==================== sample_framer
File: config.mk
export PLATFORM = sky130hd
export DESIGN_NAME = sample_framer
export DESIGN_NICKNAME = d
export VERILOG_FILES = /design/src/rtl/sample_framer.sv
export SDC_FILE = /design/constraint.sdc
export NUM_CORES = 1
export LEC_CHECK = 0
export CELL_PAD_IN_SITES_DETAIL_PLACEMENT = 0
export CELL_PAD_IN_SITES_GLOBAL_PLACEMENT = 1
export CORE_ASPECT_RATIO = 1.4
export CORE_MARGIN = 2
export CORE_UTILIZATION = 40
export CTS_CLUSTER_SIZE = 16
export DETAILED_ROUTE_END_ITERATION = 12
export PLACE_DENSITY = 0.69
export SKIP_CTS_REPAIR_TIMING = 1
export SLEW_MARGIN = 20
export SYNTH_ARGS = -nofsm -noshare
export SYNTH_HDL_FRONTEND = slang
export SYNTH_SLANG_ARGS = --single-unit
export TNS_END_PERCENT = 5
File: constraint.sdc
create_clock -name in_Clock -period 2.6 [get_ports in_Clock]
set_input_delay 0.52 -clock in_Clock [delete_from_list [all_inputs] [get_ports in_Clock]]
set_output_delay 0.52 -clock in_Clock [all_outputs]
set_load 0.03 [all_outputs]
File: src/rtl/sample_framer.sv
// sample_framer: buffers 16-bit samples in a small circular FIFO and emits each
// one as a byte frame (SYNC_BYTE, sample MSB, sample LSB[, checksum]) to a UART
// transmitter, one byte per DV strobe, paced by the transmitter's Active/Done.
// Optional feature: define CHECKSUM_EN to append byte 3 = sample[15:8] ^ sample[7:0].
//
// Sample handshake: a sample is accepted on any rising edge where
// in_Sample_Valid and out_Sample_Ready are both 1; out_Sample_Ready depends only
// on registered state. in_Sample_Valid while not ready drops the sample and bumps
// the saturating out_Drop_Count.
module sample_framer #(
  parameter int          FIFO_DEPTH_LOG2 = 2,
  parameter logic [7:0]  SYNC_BYTE       = 8'hA5
) (
  input  logic        in_Clock,
  input  logic        in_Reset,
  input  logic        in_Sample_Valid,
  input  logic [15:0] in_Sample,
  output logic        out_Sample_Ready,
  output logic        out_Tx_DV,
  output logic [7:0]  out_Tx_Byte,
  input  logic        in_Tx_Active,
  input  logic        in_Tx_Done,
  output logic        out_Busy,
  output logic [7:0]  out_Drop_Count
);

  localparam int DEPTH = 1 << FIFO_DEPTH_LOG2;
  localparam logic [FIFO_DEPTH_LOG2:0] FULL_COUNT = (FIFO_DEPTH_LOG2+1)'(DEPTH);

`ifdef CHECKSUM_EN
  localparam logic [1:0] LAST_IDX = 2'd3;
`else
  localparam logic [1:0] LAST_IDX = 2'd2;
`endif

  typedef enum logic [1:0] {
    ST_IDLE = 2'd0,
    ST_LOAD = 2'd1,
    ST_SEND = 2'd2,
    ST_WAIT = 2'd3
  } state_t;

  // FSM state is kept as a named signal so checkers can bind to it directly.
  state_t state;
  state_t state_next;

  logic [15:0]                mem [DEPTH];
  logic [FIFO_DEPTH_LOG2-1:0] wr_ptr;
  logic [FIFO_DEPTH_LOG2-1:0] rd_ptr;
  logic [FIFO_DEPTH_LOG2:0]   count;
  logic                       wr_en;
  logic                       pop;

  logic [15:0] frame;
  logic [1:0]  byte_idx;
  logic [1:0]  send_idx;
  logic [7:0]  send_byte;
  logic        tx_dv_d;
  logic [7:0]  tx_byte_d;

  logic        done_q;
  logic        done_rise;

  assign out_Sample_Ready = (count != FULL_COUNT);
  assign wr_en            = in_Sample_Valid & out_Sample_Ready;
  assign pop              = (state == ST_IDLE) && (state_next == ST_LOAD);
  assign done_rise        = in_Tx_Done & ~done_q;
  assign out_Busy         = (state != ST_IDLE);

  // Sample storage; contents need no reset because count gates every read.
  always_ff @(posedge in_Clock) begin
    if (wr_en) mem[wr_ptr] <= in_Sample;
  end

  // FIFO pointers and occupancy; pointers wrap naturally at the depth.
  always_ff @(posedge in_Clock) begin
    if (in_Reset) begin
      wr_ptr <= '0;
      rd_ptr <= '0;
      count  <= '0;
    end else begin
      if (wr_en) wr_ptr <= wr_ptr + 1'b1;
      if (pop)   rd_ptr <= rd_ptr + 1'b1;
      if (wr_en && !pop)      count <= count + 1'b1;
      else if (!wr_en && pop) count <= count - 1'b1;
    end
  end

  // Saturating counter of samples offered while the FIFO was full.
  always_ff @(posedge in_Clock) begin
    if (in_Reset) begin
      out_Drop_Count <= 8'd0;
    end else if (in_Sample_Valid && !out_Sample_Ready && out_Drop_Count != 8'hFF) begin
      out_Drop_Count <= out_Drop_Count + 8'd1;
    end
  end

  // Delayed Done so that only its rising edge completes a byte.
  always_ff @(posedge in_Clock) begin
    if (in_Reset) done_q <= 1'b0;
    else          done_q <= in_Tx_Done;
  end

  // FSM state register.
  always_ff @(posedge in_Clock) begin
    if (in_Reset) state <= ST_IDLE;
    else          state <= state_next;
  end

  // FSM next-state logic; IDLE waits for the transmitter to be fully drained.
  always_comb begin
    state_next = state;
    case (state)
      ST_IDLE: if (count != '0 && !in_Tx_Active && !in_Tx_Done) state_next = ST_LOAD;
      ST_LOAD: state_next = ST_SEND;
      ST_SEND: state_next = ST_WAIT;
      ST_WAIT: if (done_rise) state_next = (byte_idx == LAST_IDX) ? ST_IDLE : ST_SEND;
      default: state_next = ST_IDLE;
    endcase
  end

  // Frame register and byte index: load on pop, advance on each completed byte.
  always_ff @(posedge in_Clock) begin
    if (in_Reset) begin
      frame    <= 16'd0;
      byte_idx <= 2'd0;
    end else if (pop) begin
      frame    <= mem[rd_ptr];
      byte_idx <= 2'd0;
    end else if (state == ST_WAIT && done_rise && byte_idx != LAST_IDX) begin
      byte_idx <= byte_idx + 2'd1;
    end
  end

  // Output decode: the strobe and byte for the SEND cycle are prepared one
  // cycle ahead so the registered DV lines up with the SEND state.
  always_comb begin
    send_idx = (state == ST_WAIT) ? byte_idx + 2'd1 : byte_idx;
    case (send_idx)
      2'd0:    send_byte = SYNC_BYTE;
      2'd1:    send_byte = frame[15:8];
      2'd2:    send_byte = frame[7:0];
`ifdef CHECKSUM_EN
      2'd3:    send_byte = frame[15:8] ^ frame[7:0];
`endif
      default: send_byte = 8'h00;
    endcase
    tx_dv_d   = (state_next == ST_SEND);
    tx_byte_d = tx_dv_d ? send_byte : out_Tx_Byte;
  end

  // Registered transmitter outputs; the byte holds its value between strobes.
  always_ff @(posedge in_Clock) begin
    if (in_Reset) begin
      out_Tx_DV   <= 1'b0;
      out_Tx_Byte <= 8'h00;
    end else begin
      out_Tx_DV   <= tx_dv_d;
      out_Tx_Byte <= tx_byte_d;
    end
  end

endmodule

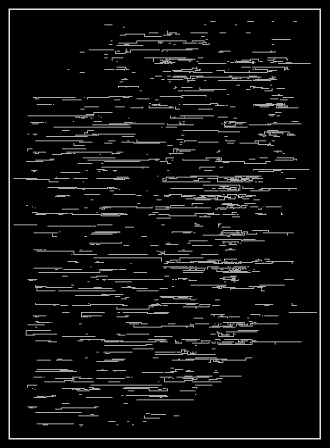
(sample_framer/layer_met1.png)
main direction: horizontal
wire length on this layer: 3400 µm
share of all routed wire: 44%
nets with wire on the layer: 361
WL final: 7.80 mm
met1 Resource Use GR: 17.1%
vias post-DR: 2634

==> impl_metrics.ini <==
; implementation run metrics
[cells_and_area]
areaGrowthSynthToFinish_pct = 20.6
top_register = mem
nets = 399

[yosys]
yosysChipArea_um2 = 4400
top_area_share_pct = 43.7
async_flop_share_pct = 0

[placed_design]
dp_hpwl_mm = 5.34
place_ws_ns = -0.0560

[sta]
hold_viol = 0

[global_route]
grt.busiest_layer = met2
first_global_vias = 2604

[power]
maxPowerGroup = registers
switchingPower_mw = 1.26

[clock_network]
cts_buffers = 9
clkLatencyLatePin_ns = 0.34
cts_root_buffer = clkbuf_16

[detailed_routing]
drcViolationCount = 0
viasPerCell = 5.10

[run_status]
outcome = finished, final reports clean

[critical_path]
slowest_stage = or3_2
r2r_end = count[2]
cp_max_fo = 2
crit_arrival_ns = 2.58

[min_path]
hp-start = out_Tx_Byte[4]
==> cell families after synthesis <==
kind of cell    after synthesis  share of synthesized area [%]
compound gates               64                           10.2
mux                          21                           9.45
fa+ha+maj                     8                           2.45
simple gates                 82                           9.02
xor+xnor                     10                           1.99
flops                       109                           64.2
buf+inv                      25                           2.67
==> layout make-up <==
class,instances,area (µm²)
fill,972,5510
sequential,109,2820
multi-input combinational,185,1460
timing repair buffer,56,518
clock buffer,9,225
tap,141,176
clock inverter,7,71.3
inverter,9,33.8
==> Yosys cell counts (3+ instances only) <==
cell      count
mux2i_1       4
nor2_1       16
buf_4         5
nand2_1      40
inv_1         7
nor2b_1       3
a21oi_1      28
a32o_1        8
o21ai_0       7
xor2_1        7
clkbuf_1      4
ha_1          7
dfxtp_1      45
a221o_1      12
xnor2_1       3
and2_1        6
edfxtp_1     64
buf_2         4
mux4_2       16
buf_1         3
nand4_1       3
==> stage by stage <==
stage | TNS (ns) | cells
floorplan | 0 | 319
global placement | 0 | 500
detailed placement | -0.0560 | 500
CTS | 0 | 516
global route | 0 | 516
finish | 0 | 516

==================== lcd_layer_mixer
==> lcd_layer_mixer/layer_met1.png <==
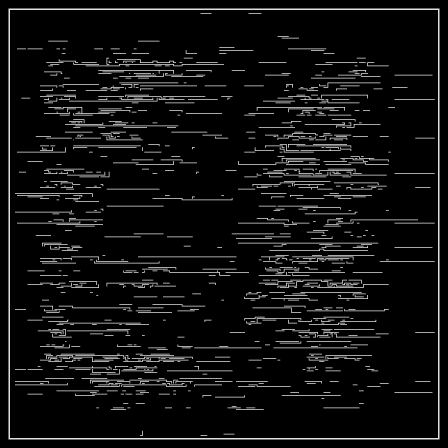
==> lcd_layer_mixer/layer_met2.png <==
Scale bar: 20 µm. Cells faint in the background.
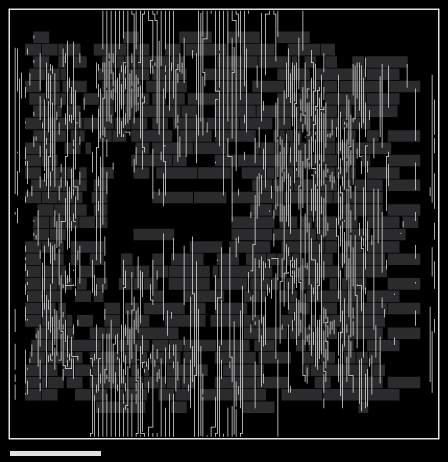
### src/rtl/lcd_layer_mixer_pkg.sv
// rtl/lcd_layer_mixer_pkg.sv - shared timing defaults, layer indices and colour helpers
// Raster positions are 11 bits, so each timing total is limited to 2048.
package lcd_layer_mixer_pkg;

    localparam int POS_W         = 11;
    localparam int POS_MAX_TOTAL = 2048;

    localparam int DEF_H_ACTIVE = 800;
    localparam int DEF_H_FP     = 40;
    localparam int DEF_H_SYNC   = 48;
    localparam int DEF_H_BP     = 40;
    localparam int DEF_V_ACTIVE = 480;
    localparam int DEF_V_FP     = 13;
    localparam int DEF_V_SYNC   = 3;
    localparam int DEF_V_BP     = 29;
    localparam int DEF_N_LAYERS = 4;
    localparam logic [23:0] DEF_BG_COLOR = 24'h000000;

    typedef enum logic [1:0] {
        LAYER_GUN   = 2'd0,
        LAYER_ENEMY = 2'd1,
        LAYER_SHOT  = 2'd2,
        LAYER_HUD   = 2'd3
    } layer_id_e;

    typedef struct packed {
        logic de;
        logic hsync;
        logic vsync;
    } lcd_ctrl_t;

    localparam lcd_ctrl_t CTRL_BLANK = '{de: 1'b0, hsync: 1'b1, vsync: 1'b1};

    // Replicate the top bits into the low bits so full-scale 565 maps to full-scale 888.
    function automatic logic [23:0] rgb565_to_888(input logic [15:0] c);
        return {c[15:11], c[15:13], c[10:5], c[10:9], c[4:0], c[4:2]};
    endfunction

endpackage

### src/rtl/lcd_layer_mixer_timing_gen.sv
// rtl/lcd_layer_mixer_timing_gen.sv - raster counters, sync/DE decode and frame_start
// Order per axis: active, front porch, sync, back porch.
module lcd_layer_mixer_timing_gen
    import lcd_layer_mixer_pkg::*;
#(
    parameter int H_ACTIVE = DEF_H_ACTIVE,
    parameter int H_FP     = DEF_H_FP,
    parameter int H_SYNC   = DEF_H_SYNC,
    parameter int H_BP     = DEF_H_BP,
    parameter int V_ACTIVE = DEF_V_ACTIVE,
    parameter int V_FP     = DEF_V_FP,
    parameter int V_SYNC   = DEF_V_SYNC,
    parameter int V_BP     = DEF_V_BP
) (
    input  logic             i_clk,
    input  logic             i_rst,
    output logic [POS_W-1:0] o_xpos,
    output logic [POS_W-1:0] o_ypos,
    output lcd_ctrl_t        o_ctrl,
    output logic             o_frame_start
);

    localparam int H_TOTAL = H_ACTIVE + H_FP + H_SYNC + H_BP;
    localparam int V_TOTAL = V_ACTIVE + V_FP + V_SYNC + V_BP;
    localparam logic [POS_W-1:0] H_LAST = POS_W'(H_TOTAL - 1);
    localparam logic [POS_W-1:0] V_LAST = POS_W'(V_TOTAL - 1);

    logic [POS_W-1:0] r_xpos;
    logic [POS_W-1:0] r_ypos;

    always_ff @(posedge i_clk or posedge i_rst) begin
        if (i_rst) begin
            r_xpos <= '0;
            r_ypos <= '0;
        end else if (r_xpos == H_LAST) begin
            r_xpos <= '0;
            r_ypos <= (r_ypos == V_LAST) ? '0 : r_ypos + 1'b1;
        end else begin
            r_xpos <= r_xpos + 1'b1;
        end
    end

    // Compare as int so an active width of exactly 2048 cannot wrap the bound.
    always_comb begin
        o_ctrl.de    = (int'(r_xpos) < H_ACTIVE) && (int'(r_ypos) < V_ACTIVE);
        o_ctrl.hsync = !((int'(r_xpos) >= H_ACTIVE + H_FP) &&
                         (int'(r_xpos) <  H_ACTIVE + H_FP + H_SYNC));
        o_ctrl.vsync = !((int'(r_ypos) >= V_ACTIVE + V_FP) &&
                         (int'(r_ypos) <  V_ACTIVE + V_FP + V_SYNC));
    end

    assign o_xpos        = r_xpos;
    assign o_ypos        = r_ypos;
    assign o_frame_start = !i_rst && (r_xpos == '0) && (r_ypos == '0);

endmodule

### src/rtl/lcd_layer_mixer.sv
// rtl/lcd_layer_mixer.sv - LCD raster source and fixed-priority layer compositor
// Optional per-layer collision flags under MIXER_COLLISION_EN.
module lcd_layer_mixer
    import lcd_layer_mixer_pkg::*;
#(
    parameter int          H_ACTIVE = DEF_H_ACTIVE,
    parameter int          H_FP     = DEF_H_FP,
    parameter int          H_SYNC   = DEF_H_SYNC,
    parameter int          H_BP     = DEF_H_BP,
    parameter int          V_ACTIVE = DEF_V_ACTIVE,
    parameter int          V_FP     = DEF_V_FP,
    parameter int          V_SYNC   = DEF_V_SYNC,
    parameter int          V_BP     = DEF_V_BP,
    parameter int          N_LAYERS = DEF_N_LAYERS,
    parameter logic [23:0] BG_COLOR = DEF_BG_COLOR
) (
    input  logic                   i_clk,
    input  logic                   i_rst,
    output logic [POS_W-1:0]       o_lcd_xpos,
    output logic [POS_W-1:0]       o_lcd_ypos,
    input  logic [24*N_LAYERS-1:0] i_layer_pixel,
    input  logic [N_LAYERS-1:0]    i_layer_valid,
    output logic                   o_lcd_de,
    output logic                   o_lcd_hsync,
    output logic                   o_lcd_vsync,
    output logic [23:0]            o_lcd_data,
    output logic                   o_frame_start
`ifdef MIXER_COLLISION_EN
    ,
    output logic [N_LAYERS-1:0]    o_collision
`endif
);

    generate
        if ((H_ACTIVE + H_FP + H_SYNC + H_BP > POS_MAX_TOTAL) ||
            (V_ACTIVE + V_FP + V_SYNC + V_BP > POS_MAX_TOTAL)) begin : g_bad_timing
            $error("lcd_layer_mixer: H or V total exceeds 2048");
        end
        if ((N_LAYERS < 1) || (N_LAYERS > 8)) begin : g_bad_layers
            $error("lcd_layer_mixer: N_LAYERS must be 1..8");
        end
    endgenerate

    logic [POS_W-1:0] w_xpos;
    logic [POS_W-1:0] w_ypos;
    lcd_ctrl_t        w_ctrl0;
    logic [23:0]      w_mix;

    lcd_ctrl_t        r_ctrl1;
    lcd_ctrl_t        r_ctrl2;
    logic [23:0]      r_data;

    lcd_layer_mixer_timing_gen #(
        .H_ACTIVE (H_ACTIVE),
        .H_FP     (H_FP),
        .H_SYNC   (H_SYNC),
        .H_BP     (H_BP),
        .V_ACTIVE (V_ACTIVE),
        .V_FP     (V_FP),
        .V_SYNC   (V_SYNC),
        .V_BP     (V_BP)
    ) u_timing (
        .i_clk         (i_clk),
        .i_rst         (i_rst),
        .o_xpos        (w_xpos),
        .o_ypos        (w_ypos),
        .o_ctrl        (w_ctrl0),
        .o_frame_start (o_frame_start)
    );

    // Scan from lowest priority upward so the lowest valid index wins.
    always_comb begin
        w_mix = BG_COLOR;
        for (int i = N_LAYERS - 1; i >= 0; i--) begin
            if (i_layer_valid[i]) begin
                w_mix = i_layer_pixel[24*i +: 24];
            end
        end
    end

    always_ff @(posedge i_clk or posedge i_rst) begin
        if (i_rst) begin
            r_ctrl1 <= CTRL_BLANK;
            r_ctrl2 <= CTRL_BLANK;
            r_data  <= '0;
        end else begin
            r_ctrl1 <= w_ctrl0;
            r_ctrl2 <= r_ctrl1;
            r_data  <= r_ctrl1.de ? w_mix : 24'h0;
        end
    end

    assign o_lcd_xpos  = w_xpos;
    assign o_lcd_ypos  = w_ypos;
    assign o_lcd_de    = r_ctrl2.de;
    assign o_lcd_hsync = r_ctrl2.hsync;
    assign o_lcd_vsync = r_ctrl2.vsync;
    assign o_lcd_data  = r_data;

`ifdef MIXER_COLLISION_EN
    logic                w_last0;
    logic [N_LAYERS-1:0] w_overlap;
    logic                r_last1;
    logic [N_LAYERS-1:0] r_flags;
    logic [N_LAYERS-1:0] r_collision;

    assign w_last0 = (int'(w_xpos) == H_ACTIVE - 1) && (int'(w_ypos) == V_ACTIVE - 1);

    always_comb begin
        w_overlap = '0;
        for (int i = 0; i < N_LAYERS; i++) begin
            w_overlap[i] = i_layer_valid[i] &&
                           |(i_layer_valid & ~(N_LAYERS'(1) << i));
        end
    end

    // The last active pixel's own overlap is folded in as the flags are published.
    always_ff @(posedge i_clk or posedge i_rst) begin
        if (i_rst) begin
            r_last1     <= 1'b0;
            r_flags     <= '0;
            r_collision <= '0;
        end else begin
            r_last1 <= w_last0;
            if (r_last1) begin
                r_collision <= r_flags | (r_ctrl1.de ? w_overlap : '0);
                r_flags     <= '0;
            end else if (r_ctrl1.de) begin
                r_flags <= r_flags | w_overlap;
            end
        end
    end

    assign o_collision = r_collision;
`endif

endmodule

### config.mk
export PLATFORM = sky130hd
export DESIGN_NAME = lcd_layer_mixer
export DESIGN_NICKNAME = d
export VERILOG_FILES = /design/src/rtl/lcd_layer_mixer_pkg.sv /design/src/rtl/lcd_layer_mixer_timing_gen.sv /design/src/rtl/lcd_layer_mixer.sv
export SDC_FILE = /design/constraint.sdc
export NUM_CORES = 1
export LEC_CHECK = 0
export CAP_MARGIN = 40
export CORE_MARGIN = 3
export CORE_UTILIZATION = 35
export DETAILED_ROUTE_END_ITERATION = 10
export PLACE_DENSITY = 0.75
export SYNTH_ARGS = -nofsm -noshare
export SYNTH_HDL_FRONTEND = slang
export SYNTH_SLANG_ARGS = --single-unit
### constraint.sdc
create_clock -name i_clk -period 1.8 [get_ports i_clk]
set_input_delay 0.36 -clock i_clk [delete_from_list [all_inputs] [get_ports i_clk]]
set_output_delay 0.36 -clock i_clk [all_outputs]
set_load 0.1 [all_outputs]
==> impl_metrics.ini <==
; implementation run metrics
[run_status]
outcome = finished with violations
violations = negative setup slack

[die]
core_area_um2 = 7410

[sta]
relSlewSlack_pct = 79.4
fin_ws_ns = -0.553
min_period_over_period_pct = 131
hold_ws_ns = 0.367
clock_skew_ns = 0.00730
setup_viol = 2
rsz0062_at_grt = yes

[detailed_routing]
drt_iter0_drc = 107
avgRoutedWirePerCell_um = 16.4
drcViolationCount = 0
wl_met3_um = 547

[cells_and_area]
n_all_buffers = 182
regArea_um2 = 1330
logic_area_um2 = 1260
final_layout_size_suffix_gt1_share_pct = 28.0

[yosys]
syn_inst = 279
synth-edff-count = 0
yosysChipArea_um2 = 2740

[placed_design]
place_ws_ns = -0.316

[clock_network]
cts_buffers = 5
clkLatencyLatePin_ns = 0.30

[power]
p_leak_nw = 2.24

[min_path]
hp-class = reg2reg

[critical_path]
cp.buffers_inverters = 2
worstSetupStartpointType = flip-flop
path_cells = inv_2 > ha_2 > or4b_4 > nor4_2 > nand4b_1 > nor2_4 > buf_12
slowest_stage = or4b_4
About lcd_layer_mixer/layer_met1.png:
wire length on this layer: 3290 µm
main direction: horizontal
longest straight run: 30.8 µm
share of all routed wire: 37%
nets with wire on the layer: 472
met1 Resource Use GR: 22.9%
WL final: 8.94 mm

About lcd_layer_mixer/layer_met2.png:
main direction: vertical
longest straight run: 40.6 µm
grt met2 use: 37.5%
vias post-DR: 2855

-- repair_timing --
action | 4_1_cts | 5_1_grt
resized | 3 | 4
pin swaps | 3 | 3
endpoints found under the setup margin | 7 | 10
-- registers in the layout, summed over array words and instances (netlist names) --
signal and count:
r_ctrl1 3, o_lcd_vsync 1, o_lcd_de 1, u_timing.o_xpos 11, o_lcd_hsync 1, o_lcd_data 24, u_timing.o_ypos 11
-- power by group through the flow --
stage,Sequential (mW),Clock [mW],Combinational (mW)
after CTS,1.26,0.797,1.03
final,1.26,0.779,1.02
after detailed placement,1.28,0,1.03
after global placement,1.28,0,1.02
after floorplan,1.61,0,0.161
after global routing,1.26,0.851,1.07
-- logic make-up (layout without fill, tap and decap cells) --
logic type	after synthesis	after routing	synth area share, %
AND-OR/OR-AND	87	87	22.8
AND/OR/NAND/NOR	72	72	15.5
flip-flops	52	52	47.7
buffers and inverters	51	219	7.86
XOR/XNOR	12	12	3.84
adder cells (fa/ha/maj)	5	5	2.29
-- per-layer routing --
layer,GRT usage (%),vias up
met5,0,-
met4,6.02,0
met3,4.38,14
met2,37.5,120
met1,22.9,1362
li1,-,1359

==================== cpu_mem_bridge
==> cpu_mem_bridge/layer_met1.png <==
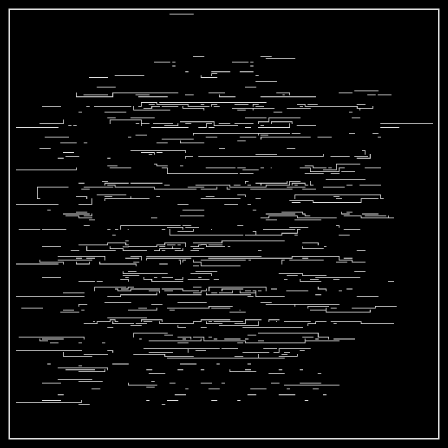
[src/rtl/cpu_mem_bridge_pkg.sv]
// cpu_mem_bridge_pkg: shared addresses, LFSR taps and step function for the CPU/VGA/RAM bridge
package cpu_mem_bridge_pkg;
  localparam logic [15:0] RND_ADDR_DEF = 16'h00FE;
  localparam logic [15:0] KEY_ADDR_DEF = 16'h00FF;
  localparam logic [15:0] SCREEN_BASE = 16'h0200;
  localparam logic [15:0] LFSR_TAPS = 16'hB400;
  function automatic logic [15:0] lfsr_next(input logic [15:0] s);
    return {1'b0, s[15:1]} ^ (s[0] ? LFSR_TAPS : 16'h0000);
  endfunction
endpackage

[src/rtl/cpu_mem_bridge_lfsr16.sv]
// lfsr16: free-running 16-bit Galois LFSR (x^16+x^14+x^13+x^11), reloads SEED on reset
module lfsr16
  import cpu_mem_bridge_pkg::*;
#(
  parameter logic [15:0] SEED = 16'hACE1
) (
  input  logic        clk,
  input  logic        reset,
  output logic [15:0] q
);
  logic [15:0] q_q, q_d;
  always_comb q_d = lfsr_next(q_q);
  always_ff @(posedge clk) q_q <= reset ? SEED : q_d;
  assign q = q_q;
endmodule

[src/rtl/cpu_mem_bridge.sv]
// cpu_mem_bridge: VGA-priority RAM arbiter with CPU read hold and easy6502 random/key I/O bytes
module cpu_mem_bridge
  import cpu_mem_bridge_pkg::*;
#(
  parameter int          ADDR_WIDTH = 11,
  parameter logic [15:0] LFSR_SEED  = 16'hACE1,
  parameter logic [15:0] RND_ADDR   = RND_ADDR_DEF,
  parameter logic [15:0] KEY_ADDR   = KEY_ADDR_DEF
) (
  input  logic                  clk,
  input  logic                  reset,
  input  logic [15:0]           cpu_addr,
  input  logic [7:0]            cpu_do,
  input  logic                  cpu_we,
  output logic [7:0]            cpu_di,
  output logic                  cpu_rdy,
  input  logic                  vga_read_en,
  input  logic [ADDR_WIDTH-1:0] vga_read_addr,
  output logic [7:0]            vga_read_data,
  input  logic                  key_valid,
  input  logic [7:0]            key_code,
  output logic [ADDR_WIDTH-1:0] ram_addr,
  output logic                  ram_we,
  output logic [7:0]            ram_din,
  input  logic [7:0]            ram_dout
);
  logic [15:0] lfsr;
  logic [7:0] lfsr_hi_unused;
  logic grant, io_hit;
  logic cpu_fetch_q, cpu_fetch_d, io_fetch_q, io_fetch_d;
  logic [7:0] io_val_q, io_val_d, di_hold_q, di_hold_d, key_q, key_d;
  lfsr16 #(.SEED(LFSR_SEED)) u_lfsr (.clk(clk), .reset(reset), .q(lfsr));
  assign lfsr_hi_unused = lfsr[15:8];
  always_comb begin
    grant = !reset && !vga_read_en;
    io_hit = cpu_addr == RND_ADDR || cpu_addr == KEY_ADDR;
    cpu_rdy = grant;
    ram_addr = vga_read_en ? vga_read_addr : cpu_addr[ADDR_WIDTH-1:0];
    ram_we = cpu_we && grant && !io_hit;
    ram_din = cpu_do;
    vga_read_data = ram_dout;
    cpu_di = cpu_fetch_q ? (io_fetch_q ? io_val_q : ram_dout) : di_hold_q;
    cpu_fetch_d = grant && !cpu_we;
    io_fetch_d = grant && io_hit;
    io_val_d = cpu_addr == RND_ADDR ? lfsr[7:0] : key_q;
    di_hold_d = cpu_di;
    key_d = key_valid ? key_code : (grant && cpu_we && cpu_addr == KEY_ADDR) ? cpu_do : key_q;
  end
  always_ff @(posedge clk) begin
    cpu_fetch_q <= reset ? 1'b0 : cpu_fetch_d;
    io_fetch_q <= reset ? 1'b0 : io_fetch_d;
    io_val_q <= reset ? 8'h00 : io_val_d;
    di_hold_q <= reset ? 8'h00 : di_hold_d;
    key_q <= reset ? 8'h00 : key_d;
  end
endmodule

[config.mk]
export PLATFORM = sky130hd
export DESIGN_NAME = cpu_mem_bridge
export DESIGN_NICKNAME = d
export VERILOG_FILES = /design/src/rtl/cpu_mem_bridge_pkg.sv /design/src/rtl/cpu_mem_bridge_lfsr16.sv /design/src/rtl/cpu_mem_bridge.sv
export SDC_FILE = /design/constraint.sdc
export NUM_CORES = 1
export LEC_CHECK = 0
export CAP_MARGIN = 0
export CORE_MARGIN = 5
export CORE_UTILIZATION = 45
export CTS_BUF_LIST = sky130_fd_sc_hd__clkbuf_4
export DETAILED_ROUTE_END_ITERATION = 8
export PLACE_DENSITY = 0.95
export SYNTH_ARGS = -nofsm -noshare
export SYNTH_HDL_FRONTEND = slang
export SYNTH_SLANG_ARGS = --single-unit
[constraint.sdc]
create_clock -name clk -period 6 [get_ports clk]
set_input_delay 1.2 -clock clk [delete_from_list [all_inputs] [get_ports clk]]
set_output_delay 1.2 -clock clk [all_outputs]
set_load 0.1 [all_outputs]
==> impl_metrics.ini <==
; implementation run metrics
[sta]
rsz0062_at_grt = no
clock_skew_ns = 0.00466

[critical_path]
ff2ff_setup_slack_ns = 4.72
rr_worst_depth = 3
startpoint = vga_read_en
cp_common_cell = clkdlybuf4s50_1
cp.depth = 3

[power]
power_frac_comb_pct = 33.7
p_leak_nw = 1.08
intPower_uw = 477
maxPowerGroup = registers

[min_path]
hp-class = reg2reg

[yosys]
yosysWarnings = 0
yosys-top-cells-count = dfxtp_1, nor2b_1, nor2_1
ys_ff = 42
synthTopCellsByArea = dfxtp_1, mux2i_1, mux2_2
synth_seq_share_pct = 43.3
simple_gate_area_share_pct = 19.3
synthAoiAreaFrac_pct = 11.1

[global_route]
grt_pass1_wl_mm = 7.26

[run]
warnings = 26

[cells_and_area]
final_area_um2 = 2850
nets = 320

[clock_network]
clkLatencyLatePin_ns = 0.34
cts_root_buffer = clkbuf_4
postCtsResizedCells = 0
clk_pin_slew_worst_paths_ns = 0.11

[run_status]
outcome = finished, final reports clean

[placed_design]
gp_congestion = 0.743
## Picture notes: cpu_mem_bridge/layer_met1.png
longest straight run: 22.1 µm
nets with wire on the layer: 271
wire length on this layer: 1760 µm
share of all routed wire: 38%
vias post-DR: 1600
met1 Resource Use GR: 19.0%

## layout make-up
| type | count | area (µm²) | share of cell area, % |
|---|---|---|---|
| tap | 50 | 62.6 | 2.20 |
| clock buffer | 7 | 52.6 | 1.84 |
| sequential | 42 | 841 | 29.5 |
| inverter | 1 | 3.75 | 0.132 |
| timing repair buffer | 93 | 923 | 32.4 |
| clock inverter | 1 | 30.0 | 1.05 |
| multi-input combinational | 121 | 936 | 32.9 |
## layer usage
layer / up-vias / GRT usage [%] / wire [µm]
li1: 808 / - / -
met1: 724 / 19.0 / 1760
met2: 63 / 29.0 / 2360
met3: 5 / 7.26 / 456
met4: 0 / 3.50 / 36
met5: - / 0 / 0
## per-stage QoR
stage | instances | utilization (%) | setup slack [ns]
6_report | 315 | 69.7 | 1.37
5_1_grt | 315 | 69.7 | 1.26
4_1_cts | 315 | 69.7 | 1.36
3_5_place_dp | 307 | 67.7 | 1.36
3_3_place_gp | 307 | 67.7 | 1.40
2_1_floorplan | 191 | - | 1.02
## flip-flops by register name, indices dropped and copies added (netlist names)
name and cells:
io_val_q 8, cpu_fetch_q 1, key_q 8, di_hold_q 8, u_lfsr.q 16, io_fetch_q 1

==================== clk_ratio_mon
==> clk_ratio_mon/layer_met1.png <==
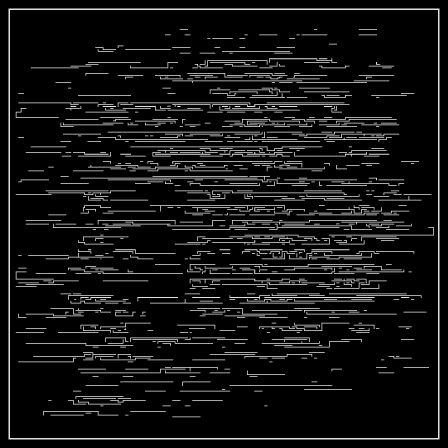
==> clk_ratio_mon/layer_met2.png <==
Scale bar: 20 µm. Cells faint in the background.
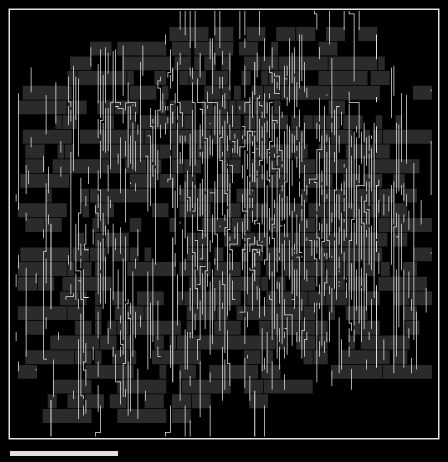
$ cat src/rtl/clk_div_pkg.sv
// ----------------------------------------------------------------------------
// clk_div_pkg
// Shared definitions for the divided-clock ratio monitor:
//   mon_state_e      - monitor FSM state encoding
//   SYNC_STAGES_DEF  - default synchronizer depth for the divided clock
//   LOCK_COUNT_DEF   - default number of consecutive equal periods for lock
//   TIMEOUT_DEF      - default ref-clock cycles without a rising edge
//   sat_inc8()       - 8-bit increment that sticks at 255
// ----------------------------------------------------------------------------
package clk_div_pkg;

    typedef enum logic [1:0] {
        ST_IDLE = 2'd0,   // monitor disabled
        ST_ARM  = 2'd1,   // waiting for the first rising edge
        ST_MEAS = 2'd2,   // measuring, not locked
        ST_LOCK = 2'd3    // locked on a stable period
    } mon_state_e;

    localparam int SYNC_STAGES_DEF = 2;
    localparam int LOCK_COUNT_DEF  = 3;
    localparam int TIMEOUT_DEF     = 255;

    function automatic logic [7:0] sat_inc8(input logic [7:0] v);
        return (v == 8'hFF) ? v : v + 8'd1;
    endfunction

endpackage

$ cat src/rtl/sync_2ff.sv
// ----------------------------------------------------------------------------
// sync_2ff
// Multi-flop level synchronizer for a single asynchronous bit.
// Ports:
//   clk_i   in   destination clock (rising edge)
//   rst_ni  in   asynchronous active-low reset, clears every stage
//   d_i     in   asynchronous input bit
//   q_o     out  synchronized level (last stage)
// DEPTH must be 2 or more.
// ----------------------------------------------------------------------------
module sync_2ff #(
    parameter int DEPTH = 2
) (
    input  logic clk_i,
    input  logic rst_ni,
    input  logic d_i,
    output logic q_o
);

    logic [DEPTH-1:0] sync_q;

    always_ff @(posedge clk_i or negedge rst_ni) begin
        if (!rst_ni) begin
            sync_q <= '0;
        end else begin
            sync_q <= {sync_q[DEPTH-2:0], d_i};
        end
    end

    assign q_o = sync_q[DEPTH-1];

endmodule

$ cat src/rtl/clk_ratio_mon.sv
// ----------------------------------------------------------------------------
// clk_ratio_mon
// Measures the period and high-phase length of a divided clock in reference
// clock cycles, locks after LOCK_COUNT consecutive identical periods, flags a
// locked ratio that differs from the expected one, and reports a timeout when
// the divided clock stops toggling.
// Ports:
//   I_ref_clk     in   reference clock, all flops on its rising edge
//   I_rst_n       in   asynchronous active-low reset
//   I_mon_en      in   monitor enable (level)
//   I_div_clk     in   divided clock under test (asynchronous)
//   I_exp_ratio   in   expected ratio; 0 and 1 disable the error check
//   o_ratio       out  last measured period
//   o_high_cnt    out  high-phase length of that period
//   o_meas_valid  out  one-cycle pulse when o_ratio/o_high_cnt update
//   o_locked      out  high while in LOCK
//   o_err         out  locked ratio differs from I_exp_ratio
//   o_timeout     out  no rising edge for TIMEOUT cycles
// ----------------------------------------------------------------------------
module clk_ratio_mon
    import clk_div_pkg::*;
#(
    parameter int SYNC_STAGES = SYNC_STAGES_DEF,
    parameter int LOCK_COUNT  = LOCK_COUNT_DEF,
    parameter int TIMEOUT     = TIMEOUT_DEF
) (
    input  logic       I_ref_clk,
    input  logic       I_rst_n,
    input  logic       I_mon_en,
    input  logic       I_div_clk,
    input  logic [7:0] I_exp_ratio,
    output logic [7:0] o_ratio,
    output logic [7:0] o_high_cnt,
    output logic       o_meas_valid,
    output logic       o_locked,
    output logic       o_err,
    output logic       o_timeout
);

    localparam logic [7:0] TIMEOUT_C = 8'(TIMEOUT);

    mon_state_e state_q, state_d;
    logic       sync_lvl;
    logic       prev_lvl_q;
    logic [7:0] cnt_q, cnt_d;
    logic [7:0] hcnt_q, hcnt_d;
    logic [1:0] match_q, match_d;
    logic [7:0] ratio_q, ratio_d;
    logic [7:0] high_q, high_d;
    logic       valid_q, valid_d;
    logic       locked_q, locked_d;
    logic       err_q, err_d;
    logic       tout_q, tout_d;

    logic       rise_det;
    logic       timeout_hit;
    logic [7:0] period;
    logic       period_eq;
    logic [1:0] match_inc;

    sync_2ff #(.DEPTH(SYNC_STAGES)) u_sync (
        .clk_i  (I_ref_clk),
        .rst_ni (I_rst_n),
        .d_i    (I_div_clk),
        .q_o    (sync_lvl)
    );

    assign rise_det    = sync_lvl & ~prev_lvl_q;
    // A rising edge in the same cycle wins over the timeout.
    assign timeout_hit = (state_q != ST_IDLE) && (cnt_q == TIMEOUT_C) && !rise_det;
    // cnt was cleared in the previous rise cycle, so the period is cnt + 1.
    assign period      = sat_inc8(cnt_q);
    assign period_eq   = (period == ratio_q);
    assign match_inc   = (match_q == 2'd3) ? match_q : match_q + 2'd1;

    always_comb begin
        state_d = state_q;
        cnt_d   = rise_det ? 8'd0 : sat_inc8(cnt_q);
        hcnt_d  = rise_det ? 8'd1 : (sync_lvl ? sat_inc8(hcnt_q) : hcnt_q);
        match_d = match_q;
        ratio_d = ratio_q;
        high_d  = high_q;
        valid_d = 1'b0;
        tout_d  = tout_q;

        if (!I_mon_en) begin
            // Disable wins over everything; measured values are kept.
            state_d = ST_IDLE;
            cnt_d   = 8'd0;
            hcnt_d  = 8'd0;
            match_d = 2'd0;
            tout_d  = 1'b0;
        end else begin
            if (rise_det) begin
                tout_d = 1'b0;
            end
            case (state_q)
                ST_IDLE: begin
                    state_d = ST_ARM;
                end
                ST_ARM: begin
                    if (rise_det) begin
                        // First edge only starts the count; nothing captured.
                        state_d = ST_MEAS;
                        match_d = 2'd0;
                    end else if (timeout_hit) begin
                        state_d = ST_ARM;
                        tout_d  = 1'b1;
                        ratio_d = 8'd0;
                        high_d  = 8'd0;
                        match_d = 2'd0;
                    end
                end
                ST_MEAS, ST_LOCK: begin
                    if (rise_det) begin
                        ratio_d = period;
                        high_d  = hcnt_q;
                        valid_d = 1'b1;
                        match_d = period_eq ? match_inc : 2'd0;
                        if (state_q == ST_MEAS && period_eq &&
                            int'(match_inc) == LOCK_COUNT - 1) begin
                            state_d = ST_LOCK;
                        end else if (state_q == ST_LOCK && !period_eq) begin
                            state_d = ST_MEAS;
                        end
                    end else if (timeout_hit) begin
                        state_d = ST_ARM;
                        tout_d  = 1'b1;
                        ratio_d = 8'd0;
                        high_d  = 8'd0;
                        match_d = 2'd0;
                    end
                end
                default: begin
                    state_d = ST_IDLE;
                end
            endcase
        end

        // Status flags are registered from next-state values so they line up
        // with the o_ratio update that caused them.
        locked_d = (state_d == ST_LOCK);
        err_d    = locked_d && (I_exp_ratio >= 8'd2) && (ratio_d != I_exp_ratio);
    end

    always_ff @(posedge I_ref_clk or negedge I_rst_n) begin
        if (!I_rst_n) begin
            state_q    <= ST_IDLE;
            prev_lvl_q <= 1'b0;
            cnt_q      <= 8'd0;
            hcnt_q     <= 8'd0;
            match_q    <= 2'd0;
            ratio_q    <= 8'd0;
            high_q     <= 8'd0;
            valid_q    <= 1'b0;
            locked_q   <= 1'b0;
            err_q      <= 1'b0;
            tout_q     <= 1'b0;
        end else begin
            state_q    <= state_d;
            prev_lvl_q <= sync_lvl;
            cnt_q      <= cnt_d;
            hcnt_q     <= hcnt_d;
            match_q    <= match_d;
            ratio_q    <= ratio_d;
            high_q     <= high_d;
            valid_q    <= valid_d;
            locked_q   <= locked_d;
            err_q      <= err_d;
            tout_q     <= tout_d;
        end
    end

    assign o_ratio      = ratio_q;
    assign o_high_cnt   = high_q;
    assign o_meas_valid = valid_q;
    assign o_locked     = locked_q;
    assign o_err        = err_q;
    assign o_timeout    = tout_q;

endmodule

$ cat config.mk
export PLATFORM = sky130hd
export DESIGN_NAME = clk_ratio_mon
export DESIGN_NICKNAME = d
export VERILOG_FILES = /design/src/rtl/clk_div_pkg.sv /design/src/rtl/sync_2ff.sv /design/src/rtl/clk_ratio_mon.sv
export SDC_FILE = /design/constraint.sdc
export NUM_CORES = 1
export LEC_CHECK = 0
export CAP_MARGIN = 20
export CORE_MARGIN = 1
export CORE_UTILIZATION = 46
export CTS_CLUSTER_DIAMETER = 80
export DETAILED_ROUTE_END_ITERATION = 10
export GPL_ROUTABILITY_DRIVEN = 0
export GPL_TIMING_DRIVEN = 0
export PLACE_DENSITY = 0.68
export SETUP_SLACK_MARGIN = 0.5
export SLEW_MARGIN = 20
export SYNTH_ARGS = -nofsm -noshare
export SYNTH_HDL_FRONTEND = slang
export SYNTH_SLANG_ARGS = --single-unit
$ cat constraint.sdc
create_clock -name I_ref_clk -period 3.1 [get_ports I_ref_clk]
set_clock_uncertainty 0.2 [all_clocks]
set_input_delay 0.62 -clock I_ref_clk [delete_from_list [all_inputs] [get_ports I_ref_clk]]
set_output_delay 0.62 -clock I_ref_clk [all_outputs]
set_load 0.03 [all_outputs]
==> impl_metrics.ini <==
; implementation run metrics
[run_status]
outcome = finished, final reports clean

[critical_path]
cp.buffers_inverters = 3
endpoint_kind = flip-flop
worstSetupStartpointType = flip-flop
slowest_stage = dfrtp_1
max_stage_delay_ns = 0.35
r2r_end = match_q[1]
cp.depth = 10

[global_route]
antenna_found_initial = 0
track_usage_pct = 27.1

[power]
intPower_uw = 986
pwr-share-seq_pct = 43.8

[detailed_routing]
wl_met2_mm = 3.63

[clock_network]
postCtsResizedCells = 23
clk_path_buf_depth = 2

[yosys]
syn-num-nets = 323

[die]
die_area_um2 = 6280

[sta]
finalSetupTns_ns = 0

[cells_and_area]
largestClassByArea = logic gates
clkbuf_count = 6
Notes on clk_ratio_mon/layer_met1.png above:
nets with wire on the layer: 345
longest straight run: 32.7 µm
main direction: horizontal
share of all routed wire: 44%
met1 Resource Use GR: 38.3%
vias post-DR: 2725
WL final: 8.02 mm

Notes on clk_ratio_mon/layer_met2.png above:
main direction: vertical
longest straight run: 32.6 µm
share of all routed wire: 45%
wire length on this layer: 3630 µm
nets with wire on the layer: 325
grt met2 use: 40.6%

cell families (layout without fill, tap and decap cells):
group,count (synthesis),after routing,share of synthesized area (%)
AND-OR/OR-AND,86,86,22.1
flip-flops,43,43,39.2
XOR/XNOR,15,15,4.79
adder cells (fa/ha/maj),2,2,0.912
multiplexers,3,3,1.09
AND/OR/NAND/NOR,129,129,26.6
buffers and inverters,31,82,5.24
sequential cells by signal, summed over array words and instances (netlist names):
register	flops
cnt_q	8
hcnt_q	8
match_q	2
o_err	1
o_high_cnt	8
o_locked	1
o_meas_valid	1
o_ratio	8
o_timeout	1
prev_lvl_q	1
state_q	2
u_sync.sync_q	2
cell usage in the layout, fill, tap and decap left out, types with 3 or more instances in the layout:
cell type        count
inv_1                9
nand2_1             27
o211ai_1             5
buf_4               18
a21oi_1             15
and2_1               3
nand3_1              7
a22o_1               7
nand2b_1             5
a31oi_1              4
xor2_1               8
nand4_1             13
xnor2_1              7
and3_1               3
nor2b_1              4
nor4_1               3
clkbuf_8             6
mux2i_1              3
clkbuf_1             7
nor3_1               8
nand3_2              3
buf_6                3
buf_2                3
o21ai_0             13
dfrtp_1             42
and4_1               5
clkdlybuf4s50_1     29
a211oi_1             4
or2_2                4
nor2_1              23

==================== buyruk_onbellegi
### src/rtl/buyruk_onbellegi_pkg.sv
// Shared definitions for the instruction cache: FSM encoding, bus widths
// and the helper that sizes the tag field from the geometry parameters.
package buyruk_onbellegi_pkg;

    typedef enum logic [1:0] {
        BOSTA  = 2'd0,
        ISTEK  = 2'd1,
        DOLDUR = 2'd2
    } durum_t;

    localparam int ADRES_W    = 32;
    localparam int KELIME_W   = 32;
    localparam int BAYT_OFS_W = 2;

    function automatic int etiket_genisligi(input int satir_sayisi, input int kelime_sayisi);
        return ADRES_W - BAYT_OFS_W - $clog2(satir_sayisi) - $clog2(kelime_sayisi);
    endfunction

endpackage

### src/rtl/onbellek_satir_dizisi.sv
// Flop-based tag/data/valid storage: one combinational read port for the
// core lookup and one write port driven by the line fill.
module onbellek_satir_dizisi
    import buyruk_onbellegi_pkg::*;
#(
    parameter int SATIR_SAYISI  = 16,
    parameter int KELIME_SAYISI = 4,
    parameter int ETIKET_W      = 24,
    localparam int SATIR_W      = $clog2(SATIR_SAYISI),
    localparam int KELIME_ADR_W = $clog2(KELIME_SAYISI)
) (
    input  logic                    clk_i,
    input  logic                    rst_i,
    input  logic [SATIR_W-1:0]      oku_satir_i,
    input  logic [KELIME_ADR_W-1:0] oku_kelime_i,
    output logic                    oku_gecerli_o,
    output logic [ETIKET_W-1:0]     oku_etiket_o,
    output logic [KELIME_W-1:0]     oku_veri_o,
    input  logic                    yaz_en_i,
    input  logic [SATIR_W-1:0]      yaz_satir_i,
    input  logic [KELIME_ADR_W-1:0] yaz_kelime_i,
    input  logic [KELIME_W-1:0]     yaz_veri_i,
    input  logic                    yaz_etiket_en_i,
    input  logic [ETIKET_W-1:0]     yaz_etiket_i,
    input  logic                    yaz_gecerli_i,
    input  logic                    tumunu_sil_i
);

    logic [KELIME_W-1:0] veri_r   [SATIR_SAYISI][KELIME_SAYISI];
    logic [ETIKET_W-1:0] etiket_r [SATIR_SAYISI];
    logic [SATIR_SAYISI-1:0] gecerli_r;

    // Valid bits: global clear first, then the completing line's own bit
    always_ff @(posedge clk_i or posedge rst_i) begin
        if (rst_i) begin
            gecerli_r <= '0;
        end else begin
            if (tumunu_sil_i) begin
                gecerli_r <= '0;
            end
            if (yaz_etiket_en_i) begin
                gecerli_r[yaz_satir_i] <= yaz_gecerli_i;
            end
        end
    end

    // Data words, one per fill beat
    always_ff @(posedge clk_i) begin
        if (yaz_en_i) begin
            veri_r[yaz_satir_i][yaz_kelime_i] <= yaz_veri_i;
        end
    end

    // Tag written together with the final fill word
    always_ff @(posedge clk_i) begin
        if (yaz_etiket_en_i) begin
            etiket_r[yaz_satir_i] <= yaz_etiket_i;
        end
    end

    assign oku_gecerli_o = gecerli_r[oku_satir_i];
    assign oku_etiket_o  = etiket_r[oku_satir_i];
    assign oku_veri_o    = veri_r[oku_satir_i][oku_kelime_i];

endmodule

### src/rtl/buyruk_onbellegi.sv
// Direct-mapped instruction cache with zero-latency hits and a
// request/fill state machine towards lower memory.
module buyruk_onbellegi
    import buyruk_onbellegi_pkg::*;
#(
    parameter int SATIR_SAYISI  = 16,
    parameter int KELIME_SAYISI = 4
) (
    input  logic                clk_i,
    input  logic                rst_i,
    input  logic                cek_chip_select_n_i,
    input  logic [ADRES_W-1:0]  cek_adres_i,
    output logic                cek_bekle_o,
    output logic [KELIME_W-1:0] cek_deger_o,
    input  logic                onbellek_gecersiz_i,
    output logic                bel_istek_o,
    output logic [ADRES_W-1:0]  bel_adres_o,
    input  logic                bel_kabul_i,
    input  logic                bel_gecerli_i,
    input  logic [KELIME_W-1:0] bel_deger_i
);

    localparam int KELIME_ADR_W = $clog2(KELIME_SAYISI);
    localparam int SATIR_W      = $clog2(SATIR_SAYISI);
    localparam int ETIKET_W     = etiket_genisligi(SATIR_SAYISI, KELIME_SAYISI);
    localparam int SATIR_LSB    = BAYT_OFS_W + KELIME_ADR_W;
    localparam int ETIKET_LSB   = SATIR_LSB + SATIR_W;

    durum_t                  durum_r;
    durum_t                  durum_d_s;
    logic [KELIME_ADR_W-1:0] sayac_r;
    logic                    bel_istek_r;
    logic [ADRES_W-1:0]      bel_adres_r;
    logic                    bekleyen_gecersiz_r;

    logic [KELIME_ADR_W-1:0] cek_kelime_s;
    logic [SATIR_W-1:0]      cek_satir_s;
    logic [ETIKET_W-1:0]     cek_etiket_s;
    logic [SATIR_W-1:0]      dolum_satir_s;
    logic [ETIKET_W-1:0]     dolum_etiket_s;
    logic                    oku_gecerli_s;
    logic [ETIKET_W-1:0]     oku_etiket_s;
    logic [KELIME_W-1:0]     oku_veri_s;
    logic                    isabet_s;
    logic                    dolum_kelime_s;
    logic                    son_kelime_s;
    logic                    dolum_bitti_s;
    logic                    yaz_en_s;
    logic                    etiket_yaz_s;
    logic                    gecerli_yap_s;
    logic                    cek_bekle_s;
    logic [KELIME_W-1:0]     cek_deger_s;
    logic                    unused_adres_s;

    assign cek_kelime_s   = cek_adres_i[SATIR_LSB-1:BAYT_OFS_W];
    assign cek_satir_s    = cek_adres_i[ETIKET_LSB-1:SATIR_LSB];
    assign cek_etiket_s   = cek_adres_i[ADRES_W-1:ETIKET_LSB];
    assign unused_adres_s = ^cek_adres_i[BAYT_OFS_W-1:0];

    // The fill is steered only by the latched address, never by the core's
    assign dolum_satir_s  = bel_adres_r[ETIKET_LSB-1:SATIR_LSB];
    assign dolum_etiket_s = bel_adres_r[ADRES_W-1:ETIKET_LSB];

    assign isabet_s       = ~cek_chip_select_n_i & oku_gecerli_s & (oku_etiket_s == cek_etiket_s);
    assign dolum_kelime_s = (durum_r == DOLDUR) & bel_gecerli_i;
    assign son_kelime_s   = (sayac_r == KELIME_ADR_W'(KELIME_SAYISI - 1));
    assign dolum_bitti_s  = dolum_kelime_s & son_kelime_s;

    onbellek_satir_dizisi #(
        .SATIR_SAYISI  (SATIR_SAYISI),
        .KELIME_SAYISI (KELIME_SAYISI),
        .ETIKET_W      (ETIKET_W)
    ) u_satir_dizisi (
        .clk_i           (clk_i),
        .rst_i           (rst_i),
        .oku_satir_i     (cek_satir_s),
        .oku_kelime_i    (cek_kelime_s),
        .oku_gecerli_o   (oku_gecerli_s),
        .oku_etiket_o    (oku_etiket_s),
        .oku_veri_o      (oku_veri_s),
        .yaz_en_i        (yaz_en_s),
        .yaz_satir_i     (dolum_satir_s),
        .yaz_kelime_i    (sayac_r),
        .yaz_veri_i      (bel_deger_i),
        .yaz_etiket_en_i (etiket_yaz_s),
        .yaz_etiket_i    (dolum_etiket_s),
        .yaz_gecerli_i   (gecerli_yap_s),
        .tumunu_sil_i    (onbellek_gecersiz_i)
    );

    // State register
    always_ff @(posedge clk_i or posedge rst_i) begin
        if (rst_i) begin
            durum_r <= BOSTA;
        end else begin
            durum_r <= durum_d_s;
        end
    end

    // Next-state logic
    always_comb begin
        durum_d_s = durum_r;
        case (durum_r)
            BOSTA: begin
                if (~cek_chip_select_n_i & ~isabet_s) begin
                    durum_d_s = ISTEK;
                end else begin
                    durum_d_s = BOSTA;
                end
            end
            ISTEK: begin
                if (bel_kabul_i) begin
                    durum_d_s = DOLDUR;
                end else begin
                    durum_d_s = ISTEK;
                end
            end
            DOLDUR: begin
                if (dolum_bitti_s) begin
                    durum_d_s = BOSTA;
                end else begin
                    durum_d_s = DOLDUR;
                end
            end
            default: durum_d_s = BOSTA;
        endcase
    end

    // Outputs and storage write controls
    always_comb begin
        yaz_en_s      = dolum_kelime_s;
        etiket_yaz_s  = dolum_bitti_s;
        // A fence.i seen at any point of the fill keeps the line invalid
        gecerli_yap_s = ~bekleyen_gecersiz_r & ~onbellek_gecersiz_i;
        cek_bekle_s   = ~cek_chip_select_n_i & (~isabet_s | (durum_r != BOSTA));
        if ((durum_r == BOSTA) && isabet_s) begin
            cek_deger_s = oku_veri_s;
        end else begin
            cek_deger_s = 32'h0000_0000;
        end
    end

    // Fill bookkeeping: request, latched line address, word counter, pending invalidate
    always_ff @(posedge clk_i or posedge rst_i) begin
        if (rst_i) begin
            sayac_r             <= '0;
            bel_istek_r         <= 1'b0;
            bel_adres_r         <= 32'h0000_0000;
            bekleyen_gecersiz_r <= 1'b0;
        end else begin
            bel_istek_r <= (durum_d_s == ISTEK);
            if ((durum_r == BOSTA) && (durum_d_s == ISTEK)) begin
                bel_adres_r <= {cek_etiket_s, cek_satir_s, {SATIR_LSB{1'b0}}};
            end
            if (dolum_kelime_s) begin
                sayac_r <= sayac_r + KELIME_ADR_W'(1);
            end
            if ((durum_r == BOSTA) || dolum_bitti_s) begin
                bekleyen_gecersiz_r <= 1'b0;
            end else begin
                bekleyen_gecersiz_r <= bekleyen_gecersiz_r | onbellek_gecersiz_i;
            end
        end
    end

    assign bel_istek_o = bel_istek_r;
    assign bel_adres_o = bel_adres_r;
    assign cek_bekle_o = cek_bekle_s;
    assign cek_deger_o = cek_deger_s;

endmodule

### config.mk
export PLATFORM = sky130hd
export DESIGN_NAME = buyruk_onbellegi
export DESIGN_NICKNAME = d
export VERILOG_FILES = /design/src/rtl/buyruk_onbellegi_pkg.sv /design/src/rtl/onbellek_satir_dizisi.sv /design/src/rtl/buyruk_onbellegi.sv
export SDC_FILE = /design/constraint.sdc
export NUM_CORES = 2
export LEC_CHECK = 0
export CORE_MARGIN = 8
export CORE_UTILIZATION = 51
export CTS_CLUSTER_DIAMETER = 60
export DETAILED_ROUTE_END_ITERATION = 16
export PLACE_DENSITY = 0.66
export SLEW_MARGIN = 20
export SYNTH_ARGS = -nofsm -noshare
export SYNTH_HDL_FRONTEND = slang
export SYNTH_SLANG_ARGS = --single-unit
### constraint.sdc
create_clock -name clk_i -period 15.95 [get_ports clk_i]
set_input_delay 3.19 -clock clk_i [delete_from_list [all_inputs] [get_ports clk_i]]
set_output_delay 3.19 -clock clk_i [all_outputs]
set_load 0.005 [all_outputs]
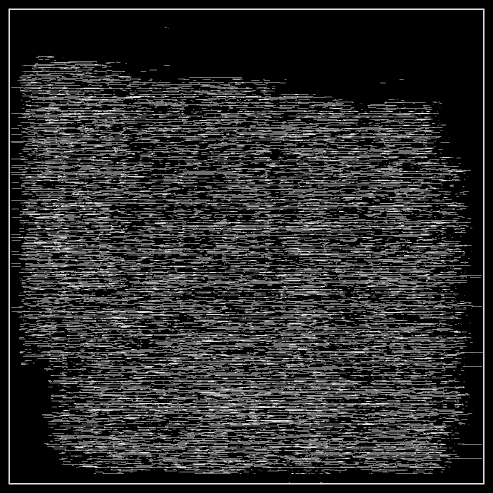
(buyruk_onbellegi/layer_met1.png)
main direction: horizontal
wire length on this layer: 89.4 mm
longest straight run: 117 µm
share of all routed wire: 41%
WL final: 221 mm
vias post-DR: 42800
met1 Resource Use GR: 31.1%

==> impl_metrics.ini <==
; implementation run metrics
[run_status]
outcome = finished, final reports clean

[yosys]
syn_inst = 3884
syn_avg_cell_area_um2 = 24.5
synth-edff-count = 2432
top_area_share_pct = 76.7
largest_area_cell = edfxtp_1

[detailed_routing]
wl_met1_mm = 89.4
viasPerCell = 6.26

[die]
ios = 136
initial_utilization_pct = 51.3
dieHeight_um = 448

[sta]
clock.fmax_ghz = 0.0886
setup_viol = 0
min_period_over_period_pct = 70.8

[critical_path]
crit_arrival_ns = 8.10
cp.depth = 8
cp.buffers_inverters = 4

[clock_network]
cts_root_buffer = clkbuf_16

[global_route]
grt_max_degree = 150

[min_path]
holdPathStages = 2

[placed_design]
dpl_cell_area_um2 = 99800
-- layout make-up --
| cell class | instances | area (µm²) | share of cell area, % |
|---|---|---|---|
| repair buffers | 233 | 2090 | 1.95 |
| multi-input cells | 1187 | 20400 | 19.0 |
| well taps | 2480 | 3100 | 2.89 |
| flip-flops and latches | 2482 | 74300 | 69.2 |
| clock buffers | 297 | 6200 | 5.77 |
| clock inverters | 145 | 1230 | 1.14 |
| inverters | 10 | 37.5 | 0.0349 |
| diodes | 14 | 35.0 | 0.0326 |
-- sequential cells by signal, indices dropped and copies added, names as in the netlist --
name                      flops
bekleyen_gecersiz_r           1
sayac_r                       2
durum_r                       2
bel_adres_o                  28
u_satir_dizisi.veri_r      2048
bel_istek_o                   1
u_satir_dizisi.etiket_r     384
u_satir_dizisi.gecerli_r     16
-- cells by family after synthesis --
| group | count (synthesis) | synth area share (%) |
|---|---|---|
| and+or+nand+nor | 222 | 1.12 |
| AOI/OAI and AO/OA | 84 | 0.631 |
| adders and majority gates | 4 | 0.0526 |
| buffers and inverters | 218 | 1.06 |
| DFF | 2482 | 78.0 |
| xor gates and xnor gates | 26 | 0.239 |
| other | 1 | 0.00394 |
| muxes | 847 | 18.9 |

==================== uart_tx_queue
$ cat src/rtl/uart_tx_queue.sv
// Byte FIFO feeding a UART transmitter: CPU-side pushes, a four-state drain engine
// hands one byte at a time to the transmitter and waits out the whole frame.
module uart_tx_queue #(
    parameter int DEPTH = 8
) (
    input  logic       clk_uart,
    input  logic       rst,
    input  logic [7:0] wr_d,
    input  logic       wr_en,
    output logic       full,
    output logic [4:0] count,
    output logic       overflow,
    input  logic       ovf_clr,
    output logic [7:0] tx_d,
    output logic       tx_en,
    input  logic       tx_rdy
);
    localparam int AW = $clog2(DEPTH);

    typedef enum logic [1:0] {IDLE, ISSUE, WAIT_LOW, WAIT_HIGH} state_t;

    state_t        state_q, state_d;
    logic [7:0]    mem_q [DEPTH];
    logic [AW-1:0] wr_ptr_q, wr_ptr_d;
    logic [AW-1:0] rd_ptr_q, rd_ptr_d;
    logic [4:0]    count_q, count_d;
    logic          overflow_q, overflow_d;
    logic          tx_en_q, tx_en_d;
    logic [7:0]    tx_d_q, tx_d_d;
    logic          push, pop;

    assign full     = (count_q == 5'(DEPTH));
    assign count    = count_q;
    assign overflow = overflow_q;
    assign tx_d     = tx_d_q;
    assign tx_en    = tx_en_q;

    always_comb begin
        // Pop looks at the registered count, so a byte pushed this cycle waits a cycle.
        push       = wr_en && !full;
        pop        = (state_q == IDLE) && (count_q != 5'd0) && tx_rdy;
        wr_ptr_d   = wr_ptr_q;
        rd_ptr_d   = rd_ptr_q;
        count_d    = count_q;
        tx_d_d     = tx_d_q;
        tx_en_d    = pop;
        overflow_d = overflow_q;
        state_d    = state_q;

        if (push) begin
            wr_ptr_d = wr_ptr_q + AW'(1);
        end
        if (pop) begin
            rd_ptr_d = rd_ptr_q + AW'(1);
            tx_d_d   = mem_q[rd_ptr_q];
        end
        case ({push, pop})
            2'b10:   count_d = count_q + 5'd1;
            2'b01:   count_d = count_q - 5'd1;
            default: count_d = count_q;
        endcase

        // A dropped write outranks a clear in the same cycle.
        if (wr_en && full) begin
            overflow_d = 1'b1;
        end else if (ovf_clr) begin
            overflow_d = 1'b0;
        end

        case (state_q)
            IDLE:      if (pop) state_d = ISSUE;
            ISSUE:     state_d = WAIT_LOW;
            WAIT_LOW:  if (!tx_rdy) state_d = WAIT_HIGH;
            WAIT_HIGH: if (tx_rdy) state_d = IDLE;
            default:   state_d = IDLE;
        endcase
    end

    always_ff @(posedge clk_uart) begin
        if (rst) begin
            state_q    <= IDLE;
            wr_ptr_q   <= '0;
            rd_ptr_q   <= '0;
            count_q    <= 5'd0;
            overflow_q <= 1'b0;
            tx_en_q    <= 1'b0;
            tx_d_q     <= 8'h00;
        end else begin
            state_q    <= state_d;
            wr_ptr_q   <= wr_ptr_d;
            rd_ptr_q   <= rd_ptr_d;
            count_q    <= count_d;
            overflow_q <= overflow_d;
            tx_en_q    <= tx_en_d;
            tx_d_q     <= tx_d_d;
        end
    end

    // Storage array kept free of reset so it maps onto RAM.
    always_ff @(posedge clk_uart) begin
        if (push && !rst) begin
            mem_q[wr_ptr_q] <= wr_d;
        end
    end
endmodule

$ cat config.mk
export PLATFORM = sky130hd
export DESIGN_NAME = uart_tx_queue
export DESIGN_NICKNAME = d
export VERILOG_FILES = /design/src/rtl/uart_tx_queue.sv
export SDC_FILE = /design/constraint.sdc
export NUM_CORES = 1
export LEC_CHECK = 0
export CAP_MARGIN = 15
export CORE_ASPECT_RATIO = 1.2
export CORE_UTILIZATION = 52
export CTS_CLUSTER_SIZE = 16
export DETAILED_ROUTE_END_ITERATION = 8
export MAX_ROUTING_LAYER = met4
export PLACE_DENSITY_LB_ADDON = 0.12
export SYNTH_ARGS = -nofsm -noshare
export SYNTH_HDL_FRONTEND = slang
export SYNTH_SLANG_ARGS = --single-unit
export TNS_END_PERCENT = 50
$ cat constraint.sdc
create_clock -name clk_uart -period 2.8 [get_ports clk_uart]
set_input_delay 0.84 -clock clk_uart [delete_from_list [all_inputs] [get_ports clk_uart]]
set_output_delay 0.84 -clock clk_uart [all_outputs]
set_load 0.01 [all_outputs]
==> impl_metrics.ini <==
; implementation run metrics
[placed_design]
io_buffers = 28

[critical_path]
startpoint = wr_en
endpoint_kind = flip-flop
critPathTopFamily = buffers and inverters
slowest_stage = clkdlybuf4s50_1

[yosys]
synth_seq_share_pct = 65.6

[cells_and_area]
regArea_um2 = 2380
sh_comb_area_pct = 26.8
largestClassByArea = flip-flops and latches
areaGrowthSynthToFinish_pct = 21.5
logic_area_um2 = 1180

[min_path]
holdPathStages = 2

[power]
intPower_mw = 2.70
seq_power_mw = 1.59

[clock_network]
postCtsHoldBufs = 0

[global_route]
grt.busiest_layer = met2

[run_status]
outcome = finished, final reports clean

[die]
initial_utilization_pct = 53.3
kinds of logic (layout without fill, tap and decap cells):
logic type / Yosys count / in the layout / share of synthesized area (%)
buffers and inverters: 18 / 81 / 2.51
XOR/XNOR: 3 / 3 / 0.723
AND/OR/NAND/NOR: 58 / 58 / 7.75
adder cells (fa/ha/maj): 11 / 11 / 3.99
multiplexers: 30 / 30 / 13.8
flip-flops: 87 / 87 / 65.6
AND-OR/OR-AND: 24 / 24 / 5.65
cells in the final DEF (no fill, tap or decap), types with 2 or more instances in the layout:
master           instances
edfxtp_1                64
buf_4                   30
nor2_1                  29
clkdlybuf4s50_1         27
dfxtp_1                 23
mux4_2                  16
mux2i_1                 13
ha_1                    10
clkbuf_8                 9
a211oi_2                 8
a21oi_1                  8
inv_1                    7
nor3_1                   6
nand2b_1                 5
nand2_1                  4
nor2b_1                  3
nor4_1                   2
or3_1                    2
xor2_1                   2
o21ai_0                  2
clkbuf_1                 2
flip-flops by register name, summed over array words and instances (netlist names):
signal,flops
overflow,1
tx_en,1
count,5
rd_ptr_q,3
state_q,2
tx_d,8
wr_ptr_q,3
mem_q,64
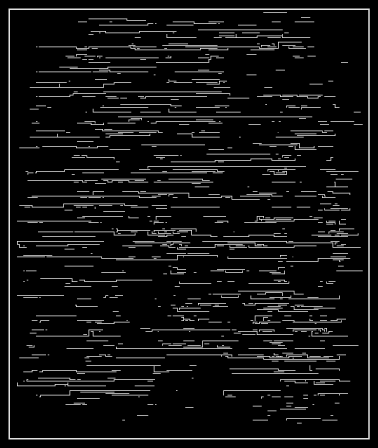
(uart_tx_queue/layer_met1.png)
nets with wire on the layer: 289
share of all routed wire: 44%
longest straight run: 42.3 µm
wire length on this layer: 2930 µm
main direction: horizontal
WL final: 6.63 mm
vias post-DR: 2064
met1 Resource Use GR: 25.9%

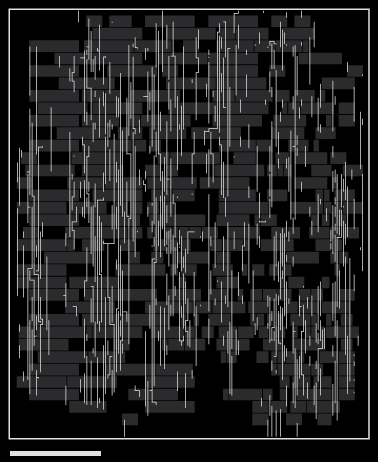
(uart_tx_queue/layer_met2.png)
Scale bar: 20 µm. Cells faint in the background.
main direction: vertical
longest straight run: 38.1 µm
grt met2 use: 34.3%

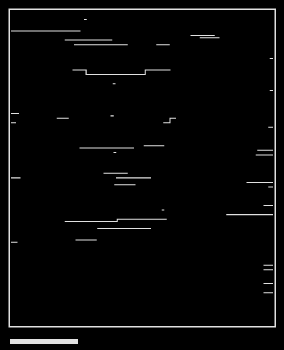
(uart_tx_queue/layer_met3.png)
Scale bar: 20 µm.
share of all routed wire: 3.9%
wire length on this layer: 258 µm
longest straight run: 20.2 µm
nets with wire on the layer: 31
met3 usage: 4.49%


==================== fft_loader
--- src/rtl/fft_loader.sv ---
// fft_loader: input stage of the FFT datapath.
// Collects one 2^N_LOG2-point frame of real samples over a valid/ready
// handshake, writes each into the FFT working RAM as {sext(re), 0}, then
// pulses start to the core and holds off new input until the core is done.
// Optional feature macro: FFT_LOADER_BITREV_EN
//   defined   -> write addresses are bit-reversed (in-place DIT core order)
//   undefined -> write addresses are in natural order
module fft_loader #(
    parameter int width  = 16,
    parameter int N_LOG2 = 11
) (
    input  logic                  clk,
    input  logic                  reset_n,
    input  logic                  sample_valid,
    input  logic [width-6:0]      sample_in,
    output logic                  sample_ready,
    output logic                  we,
    output logic [N_LOG2-1:0]     adr,
    output logic [2*width-1:0]    wd,
    output logic                  start,
    input  logic                  done,
    output logic                  busy,
    output logic [15:0]           frames
);

    localparam logic [1:0] LOAD  = 2'd0;
    localparam logic [1:0] FLUSH = 2'd1;
    localparam logic [1:0] START = 2'd2;
    localparam logic [1:0] WAIT  = 2'd3;

    localparam logic [N_LOG2-1:0] CNT_LAST = '1;

    logic [1:0]        state;
    logic [1:0]        next_state;
    logic [N_LOG2-1:0] cnt;
    logic [N_LOG2-1:0] write_adr;
    logic              handshake;

    function automatic logic [N_LOG2-1:0] bit_reverse(input logic [N_LOG2-1:0] value);
        logic [N_LOG2-1:0] result;
        for (int i = 0; i < N_LOG2; i++) begin
            result[i] = value[N_LOG2-1-i];
        end
        return result;
    endfunction

`ifdef FFT_LOADER_BITREV_EN
    assign write_adr = bit_reverse(cnt);
`else
    assign write_adr = cnt;
`endif

    // Ready is a pure decode of registered state, so there is no
    // combinational path from sample_valid back to sample_ready.
    assign sample_ready = (state == LOAD);
    assign handshake    = sample_valid && sample_ready;

    // Frame sequencing: load all points, flush the last write, kick the
    // core, then wait for it; done only matters once start has been issued.
    always_comb begin
        next_state = state;
        case (state)
            LOAD:    if (handshake && (cnt == CNT_LAST)) next_state = FLUSH;
            FLUSH:   next_state = START;
            START:   next_state = WAIT;
            WAIT:    if (done) next_state = LOAD;
            default: next_state = LOAD;
        endcase
    end

    // State register; a reset abandons any partial frame.
    always_ff @(posedge clk or negedge reset_n) begin
        if (!reset_n) state <= LOAD;
        else          state <= next_state;
    end

    // Sample index within the frame; wraps to 0 on the last point.
    always_ff @(posedge clk or negedge reset_n) begin
        if (!reset_n)       cnt <= '0;
        else if (handshake) cnt <= cnt + 1'b1;
    end

    // RAM write port: one registered write per accepted sample, imaginary zeroed.
    always_ff @(posedge clk or negedge reset_n) begin
        if (!reset_n) begin
            we  <= 1'b0;
            adr <= '0;
            wd  <= '0;
        end else begin
            we <= handshake;
            if (handshake) begin
                adr <= write_adr;
                wd  <= {{5{sample_in[width-6]}}, sample_in, {width{1'b0}}};
            end
        end
    end

    // Core handshake outputs: single-cycle start, busy tracking the non-load states.
    always_ff @(posedge clk or negedge reset_n) begin
        if (!reset_n) begin
            start <= 1'b0;
            busy  <= 1'b0;
        end else begin
            start <= (state == FLUSH);
            busy  <= (next_state != LOAD);
        end
    end

    // Frame counter advances as each frame is handed to the core.
    always_ff @(posedge clk or negedge reset_n) begin
        if (!reset_n)              frames <= '0;
        else if (state == START)   frames <= frames + 16'd1;
    end

endmodule
--- config.mk ---
export PLATFORM = sky130hd
export DESIGN_NAME = fft_loader
export DESIGN_NICKNAME = d
export VERILOG_FILES = /design/src/rtl/fft_loader.sv
export SDC_FILE = /design/constraint.sdc
export NUM_CORES = 1
export LEC_CHECK = 0
export CAP_MARGIN = 20
export CORE_MARGIN = 4
export CORE_UTILIZATION = 46
export DETAILED_ROUTE_END_ITERATION = 7
export PLACE_DENSITY = 0.8
export SLEW_MARGIN = 20
export SYNTH_ARGS = -nofsm -noshare
export SYNTH_HDL_FRONTEND = slang
export SYNTH_SLANG_ARGS = --single-unit
--- constraint.sdc ---
create_clock -name clk -period 2.01 [get_ports clk]
set_input_delay 0.402 -clock clk [delete_from_list [all_inputs] [get_ports clk]]
set_output_delay 0.402 -clock clk [all_outputs]
set_load 0.01 [all_outputs]
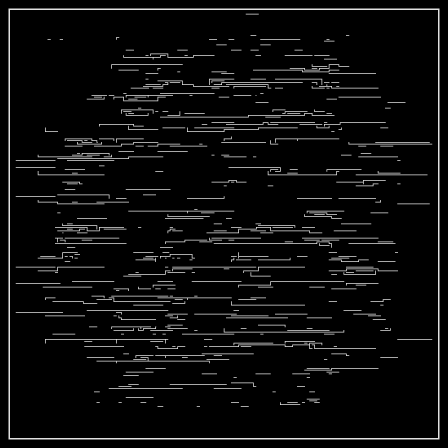
(fft_loader/layer_met1.png)
share of all routed wire: 44%
wire length on this layer: 1970 µm
longest straight run: 23.0 µm
main direction: horizontal
nets with wire on the layer: 218
WL final: 4.45 mm
vias post-DR: 1464
met1 Resource Use GR: 18.7%

==> impl_metrics.ini <==
; implementation run metrics
[run_status]
outcome = finished, final reports clean

[cells_and_area]
antenna_cells = 0
regArea_um2 = 1350
lay_top_count = clkdlybuf4s50_1

[global_route]
grt.busiest_layer = met2
grt_pass1_wl_mm = 7.17

[yosys]
yosysMostFrequentCell = dfrtp_1
async_flop_share_pct = 100
largest_area_cell = dfrtp_1
yosysChipArea_um2 = 2420
syn_inst = 180

[sta]
clock.fmax_ghz = 0.523

[detailed_routing]
wl_met3_um = 266
drcViolationCount = 0

[clock_network]
cts_buffers = 5

[placed_design]
place_ws_ns = 0.138
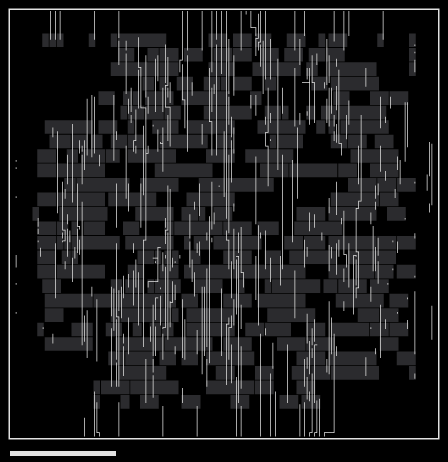
(fft_loader/layer_met2.png)
Scale bar: 20 µm. Cells faint in the background.
main direction: vertical
share of all routed wire: 48%
longest straight run: 38.9 µm
grt met2 use: 23.8%

-- report_power, final --
group          total, mW  internal, mW  switching, mW
clock              0.711         0.373          0.337
combinational       1.42         0.899          0.522
sequential          1.64          1.37          0.265
-- critical path: stages (launching register included) --
cell and delay (ns):
dfrtp_1 0.49, nor2_4 0.17, clkdlybuf4s50_1 0.55
-- area by class of cell --
cell class,instances,area share [%]
tap,70,2.78
multi-input combinational,114,29.3
timing repair buffer,65,21.3
clock inverter,1,0.952
clock buffer,7,2.42
sequential,54,42.8
inverter,3,0.357
-- kinds of logic (layout without fill, tap and decap cells) --
kind of cell | after synthesis | count (layout) | share of synthesized area [%]
AND-OR/OR-AND | 2 | 2 | 0.414
XOR/XNOR | 25 | 25 | 9.06
adder cells (fa/ha/maj) | 2 | 2 | 1.04
buffers and inverters | 27 | 76 | 8.38
flip-flops | 54 | 54 | 55.9
multiplexers | 23 | 23 | 13.2
other | 1 | 16 | 0.155
AND/OR/NAND/NOR | 46 | 46 | 11.9
-- state kept, by name, summed over array words and instances (netlist names) --
register / flops
state: 2
busy: 1
cnt: 11
we: 1
start: 1
adr: 11
wd: 11
frames: 16

==================== dial_zero_counter
[src/rtl/dial_pkg.sv]
// Shared definitions for the dial zero counter.
//
// Contents:
//   state_t   - controller states (IDLE, REV, STEP)
//   DIR_UP    - step_direction value that moves the dial +1 per step
//   DIR_DOWN  - step_direction value that moves the dial -1 per step
package dial_pkg;

    typedef enum logic [1:0] {
        IDLE = 2'd0,
        REV  = 2'd1,
        STEP = 2'd2
    } state_t;

    localparam logic DIR_UP   = 1'b1;
    localparam logic DIR_DOWN = 1'b0;

endpackage

[src/rtl/dial_zero_counter_sat_counter.sv]
// Saturating event counter with a sticky overflow flag.
//
// Ports:
//   clk   in   1      rising-edge clock
//   rst   in   1      asynchronous, active-low reset
//   inc   in   1      count one event this cycle
//   count out  WIDTH  number of events seen, holds at all-ones
//   ovf   out  1      set by any increment attempted at all-ones;
//                     cleared only by reset
module sat_counter #(
    parameter int WIDTH = 12
) (
    input  logic             clk,
    input  logic             rst,
    input  logic             inc,
    output logic [WIDTH-1:0] count,
    output logic             ovf
);

    logic [WIDTH-1:0] count_reg;
    logic             ovf_reg;

    always_ff @(posedge clk or negedge rst) begin
        if (!rst) begin
            count_reg <= '0;
            ovf_reg   <= 1'b0;
        end else if (inc) begin
            if (&count_reg) begin
                // Already saturated: the event is lost, so remember that.
                ovf_reg <= 1'b1;
            end else begin
                count_reg <= count_reg + WIDTH'(1);
            end
        end
    end

    assign count = count_reg;
    assign ovf   = ovf_reg;

endmodule

[src/rtl/dial_zero_counter.sv]
// Modular safe-dial walker that counts how often the dial hits zero.
//
// Commands (direction + step count) arrive over a valid/ready handshake.
// Each step moves the dial by one position, wrapping between DIAL_MAX and 0.
// Two results are tracked:
//   land_count - rotations whose final step leaves the dial on 0
//   pass_count - individual steps that arrive at 0 (landings included)
// With FAST_REV set, every whole revolution beyond the last one is retired in
// a single cycle; a full revolution always passes 0 exactly once and leaves
// the dial where it was.
//
// Ports:
//   clk             in   1            rising-edge clock
//   rst             in   1            asynchronous, active-low reset
//   in_valid        in   1            command present
//   in_ready        out  1            block is idle and can accept a command
//   step_direction  in   1            1 = up (+1/step), 0 = down (-1/step)
//   step_count      in   INPUT_WIDTH  number of steps, 0 allowed
//   busy            out  1            command in progress
//   dial_value      out  DIAL_WIDTH   current dial position
//   land_count      out  COUNT_WIDTH  rotations that ended on 0 (saturating)
//   pass_count      out  COUNT_WIDTH  steps that arrived at 0 (saturating)
//   land_ovf        out  1            sticky, land_count saturated
//   pass_ovf        out  1            sticky, pass_count saturated
//
// DIAL_INIT must not exceed DIAL_MAX.
module dial_zero_counter
    import dial_pkg::*;
#(
    parameter int INPUT_WIDTH = 10,
    parameter int COUNT_WIDTH = 12,
    parameter int DIAL_MAX    = 99,
    parameter int DIAL_INIT   = 50,
    parameter int FAST_REV    = 1,
    localparam int DIAL_WIDTH = $clog2(DIAL_MAX + 1)
) (
    input  logic                   clk,
    input  logic                   rst,
    input  logic                   in_valid,
    output logic                   in_ready,
    input  logic                   step_direction,
    input  logic [INPUT_WIDTH-1:0] step_count,
    output logic                   busy,
    output logic [DIAL_WIDTH-1:0]  dial_value,
    output logic [COUNT_WIDTH-1:0] land_count,
    output logic [COUNT_WIDTH-1:0] pass_count,
    output logic                   land_ovf,
    output logic                   pass_ovf
);

    // Modulus as seen by the step counter, and dial limits in dial width.
    localparam logic [INPUT_WIDTH-1:0] N_EXT     = INPUT_WIDTH'(DIAL_MAX + 1);
    localparam logic [INPUT_WIDTH-1:0] ONE_EXT   = INPUT_WIDTH'(1);
    localparam logic [DIAL_WIDTH-1:0]  DIAL_TOP  = DIAL_WIDTH'(DIAL_MAX);
    localparam logic [DIAL_WIDTH-1:0]  DIAL_ZERO = '0;
    localparam logic [DIAL_WIDTH-1:0]  DIAL_RST  = DIAL_WIDTH'(DIAL_INIT);
    localparam logic                   FAST_EN   = (FAST_REV != 0);

    // Counter index map for the generated saturating counters.
    localparam int LAND_IDX = 0;
    localparam int PASS_IDX = 1;

    state_t                   state_reg,     state_next;
    logic [INPUT_WIDTH-1:0]   remaining_reg, remaining_next;
    logic                     dir_reg,       dir_next;
    logic [DIAL_WIDTH-1:0]    dial_reg,      dial_next;

    logic [DIAL_WIDTH-1:0]    step_pos;
    logic [1:0]               inc_vec;
    logic [COUNT_WIDTH-1:0]   count_vec [2];
    logic [1:0]               ovf_vec;

    // ------------------------------------------------------------------
    // State register
    // ------------------------------------------------------------------
    always_ff @(posedge clk or negedge rst) begin
        if (!rst) begin
            state_reg     <= IDLE;
            remaining_reg <= '0;
            dir_reg       <= DIR_DOWN;
            dial_reg      <= DIAL_RST;
        end else begin
            state_reg     <= state_next;
            remaining_reg <= remaining_next;
            dir_reg       <= dir_next;
            dial_reg      <= dial_next;
        end
    end

    // ------------------------------------------------------------------
    // Position after one step in the latched direction, with explicit wrap.
    // ------------------------------------------------------------------
    always_comb begin
        step_pos = dial_reg;
        if (dir_reg == DIR_UP) begin
            step_pos = (dial_reg == DIAL_TOP) ? DIAL_ZERO : dial_reg + DIAL_WIDTH'(1);
        end else begin
            step_pos = (dial_reg == DIAL_ZERO) ? DIAL_TOP : dial_reg - DIAL_WIDTH'(1);
        end
    end

    // ------------------------------------------------------------------
    // Next-state and counter strobes
    // ------------------------------------------------------------------
    always_comb begin
        state_next     = state_reg;
        remaining_next = remaining_reg;
        dir_next       = dir_reg;
        dial_next      = dial_reg;
        inc_vec        = 2'b00;

        case (state_reg)
            IDLE: begin
                // A zero-step command is simply consumed: nothing latched,
                // no landing evaluated.
                if (in_valid && (step_count != '0)) begin
                    remaining_next = step_count;
                    dir_next       = step_direction;
                    // Strictly greater than N so that an exact last
                    // revolution is walked step by step and can land.
                    if (FAST_EN && (step_count > N_EXT)) begin
                        state_next = REV;
                    end else begin
                        state_next = STEP;
                    end
                end
            end

            REV: begin
                // A whole revolution crosses 0 once and returns the dial
                // to the same position.
                remaining_next    = remaining_reg - N_EXT;
                inc_vec[PASS_IDX] = 1'b1;
                state_next        = (remaining_next > N_EXT) ? REV : STEP;
            end

            STEP: begin
                dial_next      = step_pos;
                remaining_next = remaining_reg - ONE_EXT;
                if (step_pos == DIAL_ZERO) begin
                    inc_vec[PASS_IDX] = 1'b1;
                end
                if (remaining_reg == ONE_EXT) begin
                    inc_vec[LAND_IDX] = (step_pos == DIAL_ZERO);
                    state_next        = IDLE;
                end
            end

            default: begin
                state_next = IDLE;
            end
        endcase
    end

    // ------------------------------------------------------------------
    // Result counters: index 0 = landings, index 1 = passes.
    // ------------------------------------------------------------------
    generate
        for (genvar gi = 0; gi < 2; gi++) begin : g_counter
            sat_counter #(
                .WIDTH (COUNT_WIDTH)
            ) u_sat_counter (
                .clk   (clk),
                .rst   (rst),
                .inc   (inc_vec[gi]),
                .count (count_vec[gi]),
                .ovf   (ovf_vec[gi])
            );
        end
    endgenerate

    // ------------------------------------------------------------------
    // Outputs
    // ------------------------------------------------------------------
    assign in_ready   = (state_reg == IDLE);
    assign busy       = (state_reg != IDLE);
    assign dial_value = dial_reg;
    assign land_count = count_vec[LAND_IDX];
    assign pass_count = count_vec[PASS_IDX];
    assign land_ovf   = ovf_vec[LAND_IDX];
    assign pass_ovf   = ovf_vec[PASS_IDX];

endmodule

[config.mk]
export PLATFORM = sky130hd
export DESIGN_NAME = dial_zero_counter
export DESIGN_NICKNAME = d
export VERILOG_FILES = /design/src/rtl/dial_pkg.sv /design/src/rtl/dial_zero_counter_sat_counter.sv /design/src/rtl/dial_zero_counter.sv
export SDC_FILE = /design/constraint.sdc
export NUM_CORES = 1
export LEC_CHECK = 0
export ABC_AREA = 1
export CAP_MARGIN = 0
export CORE_MARGIN = 2
export CORE_UTILIZATION = 55
export DETAILED_ROUTE_END_ITERATION = 8
export GPL_TIMING_DRIVEN = 0
export HOLD_SLACK_MARGIN = 0.08
export PLACE_DENSITY = 0.87
export SLEW_MARGIN = 20
export SYNTH_ARGS = -nofsm -noshare
export SYNTH_HDL_FRONTEND = slang
export SYNTH_SLANG_ARGS = --single-unit
[constraint.sdc]
create_clock -name clk -period 4.3 [get_ports clk]
set_input_delay 0.86 -clock clk [delete_from_list [all_inputs] [get_ports clk]]
set_output_delay 0.86 -clock clk [all_outputs]
set_load 0.01 [all_outputs]
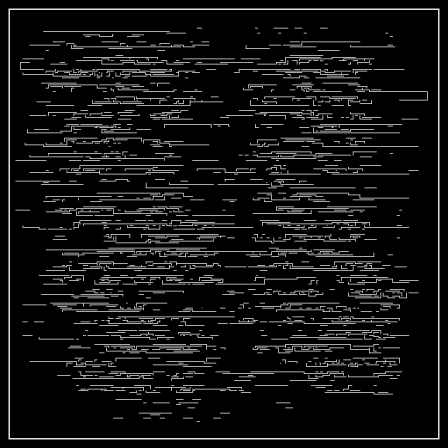
(dial_zero_counter/layer_met1.png)
nets with wire on the layer: 539
longest straight run: 24.8 µm
vias post-DR: 3605
WL final: 8.41 mm

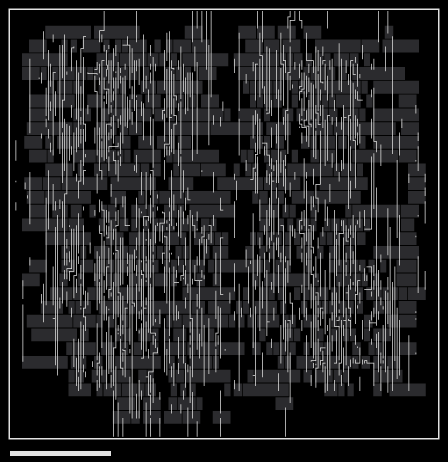
(dial_zero_counter/layer_met2.png)
Scale bar: 20 µm. Cells faint in the background.
nets with wire on the layer: 486
main direction: vertical
share of all routed wire: 48%
wire length on this layer: 4010 µm
longest straight run: 31.6 µm
grt met2 use: 40.1%

==> impl_metrics.ini <==
; implementation run metrics
[run_status]
outcome = finished, final reports clean

[critical_path]
timing.rr.start = dial_value[1]
r2r_end = g_counter[0].u_sat_counter.count[6]
slowest_stage = clkdlybuf4s50_1
crit_arrival_ns = 2.81

[detailed_routing]
drt_iter0_drc = 183
first_pass_iters = 4
drtAntennaViolNets = 0

[die]
rows = 29
initial_utilization_pct = 56.7

[power]
p_leak_nw = 2.08
switchingPower_uw = 621
clkPwrFrac_pct = 19.4

[yosys]
synth.distinct_cells = 39

[sta]
relSlewSlack_pct = 65.8

[cells_and_area]
nets = 612
sh_comb_area_pct = 49.1

[clock_network]
clkLatencyLatePin_ns = 0.32
cts_root_buffer = clkbuf_8
postCtsHoldBufs = 0
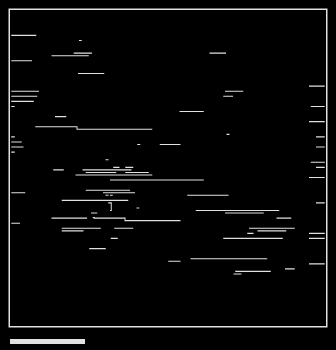
(dial_zero_counter/layer_met3.png)
Scale bar: 20 µm.
nets with wire on the layer: 60
share of all routed wire: 5.5%
longest straight run: 24.8 µm
met3 usage: 4.42%

-- per-stage QoR --
stage / instances / util [%]
after CTS: 661 / 67.5
final: 661 / 67.5
after global routing: 661 / 67.5
after floorplan: 527 / -
after detailed placement: 653 / 66.1
after global placement: 652 / 65.8
-- power groups by stage --
stage / Sequential (mW) / Combinational [mW] / Clock, mW
3_5_place_dp: 0.563 / 0.644 / 0
6_report: 0.555 / 0.644 / 0.288
2_1_floorplan: 0.566 / 0.429 / 0
3_3_place_gp: 0.558 / 0.629 / 0
4_1_cts: 0.555 / 0.645 / 0.295
5_1_grt: 0.565 / 0.738 / 0.313
-- worst reg2reg max path: stages, from the launching register on --
cell	delay (ns)
dfstp_2	0.62
ha_1	0.29
nand2_1	0.14
o21ai_0	0.17
nand2_1	0.07
nand2_1	0.08
nand2_1	0.05
nor2_1	0.16
nand2_1	0.08
nor2_1	0.13
nand4_2	0.25
nand2_1	0.15
nand2_1	0.06
-- logic make-up (layout without fill, tap and decap cells) --
family,Yosys count,after routing,share of synthesized area [%]
compound gates,60,60,9.37
xor+xnor,25,25,6.12
fa+ha+maj,15,15,5.24
buf+inv,77,134,9.23
flops,46,46,32.3
simple gates,304,304,37.8

==================== timer_1us_pulse
==> timer_1us_pulse/layer_met1.png <==
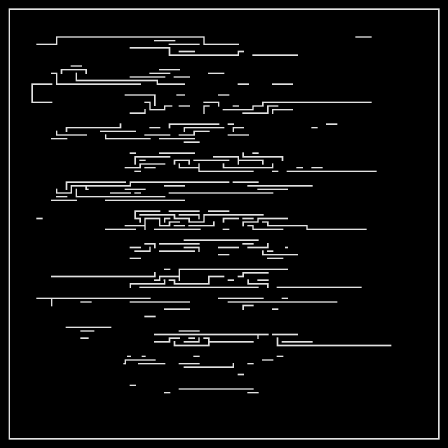
==> timer_1us_pulse/layer_met3.png <==
Scale bar: 10 µm.
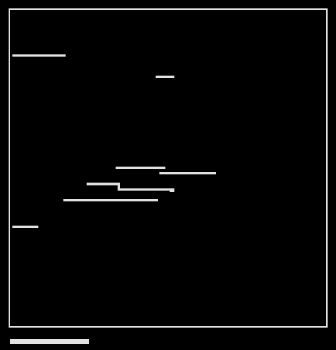
==> timer_1us_pulse/detail.png <==
Scale bar: 5 µm. Region (0, 20) to (20, 40) µm. Cells in gray, sequential cells in the stronger gray; small squares are vias.
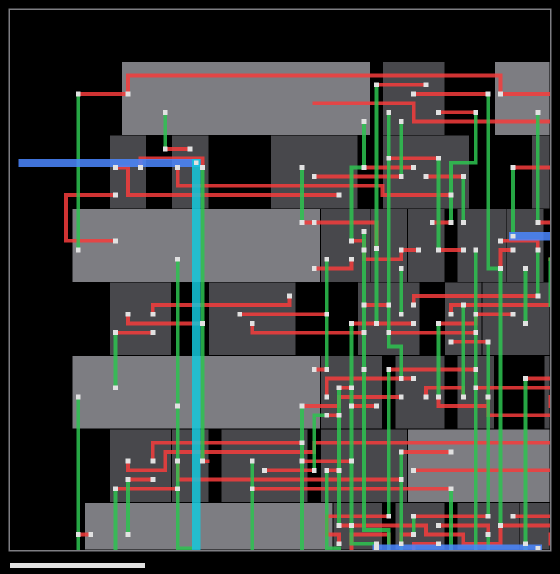
## src/rtl/timer_1us_pulse.sv

```systemverilog
// rtl/timer_1us_pulse.sv - free-running 1 us prescaler plus PERIOD_US timeout pulse
// Optional build macro TIMER_1US_TICK_OUT_EN adds the registered o_tick_1us output.
module timer_1us_pulse #(
  parameter int PERIOD_US  = 1000,
  parameter int CLK_PER_US = 25
) (
  input  logic i_clk_25MHz,
  input  logic i_reset,
`ifdef TIMER_1US_TICK_OUT_EN
  output logic o_tick_1us,
`endif
  output logic o_q
);

  localparam int PS_W = $clog2(CLK_PER_US + 1);
  localparam int US_W = $clog2(PERIOD_US + 1);
  localparam logic [PS_W-1:0] PS_MAX = PS_W'(CLK_PER_US - 1);
  localparam logic [US_W-1:0] US_MAX = US_W'(PERIOD_US - 1);

  logic [PS_W-1:0] prescaler;
  logic [US_W-1:0] us_count;
  logic            us_tick;
  logic            us_wrap;

  assign us_tick = (prescaler == PS_MAX);
  assign us_wrap = (us_count == US_MAX);

  always_ff @(posedge i_clk_25MHz or posedge i_reset) begin
    if (i_reset) begin
      prescaler <= '0;
      us_count  <= '0;
      o_q       <= 1'b0;
    end else begin
      prescaler <= us_tick ? '0 : prescaler + PS_W'(1);
      if (us_tick) begin
        us_count <= us_wrap ? '0 : us_count + US_W'(1);
      end
      // Pulse lands on the same edge that wraps us_count, so periods never drift.
      o_q <= us_tick && us_wrap;
    end
  end

`ifdef TIMER_1US_TICK_OUT_EN
  always_ff @(posedge i_clk_25MHz or posedge i_reset) begin
    if (i_reset) begin
      o_tick_1us <= 1'b0;
    end else begin
      o_tick_1us <= us_tick;
    end
  end
`endif

endmodule

```

## config.mk

```make
export PLATFORM = sky130hd
export DESIGN_NAME = timer_1us_pulse
export DESIGN_NICKNAME = d
export VERILOG_FILES = /design/src/rtl/timer_1us_pulse.sv
export SDC_FILE = /design/constraint.sdc
export NUM_CORES = 1
export LEC_CHECK = 0
export CORE_MARGIN = 2
export CORE_UTILIZATION = 60
export DETAILED_ROUTE_END_ITERATION = 8
export PLACE_DENSITY = 0.86
export SYNTH_ARGS = -nofsm -noshare
export SYNTH_HDL_FRONTEND = slang
export SYNTH_SLANG_ARGS = --single-unit
```

## constraint.sdc

```tcl
create_clock -name i_clk_25MHz -period 4.6 [get_ports i_clk_25MHz]
set_clock_uncertainty 0.2 [all_clocks]
set_input_delay 0.92 -clock i_clk_25MHz [delete_from_list [all_inputs] [get_ports i_clk_25MHz]]
set_output_delay 0.92 -clock i_clk_25MHz [all_outputs]
set_load 0.01 [all_outputs]
```

==> impl_metrics.ini <==
; implementation run metrics
[cells_and_area]
nets = 87

[clock_network]
htreeDepth = 1

[critical_path]
cp.buffers_inverters = 1
timing.rr.start = prescaler[0]

[sta]
setup_viol = 0
rsz0062_at_grt = no
clock.fmax_ghz = 0.443

[run_status]
outcome = finished, final reports clean

[global_route]
first_global_vias = 446

[power]
p_comb_uw = 3.36
worst_ir_drop_vdd_mv = 0.210

[placed_design]
io_buffers = 2
place_ws_ns = 2.65

[yosys]
synth.distinct_cells = 20
yosysChipArea_um2 = 782
syn_inst = 77

[min_path]
hp-class = reg2reg
## Picture notes: timer_1us_pulse/layer_met1.png
wire length on this layer: 553 µm
main direction: horizontal
nets with wire on the layer: 79
longest straight run: 13.8 µm
met1 Resource Use GR: 26.2%
WL final: 1.21 mm
vias post-DR: 525

## Picture notes: timer_1us_pulse/layer_met3.png
wire length on this layer: 48.0 µm
longest straight run: 11.7 µm
nets with wire on the layer: 5
met3 usage: 5.00%

## Picture notes: timer_1us_pulse/detail.png
| color | layer |
|---|---|
| cyan | metal 4 |
| blue | metal 3 |
| green | metal 2 |
| red | metal 1 |
cells with their middle in the window: 31
netlist names of flops here include: `us_count` (4), `prescaler` (1)
most frequent: xnor2_1 (6), nor2_1 (5), dfrtp_1 (5)
sequential cells in the window: 5

cells by family after synthesis:
family          Yosys count  synth area share [%]
flops                    16                  51.2
xor+xnor                 10                  11.2
compound gates            4                  3.04
mux                       1                  1.28
buf+inv                   6                  3.20
simple gates             37                  25.3
fa+ha+maj                 3                  4.80
registers in the layout, summed over array words and instances, names as in the netlist:
signal,cells
prescaler,5
o_q,1
us_count,10
cells in the mapped netlist, drive strengths merged:
cell type	number	area (µm²)
o21ai	3	15.0
ha	3	37.5
inv	4	15.0
nor3	4	20.0
and3	1	6.26
xor2	1	8.76
nand3	5	25.0
nand2	9	33.8
nor4	3	18.8
nand4	1	6.26
xnor2	9	78.8
nand2b	1	6.26
mux2i	1	10.0
dfrtp	16	400
buf	2	10.0
a22o	1	8.76
nor2	11	46.3
and4b	1	11.3
nand4b	1	23.8
layout make-up:
type / count / area [µm²]
Fill cell: 93 / 419
Sequential cell: 16 / 400
Multi-Input combinational cell: 55 / 357
Clock buffer: 3 / 22.5
Timing Repair Buffer: 2 / 20.0
Tap cell: 15 / 18.8
Inverter: 4 / 15.0

==================== tpu_job_sequencer
`config.mk`:
```
export PLATFORM = sky130hd
export DESIGN_NAME = tpu_job_sequencer
export DESIGN_NICKNAME = d
export VERILOG_FILES = /design/src/rtl/tpu_job_sequencer.sv
export SDC_FILE = /design/constraint.sdc
export NUM_CORES = 1
export LEC_CHECK = 0
export CAP_MARGIN = 20
export CORE_MARGIN = 2
export CORE_UTILIZATION = 35
export CTS_CLUSTER_SIZE = 25
export DETAILED_ROUTE_END_ITERATION = 10
export RECOVER_POWER = 25
export SETUP_SLACK_MARGIN = 0.05
export SKIP_CTS_REPAIR_TIMING = 1
export SLEW_MARGIN = 20
export SYNTH_ARGS = -nofsm -noshare
export SYNTH_HDL_FRONTEND = slang
export SYNTH_SLANG_ARGS = --single-unit
```
`constraint.sdc`:
```
create_clock -name clk -period 5.4 [get_ports clk]
set_input_delay 1.08 -clock clk [delete_from_list [all_inputs] [get_ports clk]]
set_output_delay 1.08 -clock clk [all_outputs]
set_load 0.03 [all_outputs]
```
`src/rtl/tpu_job_sequencer.sv`:
```
// Matrix-job sequencer for the mini-TPU: fetch A/B, LOAD, RUN, STORE results into a readable buffer.
// Optional macro TPU_SEQ_CHECKSUM_EN enables a running modulo-2^DW sum of buffered results.
module tpu_job_sequencer #(
  parameter int N          = 4,
  parameter int DW         = 8,
  parameter int RUN_CYCLES = 10,
  parameter int RESULT_LAT = 1,
  localparam int AW        = (N > 2) ? $clog2(N) : 1,
  localparam int INSTR_W   = 3 + 2*AW + DW
) (
  input  logic               clk,
  input  logic               rst_n,
  input  logic               start,
  output logic               busy,
  output logic               done,
  output logic               op_rd_en,
  output logic [2*AW:0]      op_rd_addr,
  input  logic [DW-1:0]      op_rd_data,
  output logic [INSTR_W-1:0] instr,
  input  logic [DW-1:0]      result,
  input  logic [2*AW-1:0]    rd_addr,
  output logic [DW-1:0]      rd_data,
  output logic [DW-1:0]      checksum
);

  typedef enum logic [2:0] {S_IDLE, S_LOAD_A, S_LOAD_B, S_RUN, S_STORE, S_DRAIN} state_e;
  typedef enum logic [1:0] {OP_NOP = 2'b00, OP_RUN = 2'b01, OP_LOAD = 2'b10, OP_STORE = 2'b11} op_e;

  localparam int CNT_MAX = (RUN_CYCLES > RESULT_LAT) ? RUN_CYCLES : RESULT_LAT;
  localparam int CW      = $clog2(CNT_MAX + 1);
  localparam logic [CW-1:0] RUN_LAST   = CW'(RUN_CYCLES - 1);
  localparam logic [CW-1:0] DRAIN_LAST = CW'(RESULT_LAT);
  localparam logic [AW-1:0] IDX_LAST   = AW'(N - 1);

  state_e          state_q, state_d;
  logic [CW-1:0]   cnt_q, cnt_d;
  logic [AW-1:0]   row_q, row_d, col_q, col_d;
  logic [AW-1:0]   row_nxt, col_nxt;
  logic            idx_last;
  op_e             ins_op_q, ins_op_d;
  logic            ins_sel_q, ins_sel_d;
  logic [AW-1:0]   ins_row_q, ins_row_d, ins_col_q, ins_col_d;
  logic [DW-1:0]   ins_data;
  logic            done_q, done_d;
  logic            st_vld, wr_en;
  logic [2*AW-1:0] st_idx, wr_idx;
  logic [DW-1:0]   rd_data_q;
  logic [DW-1:0]   buf_q [2**(2*AW)];

  always_ff @(posedge clk or negedge rst_n) begin
    if (!rst_n) begin
      state_q   <= S_IDLE;
      cnt_q     <= '0;
      row_q     <= '0;
      col_q     <= '0;
      ins_op_q  <= OP_NOP;
      ins_sel_q <= 1'b0;
      ins_row_q <= '0;
      ins_col_q <= '0;
      done_q    <= 1'b0;
    end else begin
      state_q   <= state_d;
      cnt_q     <= cnt_d;
      row_q     <= row_d;
      col_q     <= col_d;
      ins_op_q  <= ins_op_d;
      ins_sel_q <= ins_sel_d;
      ins_row_q <= ins_row_d;
      ins_col_q <= ins_col_d;
      done_q    <= done_d;
    end
  end

  // Row/col wrap by explicit compare to N-1 so non-power-of-two N stays in range.
  always_comb begin
    idx_last = (row_q == IDX_LAST) && (col_q == IDX_LAST);
    row_nxt  = row_q;
    col_nxt  = col_q + 1'b1;
    if (col_q == IDX_LAST) begin
      col_nxt = '0;
      row_nxt = (row_q == IDX_LAST) ? '0 : row_q + 1'b1;
    end
  end

  always_comb begin
    state_d = state_q;
    cnt_d   = cnt_q;
    row_d   = row_q;
    col_d   = col_q;
    case (state_q)
      S_IDLE: begin
        cnt_d = '0;
        row_d = '0;
        col_d = '0;
        if (start) state_d = S_LOAD_A;
      end
      S_LOAD_A, S_LOAD_B, S_STORE: begin
        row_d = row_nxt;
        col_d = col_nxt;
        if (idx_last) begin
          case (state_q)
            S_LOAD_A: state_d = S_LOAD_B;
            S_LOAD_B: state_d = S_RUN;
            default:  state_d = S_DRAIN;
          endcase
        end
      end
      S_RUN: begin
        if (cnt_q == RUN_LAST) begin
          cnt_d   = '0;
          state_d = S_STORE;
        end else begin
          cnt_d = cnt_q + 1'b1;
        end
      end
      S_DRAIN: begin
        if (cnt_q == DRAIN_LAST) begin
          cnt_d   = '0;
          state_d = S_IDLE;
        end else begin
          cnt_d = cnt_q + 1'b1;
        end
      end
      default: state_d = S_IDLE;
    endcase
  end

  // Instruction fields are registered; LOAD data rides through from the operand memory
  // in the cycle it becomes valid.
  always_comb begin
    ins_op_d   = OP_NOP;
    ins_sel_d  = 1'b0;
    ins_row_d  = '0;
    ins_col_d  = '0;
    done_d     = 1'b0;
    op_rd_en   = 1'b0;
    busy       = (state_q != S_IDLE);
    case (state_q)
      S_LOAD_A, S_LOAD_B: begin
        op_rd_en  = 1'b1;
        ins_op_d  = OP_LOAD;
        ins_sel_d = (state_q == S_LOAD_B);
        ins_row_d = row_q;
        ins_col_d = col_q;
      end
      S_RUN: ins_op_d = OP_RUN;
      S_STORE: begin
        ins_op_d  = OP_STORE;
        ins_row_d = row_q;
        ins_col_d = col_q;
      end
      S_DRAIN: done_d = (cnt_q == DRAIN_LAST);
      default: ;
    endcase
    op_rd_addr = {ins_sel_d, row_q, col_q};
    ins_data   = (ins_op_q == OP_LOAD) ? op_rd_data : '0;
  end

  assign instr  = {ins_op_q, ins_sel_q, ins_row_q, ins_col_q, ins_data};
  assign done   = done_q;
  assign st_vld = (ins_op_q == OP_STORE);
  assign st_idx = {ins_row_q, ins_col_q};

  generate
    if (RESULT_LAT == 0) begin : g_nolat
      always_comb begin
        wr_en  = st_vld;
        wr_idx = st_idx;
      end
    end else begin : g_lat
      logic [RESULT_LAT-1:0] vld_q, vld_d;
      logic [2*AW-1:0]       idx_q [RESULT_LAT];
      logic [2*AW-1:0]       idx_d [RESULT_LAT];

      always_comb begin
        vld_d[0] = st_vld;
        idx_d[0] = st_idx;
        for (int unsigned i = 1; i < RESULT_LAT; i++) begin
          vld_d[i] = vld_q[i-1];
          idx_d[i] = idx_q[i-1];
        end
      end

      always_ff @(posedge clk or negedge rst_n) begin
        if (!rst_n) vld_q <= '0;
        else        vld_q <= vld_d;
      end

      always_ff @(posedge clk) idx_q <= idx_d;

      always_comb begin
        wr_en  = vld_q[RESULT_LAT-1];
        wr_idx = idx_q[RESULT_LAT-1];
      end
    end
  endgenerate

  always_ff @(posedge clk) begin
    if (wr_en) buf_q[wr_idx] <= result;
  end

  always_ff @(posedge clk or negedge rst_n) begin
    if (!rst_n) rd_data_q <= '0;
    else        rd_data_q <= buf_q[rd_addr];
  end

  assign rd_data = rd_data_q;

`ifdef TPU_SEQ_CHECKSUM_EN
  logic [DW-1:0] checksum_q, checksum_d;

  always_comb begin
    checksum_d = checksum_q;
    if ((state_q == S_IDLE) && start) checksum_d = '0;
    else if (wr_en)                   checksum_d = checksum_q + result;
  end

  always_ff @(posedge clk or negedge rst_n) begin
    if (!rst_n) checksum_q <= '0;
    else        checksum_q <= checksum_d;
  end

  assign checksum = checksum_q;
`else
  assign checksum = '0;
`endif

endmodule
```
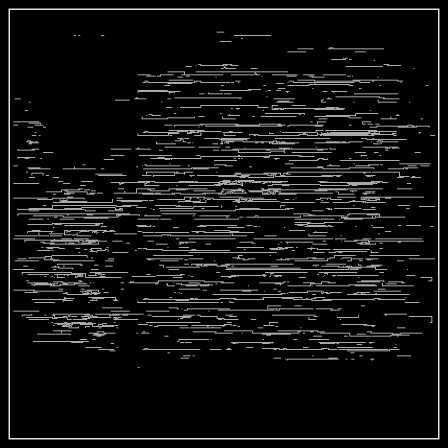
(tpu_job_sequencer/layer_met1.png)
nets with wire on the layer: 399
longest straight run: 36.3 µm
share of all routed wire: 45%
WL final: 12.7 mm
met1 Resource Use GR: 18.2%
vias post-DR: 3294

==> impl_metrics.ini <==
; implementation run metrics
[cells_and_area]
flops = 160
nFillCells = 1574
regArea_um2 = 4620

[sta]
hold_viol = 0
finalSetupTns_ns = 0
hold_ws_ns = 0.372
setup_viol = 0
slew_viol_final = 29
relSlewSlack_pct = -15.5

[yosys]
synthAoiAreaFrac_pct = 3.93
ys_sh_xor_pct = 0.137
synth.distinct_cells = 42
simple_gate_area_share_pct = 6.74
syn_avg_cell_area_um2 = 18.1
top_area_share_pct = 60.0

[run]
drv_cap = 1

[critical_path]
endpoint_kind = primary output
ff2ff_setup_slack_ns = 3.27

[run_status]
violations = max-capacitance violations, max-slew violations
outcome = finished with violations

[die]
initial_utilization_pct = 35.7

[power]
maxPowerGroup = registers
intPower_mw = 2.47

[global_route]
grt_max_degree = 33
grt_use_met3_pct = 4.51

[detailed_routing]
drcViolationCount = 0
drt_iter0_drc = 218

[clock_network]
clk_path_buf_depth = 2
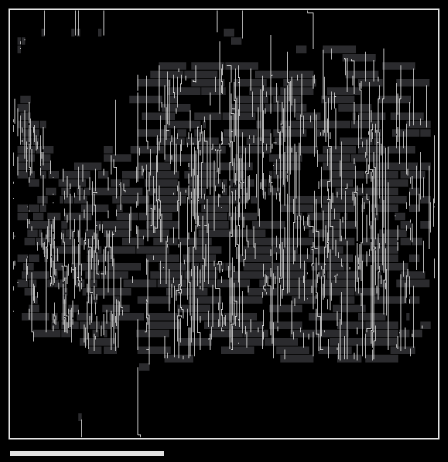
(tpu_job_sequencer/layer_met2.png)
Scale bar: 50 µm. Cells faint in the background.
nets with wire on the layer: 393
main direction: vertical
wire length on this layer: 5950 µm
share of all routed wire: 47%
grt met2 use: 21.3%

cell usage in the layout, fill, tap and decap left out, drive strengths merged, types with 2 or more instances in the layout:
master / instances
dlygate4sd3: 4
o22ai: 4
nor3: 6
a21oi: 5
bufinv: 3
nand3: 2
edfxtp: 128
nor3b: 3
inv: 5
clkbuf: 22
maj3: 3
a22oi: 16
nor2b: 4
dfrtp: 28
mux4: 32
clkinv: 5
and2: 14
conb: 8
ha: 4
clkdlybuf4s50: 48
clkinvlp: 3
mux2i: 3
buf: 3
nand3b: 4
nor2: 21
nand2b: 5
a22o: 3
dfxtp: 4
o21ai: 6
nand2: 16
sequential cells by signal, summed over array words and instances (netlist names), 2 cells and up:
| signal | cells |
|---|---|
| rd_data | 8 |
| state_q | 3 |
| ins_op_q | 2 |
| row_q | 2 |
| cnt_q | 4 |
| buf_q | 128 |
| g_lat.idx_q | 4 |
| ins_row_q | 2 |
| ins_col_q | 2 |
| col_q | 2 |
worst max-delay path: cells and delay by family:
| family | cells | cell delay [ns] |
|---|---|---|
| buf+inv | 2 | 1.13 |
| simple gates | 1 | 0.12 |

==================== slot_scheduler
==> slot_scheduler/layer_met1.png <==
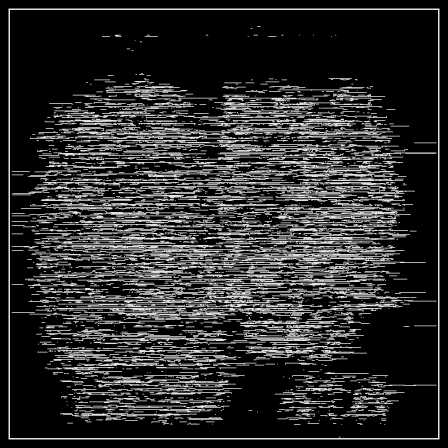
<file path="config.mk">
export PLATFORM = sky130hd
export DESIGN_NAME = slot_scheduler
export DESIGN_NICKNAME = d
export VERILOG_FILES = /design/src/rtl/slot_scheduler.sv
export SDC_FILE = /design/constraint.sdc
export NUM_CORES = 1
export LEC_CHECK = 0
export CORE_MARGIN = 8
export CORE_UTILIZATION = 42
export CTS_BUF_LIST = sky130_fd_sc_hd__clkbuf_16
export CTS_CLUSTER_DIAMETER = 40
export CTS_CLUSTER_SIZE = 10
export DETAILED_ROUTE_END_ITERATION = 10
export GPL_TIMING_DRIVEN = 0
export PLACE_DENSITY = 0.66
export SYNTH_ARGS = -nofsm -noshare
export SYNTH_HDL_FRONTEND = slang
export SYNTH_SLANG_ARGS = --single-unit
</file>
<file path="constraint.sdc">
create_clock -name clk -period 13.15 [get_ports clk]
set_clock_uncertainty 0.15 [all_clocks]
set_input_delay 2.63 -clock clk [delete_from_list [all_inputs] [get_ports clk]]
set_output_delay 2.63 -clock clk [all_outputs]
set_load 0.05 [all_outputs]
</file>
<file path="src/rtl/slot_scheduler.sv">
// Falling-character slot table for a typing game: one sequencer serialises frame
// advances, keyboard hits and spawns, touching at most one slot per cycle.
module slot_scheduler #(
  parameter int unsigned SLOTS      = 16,
  parameter logic [9:0]  BOTTOM     = 10'd480,
  parameter logic [7:0]  MISS_LIMIT = 8'd10
) (
  input  logic                     clk,
  input  logic                     rst_n,
  input  logic                     frame_tick,
  input  logic                     spawn_req,
  input  logic [7:0]               spawn_ascii,
  input  logic [9:0]               spawn_x,
  input  logic [2:0]               spawn_speed,
  output logic                     spawn_ack,
  output logic                     spawn_ok,
  input  logic                     hit_req,
  input  logic [7:0]               hit_ascii,
  output logic                     hit_ack,
  output logic                     hit_ok,
  input  logic [$clog2(SLOTS)-1:0] rd_idx,
  output logic                     rd_valid,
  output logic [7:0]               rd_ascii,
  output logic [9:0]               rd_x,
  output logic [9:0]               rd_y,
  output logic                     miss,
  output logic [15:0]              score,
  output logic [7:0]               miss_cnt,
  output logic                     gameover,
  output logic                     busy
);

  localparam int unsigned   IW   = $clog2(SLOTS);
  localparam logic [IW-1:0] LAST = IW'(SLOTS - 1);

  typedef enum logic [2:0] {IDLE, ADVANCE, HIT_SCAN, HIT_DONE, SPAWN} state_e;

  state_e        state_q, state_d;
  logic [IW-1:0] idx_q, idx_d;
  logic          tick_pend_q, tick_pend_d;
  logic          found_q, found_d;
  logic [IW-1:0] best_q, best_d;
  logic [9:0]    best_y_q, best_y_d;
  logic [15:0]   score_q, score_d;
  logic [7:0]    miss_cnt_q, miss_cnt_d;
  logic          gameover_q, gameover_d;

  logic          valid_q [SLOTS];
  logic          valid_d [SLOTS];
  logic [7:0]    ascii_q [SLOTS];
  logic [7:0]    ascii_d [SLOTS];
  logic [9:0]    x_q     [SLOTS];
  logic [9:0]    x_d     [SLOTS];
  logic [9:0]    y_q     [SLOTS];
  logic [9:0]    y_d     [SLOTS];
  logic [2:0]    speed_q [SLOTS];
  logic [2:0]    speed_d [SLOTS];

  logic          free_found;
  logic [IW-1:0] free_idx;
  logic [10:0]   adv_sum;
  logic          adv_miss;
  logic          tick_req;

  // Lowest-index empty slot, used only by SPAWN.
  always_comb begin
    free_found = 1'b0;
    free_idx   = '0;
    for (int i = int'(SLOTS) - 1; i >= 0; i--) begin
      if (!valid_q[i]) begin
        free_found = 1'b1;
        free_idx   = IW'(i);
      end
    end
  end

  // The sum is 11 bits wide so a character close to BOTTOM cannot wrap back to the top.
  assign adv_sum  = {1'b0, y_q[idx_q]} + {8'b0, speed_q[idx_q]};
  assign adv_miss = (state_q == ADVANCE) && valid_q[idx_q] && (adv_sum >= {1'b0, BOTTOM});
  assign tick_req = (tick_pend_q | frame_tick) & ~gameover_q;

  always_comb begin
    state_d     = state_q;
    idx_d       = idx_q;
    tick_pend_d = tick_req;
    found_d     = found_q;
    best_d      = best_q;
    best_y_d    = best_y_q;
    score_d     = score_q;
    miss_cnt_d  = miss_cnt_q;
    valid_d     = valid_q;
    ascii_d     = ascii_q;
    x_d         = x_q;
    y_d         = y_q;
    speed_d     = speed_q;

    case (state_q)
      IDLE: begin
        if (tick_req) begin
          state_d     = ADVANCE;
          idx_d       = '0;
          tick_pend_d = 1'b0;
        end else if (hit_req) begin
          state_d  = HIT_SCAN;
          idx_d    = '0;
          found_d  = 1'b0;
          best_d   = '0;
          best_y_d = '0;
        end else if (spawn_req) begin
          state_d = SPAWN;
        end
      end
      ADVANCE: begin
        if (valid_q[idx_q]) begin
          y_d[idx_q] = adv_sum[9:0];
          if (adv_miss) begin
            valid_d[idx_q] = 1'b0;
            if (miss_cnt_q != 8'hFF) miss_cnt_d = miss_cnt_q + 8'd1;
          end
        end
        if (idx_q == LAST) state_d = IDLE;
        else               idx_d   = idx_q + IW'(1);
      end
      HIT_SCAN: begin
        // Strict comparison keeps the lowest index on equal heights.
        if (valid_q[idx_q] && (ascii_q[idx_q] == hit_ascii) &&
            (!found_q || (y_q[idx_q] > best_y_q))) begin
          found_d  = 1'b1;
          best_d   = idx_q;
          best_y_d = y_q[idx_q];
        end
        if (idx_q == LAST) state_d = HIT_DONE;
        else               idx_d   = idx_q + IW'(1);
      end
      HIT_DONE: begin
        state_d = IDLE;
        if (found_q && !gameover_q) begin
          valid_d[best_q] = 1'b0;
          if (score_q != 16'hFFFF) score_d = score_q + 16'd1;
        end
      end
      SPAWN: begin
        state_d = IDLE;
        if (free_found && !gameover_q) begin
          valid_d[free_idx] = 1'b1;
          ascii_d[free_idx] = spawn_ascii;
          x_d[free_idx]     = spawn_x;
          y_d[free_idx]     = 10'd0;
          speed_d[free_idx] = (spawn_speed == 3'd0) ? 3'd1 : spawn_speed;
        end
      end
      default: state_d = IDLE;
    endcase

    gameover_d = gameover_q | (miss_cnt_d >= MISS_LIMIT);
  end

  always_ff @(posedge clk or negedge rst_n) begin
    if (!rst_n) begin
      state_q     <= IDLE;
      idx_q       <= '0;
      tick_pend_q <= 1'b0;
      found_q     <= 1'b0;
      best_q      <= '0;
      best_y_q    <= '0;
      score_q     <= '0;
      miss_cnt_q  <= '0;
      gameover_q  <= 1'b0;
      for (int i = 0; i < int'(SLOTS); i++) begin
        valid_q[i] <= 1'b0;
        ascii_q[i] <= '0;
        x_q[i]     <= '0;
        y_q[i]     <= '0;
        speed_q[i] <= '0;
      end
    end else begin
      state_q     <= state_d;
      idx_q       <= idx_d;
      tick_pend_q <= tick_pend_d;
      found_q     <= found_d;
      best_q      <= best_d;
      best_y_q    <= best_y_d;
      score_q     <= score_d;
      miss_cnt_q  <= miss_cnt_d;
      gameover_q  <= gameover_d;
      valid_q     <= valid_d;
      ascii_q     <= ascii_d;
      x_q         <= x_d;
      y_q         <= y_d;
      speed_q     <= speed_d;
    end
  end

  assign busy      = (state_q != IDLE);
  assign hit_ack   = (state_q == HIT_DONE);
  assign hit_ok    = hit_ack & found_q & ~gameover_q;
  assign spawn_ack = (state_q == SPAWN);
  assign spawn_ok  = spawn_ack & free_found & ~gameover_q;
  assign miss      = adv_miss;
  assign score     = score_q;
  assign miss_cnt  = miss_cnt_q;
  assign gameover  = gameover_q;
  assign rd_valid  = valid_q[rd_idx];
  assign rd_ascii  = ascii_q[rd_idx];
  assign rd_x      = x_q[rd_idx];
  assign rd_y      = y_q[rd_idx];

endmodule

</file>
==> impl_metrics.ini <==
; implementation run metrics
[run_status]
outcome = finished, final reports clean

[yosys]
synth.distinct_cells = 71
synth_seq_share_pct = 49.0
syn-num-nets = 2217
synthTopLogicFamily = multiplexers
yosys_cells = 2159
mux_area_share_pct = 32.3
yosysWarnings = 0

[critical_path]
critPathTopFamily = buffers and inverters
cp.depth = 17
startpoint = idx_q[1]

[sta]
min_period_ns = 11.16
setup_viol = 0
relSlewSlack_pct = 3.03

[cells_and_area]
antenna_cells = 1
areaGrowthSynthToFinish_pct = 18.5
sh_comb_area_pct = 40.4
regArea_um2 = 14000
sh_seq_area_pct = 41.4

[power]
worst_ir_drop_vdd_mv = 0.154
p_comb_uw = 975

[clock_network]
cts_setup_buffers = 0
cts_sinks = 560

[global_route]
grt_use_met3_pct = 5.51
gr-usage-met2_pct = 37.6

[die]
initial_utilization_pct = 42.5

[min_path]
hp-start = x_q[159]
holdPathStages = 2

[detailed_routing]
wl_met1_mm = 35.1
## Picture notes: slot_scheduler/layer_met1.png
nets with wire on the layer: 2286
share of all routed wire: 39%
longest straight run: 99.8 µm
wire length on this layer: 35.1 mm
main direction: horizontal
WL final: 90.6 mm
met1 Resource Use GR: 30.1%
vias post-DR: 20800

-- registers in the layout, summed over array words and instances (netlist names) --
signal	cells
state_q	3
y_q	160
gameover	1
best_y_q	10
found_q	1
speed_q	48
score	16
ascii_q	128
valid_q	16
idx_q	4
tick_pend_q	1
miss_cnt	8
best_q	4
x_q	160
-- synthesized netlist by cell type (8+ instances only) --
cell | number | share of area, %
nand2_1 | 253 | 3.3
mux4_2 | 243 | 19
ha_1 | 19 | 0.83
buf_1 | 27 | 0.35
a21oi_1 | 31 | 0.54
nand4_1 | 13 | 0.28
xor2_1 | 11 | 0.34
clkbuf_1 | 144 | 1.9
nor3_1 | 19 | 0.33
o22ai_1 | 122 | 2.7
a31oi_1 | 13 | 0.28
nand2b_1 | 10 | 0.22
nor2_1 | 43 | 0.56
o221ai_1 | 9 | 0.28
dfrtp_1 | 560 | 49
mux2i_1 | 8 | 0.28
mux2_2 | 316 | 12
buf_2 | 11 | 0.19
o21ai_0 | 58 | 1.0
nand3_1 | 88 | 1.5
inv_1 | 29 | 0.38
xnor2_1 | 26 | 0.80

==================== plru_state_array_flat
### config.mk
export PLATFORM = sky130hd
export DESIGN_NAME = plru_state_array_flat
export DESIGN_NICKNAME = d
export VERILOG_FILES = /design/src/rtl/plru_state_array_pkg.sv /design/src/rtl/plru_state_array_if.sv /design/src/rtl/plru_state_array_mem.sv /design/src/rtl/plru_state_array.sv /design/src/flat_wrapper.sv
export SDC_FILE = /design/constraint.sdc
export NUM_CORES = 1
export LEC_CHECK = 0
export CAP_MARGIN = 20
export CORE_MARGIN = 1.5
export CORE_UTILIZATION = 66
export DETAILED_ROUTE_END_ITERATION = 8
export GPL_TIMING_DRIVEN = 0
export MAX_ROUTING_LAYER = met4
export PLACE_DENSITY = 0.85
export SYNTH_ARGS = -nofsm -noshare
export SYNTH_HDL_FRONTEND = slang
export SYNTH_SLANG_ARGS = --single-unit
### constraint.sdc
create_clock -name clk -period 4.8 [get_ports clk]
set_input_delay 0.48 -clock clk [delete_from_list [all_inputs] [get_ports clk]]
set_output_delay 0.48 -clock clk [all_outputs]
set_load 0.1 [all_outputs]
### src/rtl/plru_state_array_pkg.sv
// Shared types for the tree-PLRU state array: 3-bit per-set state, init value, FSM states.
package plru_state_array_pkg;
  localparam int LRU_W = 3;
  typedef logic [LRU_W-1:0] lru_bits_t;
  localparam lru_bits_t LRU_INIT = 3'b000;
  typedef enum logic [1:0] {ST_INIT, ST_RUN, ST_DRAIN} state_t;
endpackage

### src/rtl/plru_state_array_if.sv
// Lookup / writeback bus between the replacement logic (master) and the PLRU array (slave).
interface plru_state_array_if #(parameter int NUM_SETS = 64);
  import plru_state_array_pkg::*;
  localparam int SET_W = $clog2(NUM_SETS);

  logic             req_valid;
  logic             req_ready;
  logic [SET_W-1:0] req_set;
  logic             lru_valid;
  lru_bits_t        old_lru_bits;
  lru_bits_t        new_lru_bits;
  logic             init_done;

  modport master (output req_valid, req_set, new_lru_bits,
                  input  req_ready, lru_valid, old_lru_bits, init_done);
  modport slave  (input  req_valid, req_set, new_lru_bits,
                  output req_ready, lru_valid, old_lru_bits, init_done);
endinterface

### src/rtl/plru_state_array_mem.sv
// NUM_SETS x 3-bit flop array: one synchronous read port, one write port.
module plru_mem
  import plru_state_array_pkg::*;
#(
  parameter int NUM_SETS = 64
) (
  input  logic                        clk,
  input  logic [$clog2(NUM_SETS)-1:0] rd_addr,
  output lru_bits_t                   rd_data,
  input  logic                        we,
  input  logic [$clog2(NUM_SETS)-1:0] waddr,
  input  lru_bits_t                   wdata
);
  lru_bits_t mem [NUM_SETS];

  // Read returns the pre-write contents on a same-edge collision; the parent forwards.
  always_ff @(posedge clk) begin
    if (we) mem[waddr] <= wdata;
    rd_data <= mem[rd_addr];
  end
endmodule

### src/rtl/plru_state_array.sv
// Per-set tree-PLRU state with init/flush sweep and same-set hazard handling.
// Define PLRU_BYPASS_EN to forward writebacks instead of stalling hazarding lookups.
module plru_state_array
  import plru_state_array_pkg::*;
#(
  parameter int NUM_SETS = 64
) (
  input  logic               clk,
  input  logic               rst,
  input  logic               flush,
  plru_state_array_if.slave  bus
);
  localparam int SET_W = $clog2(NUM_SETS);

  state_t           state;
  logic [SET_W-1:0] sweep_idx;
  logic             init_done_q, run_q;
  logic             s1_valid, s2_valid;
  logic [SET_W-1:0] s1_set, s2_set;
  lru_bits_t        rd_data, s1_bits;
  logic             hazard, accept;
  logic             mem_we;
  logic [SET_W-1:0] mem_waddr;
  lru_bits_t        mem_wdata;

  assign accept = bus.req_valid && bus.req_ready;

  always_ff @(posedge clk) begin
    if (rst) begin
      state       <= ST_INIT;
      sweep_idx   <= '0;
      init_done_q <= 1'b0;
      run_q       <= 1'b0;
    end else begin
      case (state)
        ST_INIT: begin
          if (flush) sweep_idx <= '0;
          else if (sweep_idx == SET_W'(NUM_SETS-1)) begin
            state       <= ST_RUN;
            sweep_idx   <= '0;
            init_done_q <= 1'b1;
            run_q       <= 1'b1;
          end else sweep_idx <= sweep_idx + 1'b1;
        end
        ST_RUN: if (flush) begin
          state       <= ST_DRAIN;
          init_done_q <= 1'b0;
          run_q       <= 1'b0;
        end
        ST_DRAIN: if (!s1_valid && !s2_valid) begin
          state     <= ST_INIT;
          sweep_idx <= '0;
        end
        default: state <= ST_INIT;
      endcase
    end
  end

  always_ff @(posedge clk) begin
    if (rst) begin
      s1_valid <= 1'b0;
      s2_valid <= 1'b0;
    end else begin
      s1_valid <= accept;
      s2_valid <= s1_valid;
    end
    if (accept) s1_set <= bus.req_set;
    s2_set <= s1_set;
  end

`ifdef PLRU_BYPASS_EN
  logic      fwd_q;
  lru_bits_t fwd_bits;

  assign hazard = 1'b0;

  // dist-2: the S2 writeback lands on the read edge, so capture it instead of mem.
  always_ff @(posedge clk) begin
    if (rst) fwd_q <= 1'b0;
    else if (accept) begin
      fwd_q    <= s2_valid && (s2_set == bus.req_set);
      fwd_bits <= bus.new_lru_bits;
    end
  end

  // dist-1 is the newest value and wins over a captured dist-2 value.
  assign s1_bits = (s2_valid && s2_set == s1_set) ? bus.new_lru_bits :
                   fwd_q                          ? fwd_bits         : rd_data;
`else
  assign hazard  = (s1_valid && s1_set == bus.req_set) ||
                   (s2_valid && s2_set == bus.req_set);
  assign s1_bits = rd_data;
`endif

  assign bus.req_ready    = run_q && !hazard;
  assign bus.lru_valid    = s1_valid;
  assign bus.old_lru_bits = s1_valid ? s1_bits : LRU_INIT;
  assign bus.init_done    = init_done_q;

  // Sweep owns the write port in INIT; the pipeline is empty there by construction.
  assign mem_we    = !rst && (state == ST_INIT || s2_valid);
  assign mem_waddr = (state == ST_INIT) ? sweep_idx : s2_set;
  assign mem_wdata = (state == ST_INIT) ? LRU_INIT  : bus.new_lru_bits;

  plru_mem #(.NUM_SETS(NUM_SETS)) u_mem (
    .clk     (clk),
    .rd_addr (bus.req_set),
    .rd_data (rd_data),
    .we      (mem_we),
    .waddr   (mem_waddr),
    .wdata   (mem_wdata)
  );
endmodule
### src/flat_wrapper.sv
// flat-port wrapper written by rule: the top's interface ports become plain ports
module plru_state_array_flat import plru_state_array_pkg::*;
#(
  parameter int NUM_SETS = 64
)
  (clk, rst, flush, bus_req_valid, bus_req_set, bus_new_lru_bits, bus_req_ready, bus_lru_valid, bus_old_lru_bits, bus_init_done);
  plru_state_array_if #(.NUM_SETS(NUM_SETS)) bus_i ();
  input  logic clk;
  input  logic rst;
  input  logic flush;
  input wire logic [$bits(bus_i.req_valid)-1:0] bus_req_valid;
  input wire logic [$bits(bus_i.req_set)-1:0] bus_req_set;
  input wire logic [$bits(bus_i.new_lru_bits)-1:0] bus_new_lru_bits;
  output wire logic [$bits(bus_i.req_ready)-1:0] bus_req_ready;
  output wire logic [$bits(bus_i.lru_valid)-1:0] bus_lru_valid;
  output wire logic [$bits(bus_i.old_lru_bits)-1:0] bus_old_lru_bits;
  output wire logic [$bits(bus_i.init_done)-1:0] bus_init_done;
  assign bus_i.req_valid = bus_req_valid;
  assign bus_i.req_set = bus_req_set;
  assign bus_i.new_lru_bits = bus_new_lru_bits;
  assign bus_req_ready = bus_i.req_ready;
  assign bus_lru_valid = bus_i.lru_valid;
  assign bus_old_lru_bits = bus_i.old_lru_bits;
  assign bus_init_done = bus_i.init_done;
  plru_state_array #(.NUM_SETS(NUM_SETS)) u_core (.clk(clk), .rst(rst), .flush(flush), .bus(bus_i));
endmodule
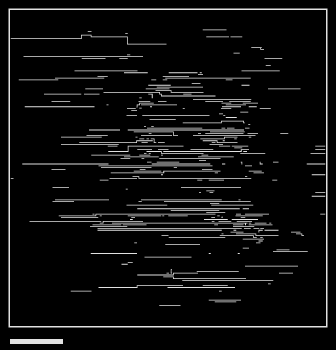
(plru_state_array_flat/layer_met3.png)
Scale bar: 20 µm.
main direction: horizontal
share of all routed wire: 12%
longest straight run: 54.5 µm
wire length on this layer: 2490 µm
nets with wire on the layer: 153
vias post-DR: 5462
met3 usage: 7.27%
WL final: 21.3 mm

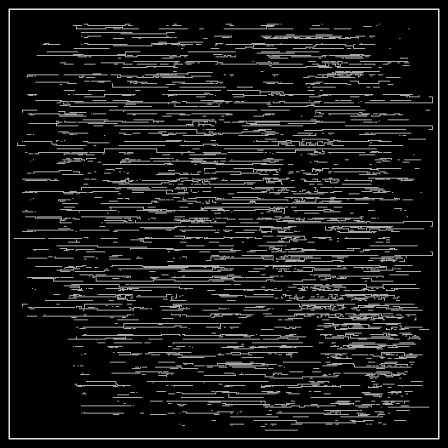
(plru_state_array_flat/layer_met1.png)
wire length on this layer: 7570 µm
nets with wire on the layer: 587
met1 Resource Use GR: 41.8%

-- sequential cells by signal (all words and copies together) (netlist names) --
| signal | cells |
|---|---|
| u_core.s2_set | 6 |
| u_core.s1_set | 6 |
| u_core.bus.init_done | 1 |
| u_core.state | 2 |
| u_core.bus.lru_valid | 1 |
| u_core.s2_valid | 1 |
| u_core.u_mem.rd_data | 3 |
| u_core.sweep_idx | 6 |
| u_core.u_mem.mem | 192 |
-- metal layers --
metal	share of wire, %	vias to the layer above	GRT usage (%)
li1	-	2256	-
met1	36	2629	41.8
met2	47	449	50.6
met3	12	128	7.27
met4	5.4	0	12.4
met5	0	-	-
-- report_power, final --
group | total, mW | switching [mW] | internal, mW | leakage [nW]
Sequential | 2.05 | 0.00320 | 2.05 | 2.00
Clock | 1.75 | 0.688 | 1.06 | 0.350
Combinational | 0.166 | 0.0911 | 0.0744 | 0.990
Total | 3.96 | 0.782 | 3.18 | 3.34
-- layout make-up --
class                      instances  area, µm²
inverter                           3       11.3
timing repair buffer              20        230
tap                              176        220
sequential                       218       6350
fill                             706       3040
buffer                            28        170
multi-input combinational        298       2540
clock buffer                      32        619
clock inverter                     8        118
==> impl_metrics.ini <==
; implementation run metrics
[run_status]
outcome = finished, final reports clean

[min_path]
holdPathStages = 0
hp-start = u_core.s1_set[2]

[power]
p_leak_nw = 3.34
powerDensity_nw_per_um2 = 386

[global_route]
track_usage_pct = 32.2

[clock_network]
postCtsResizedCells = 0
postCtsHoldBufs = 0

[die]
die_area_um2 = 14400
dieHeight_um = 120

[yosys]
ys_ff = 218
syn_inst = 547
top_area_share_pct = 65.7
yosys_cells = 547
syn-num-nets = 561
yosysWarnings = 0

[detailed_routing]
avgRoutedWirePerCell_um = 27.2

[critical_path]
critPathTopFamily = buffers and inverters
startpoint = bus_req_set[2]


==> notes/layouts.md <==
Pictures saved along the way, in no particular order.

Met4 routing.
Cells faint in the background.
panel A
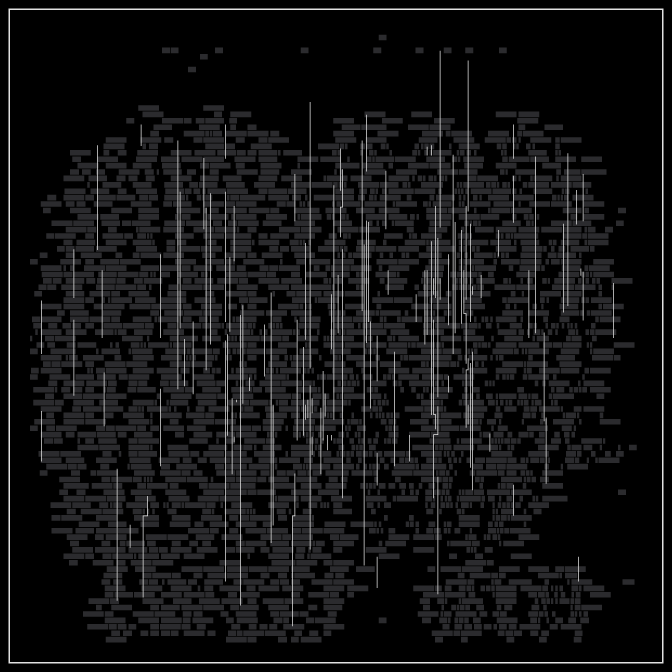
panel B
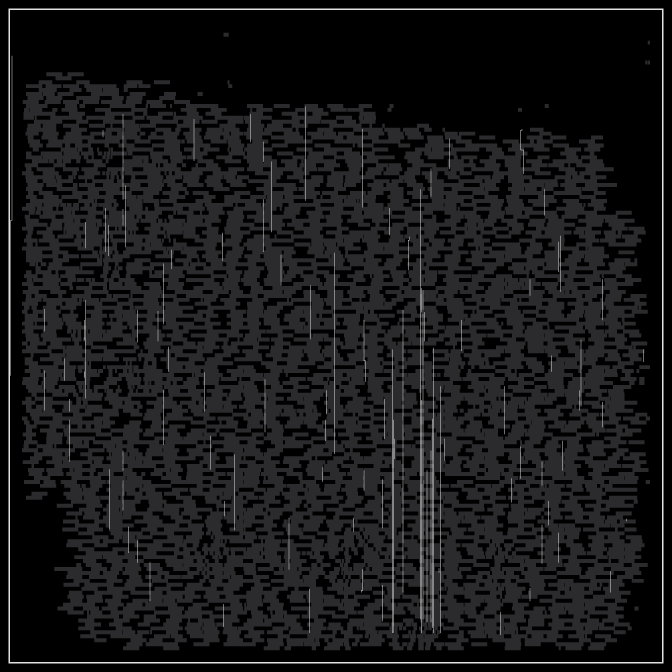
panel C
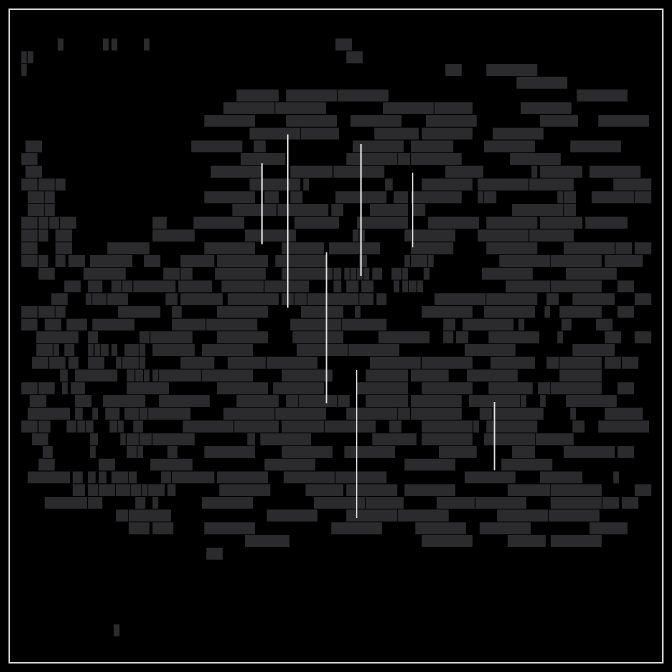
panel D
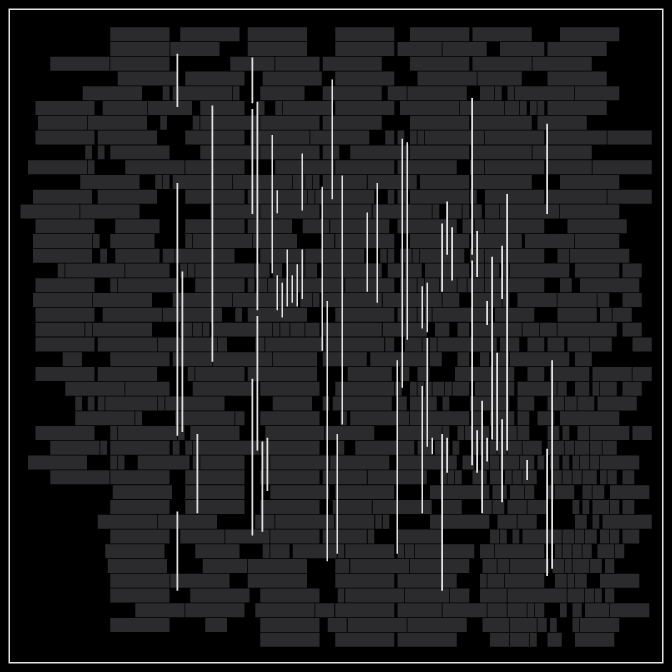
panel E
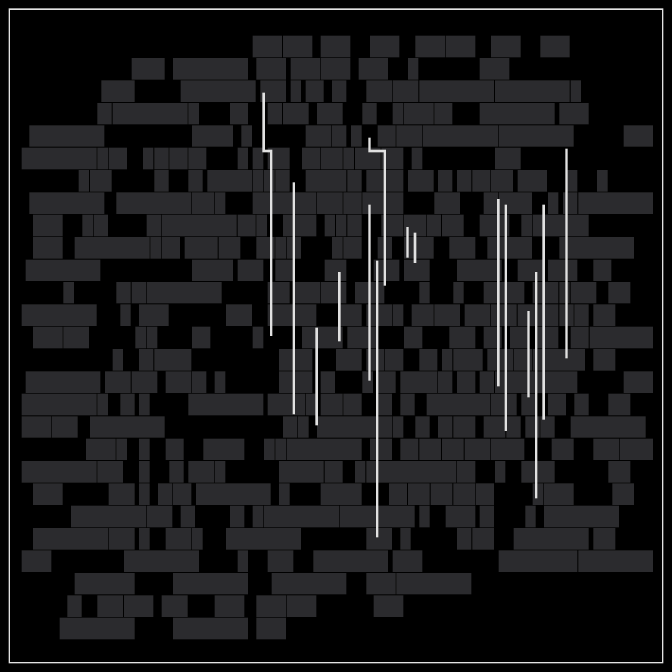
panel F
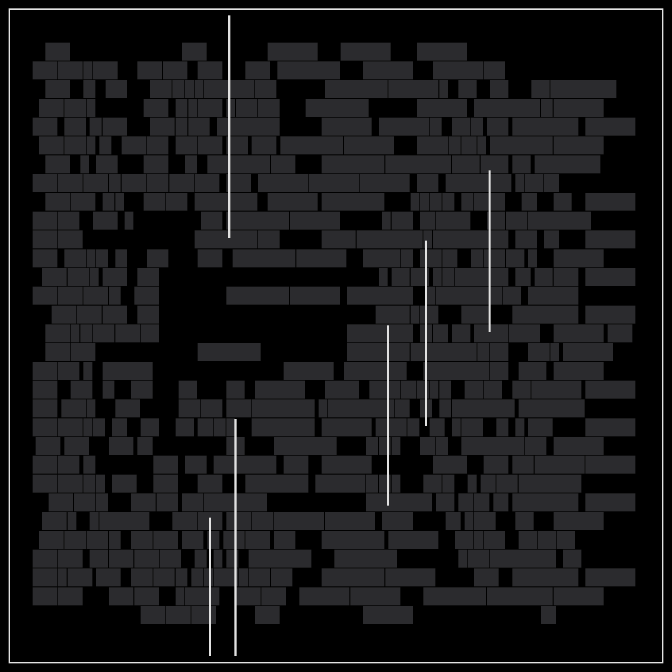
Panel A is slot_scheduler.
Panel F is lcd_layer_mixer.
Panel C is tpu_job_sequencer.
Panel E is clk_ratio_mon.
Panel D is plru_state_array_flat.
Panel B is buyruk_onbellegi.


==> gallery <==
Routing congestion map.
Plate I
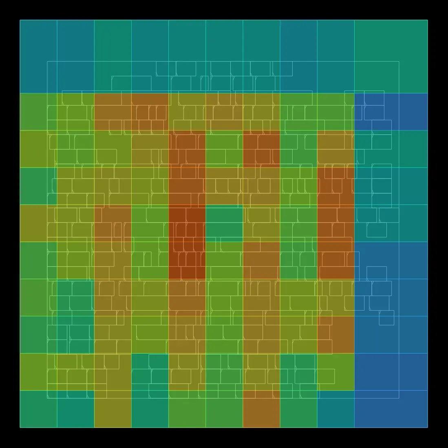
Plate II
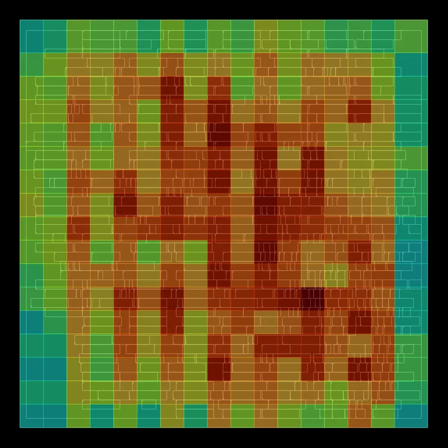
Plate III
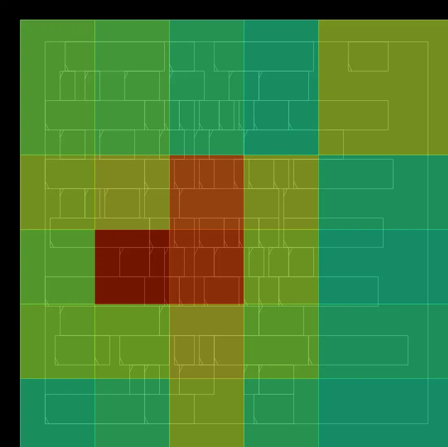
Plate IV
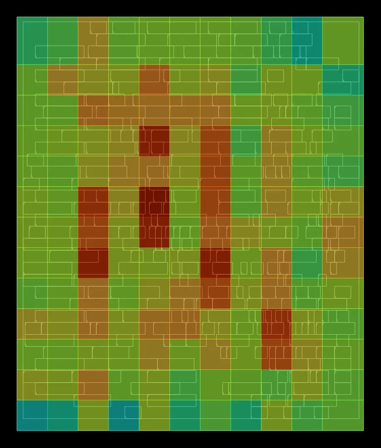
Plate V
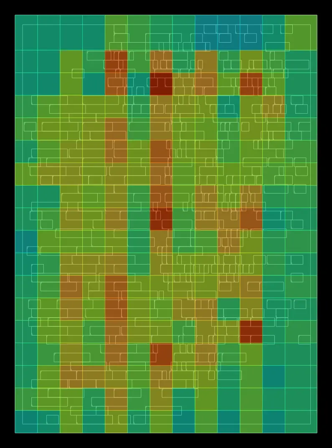
Plate II: plru_state_array_flat
Plate III: timer_1us_pulse
Plate IV: uart_tx_queue
Plate V: sample_framer
Plate I: cpu_mem_bridge
Of these, lowest track usage: Plate V
Of these, most wire per cell: Plate II

Power and IR drop assume default switching activity.
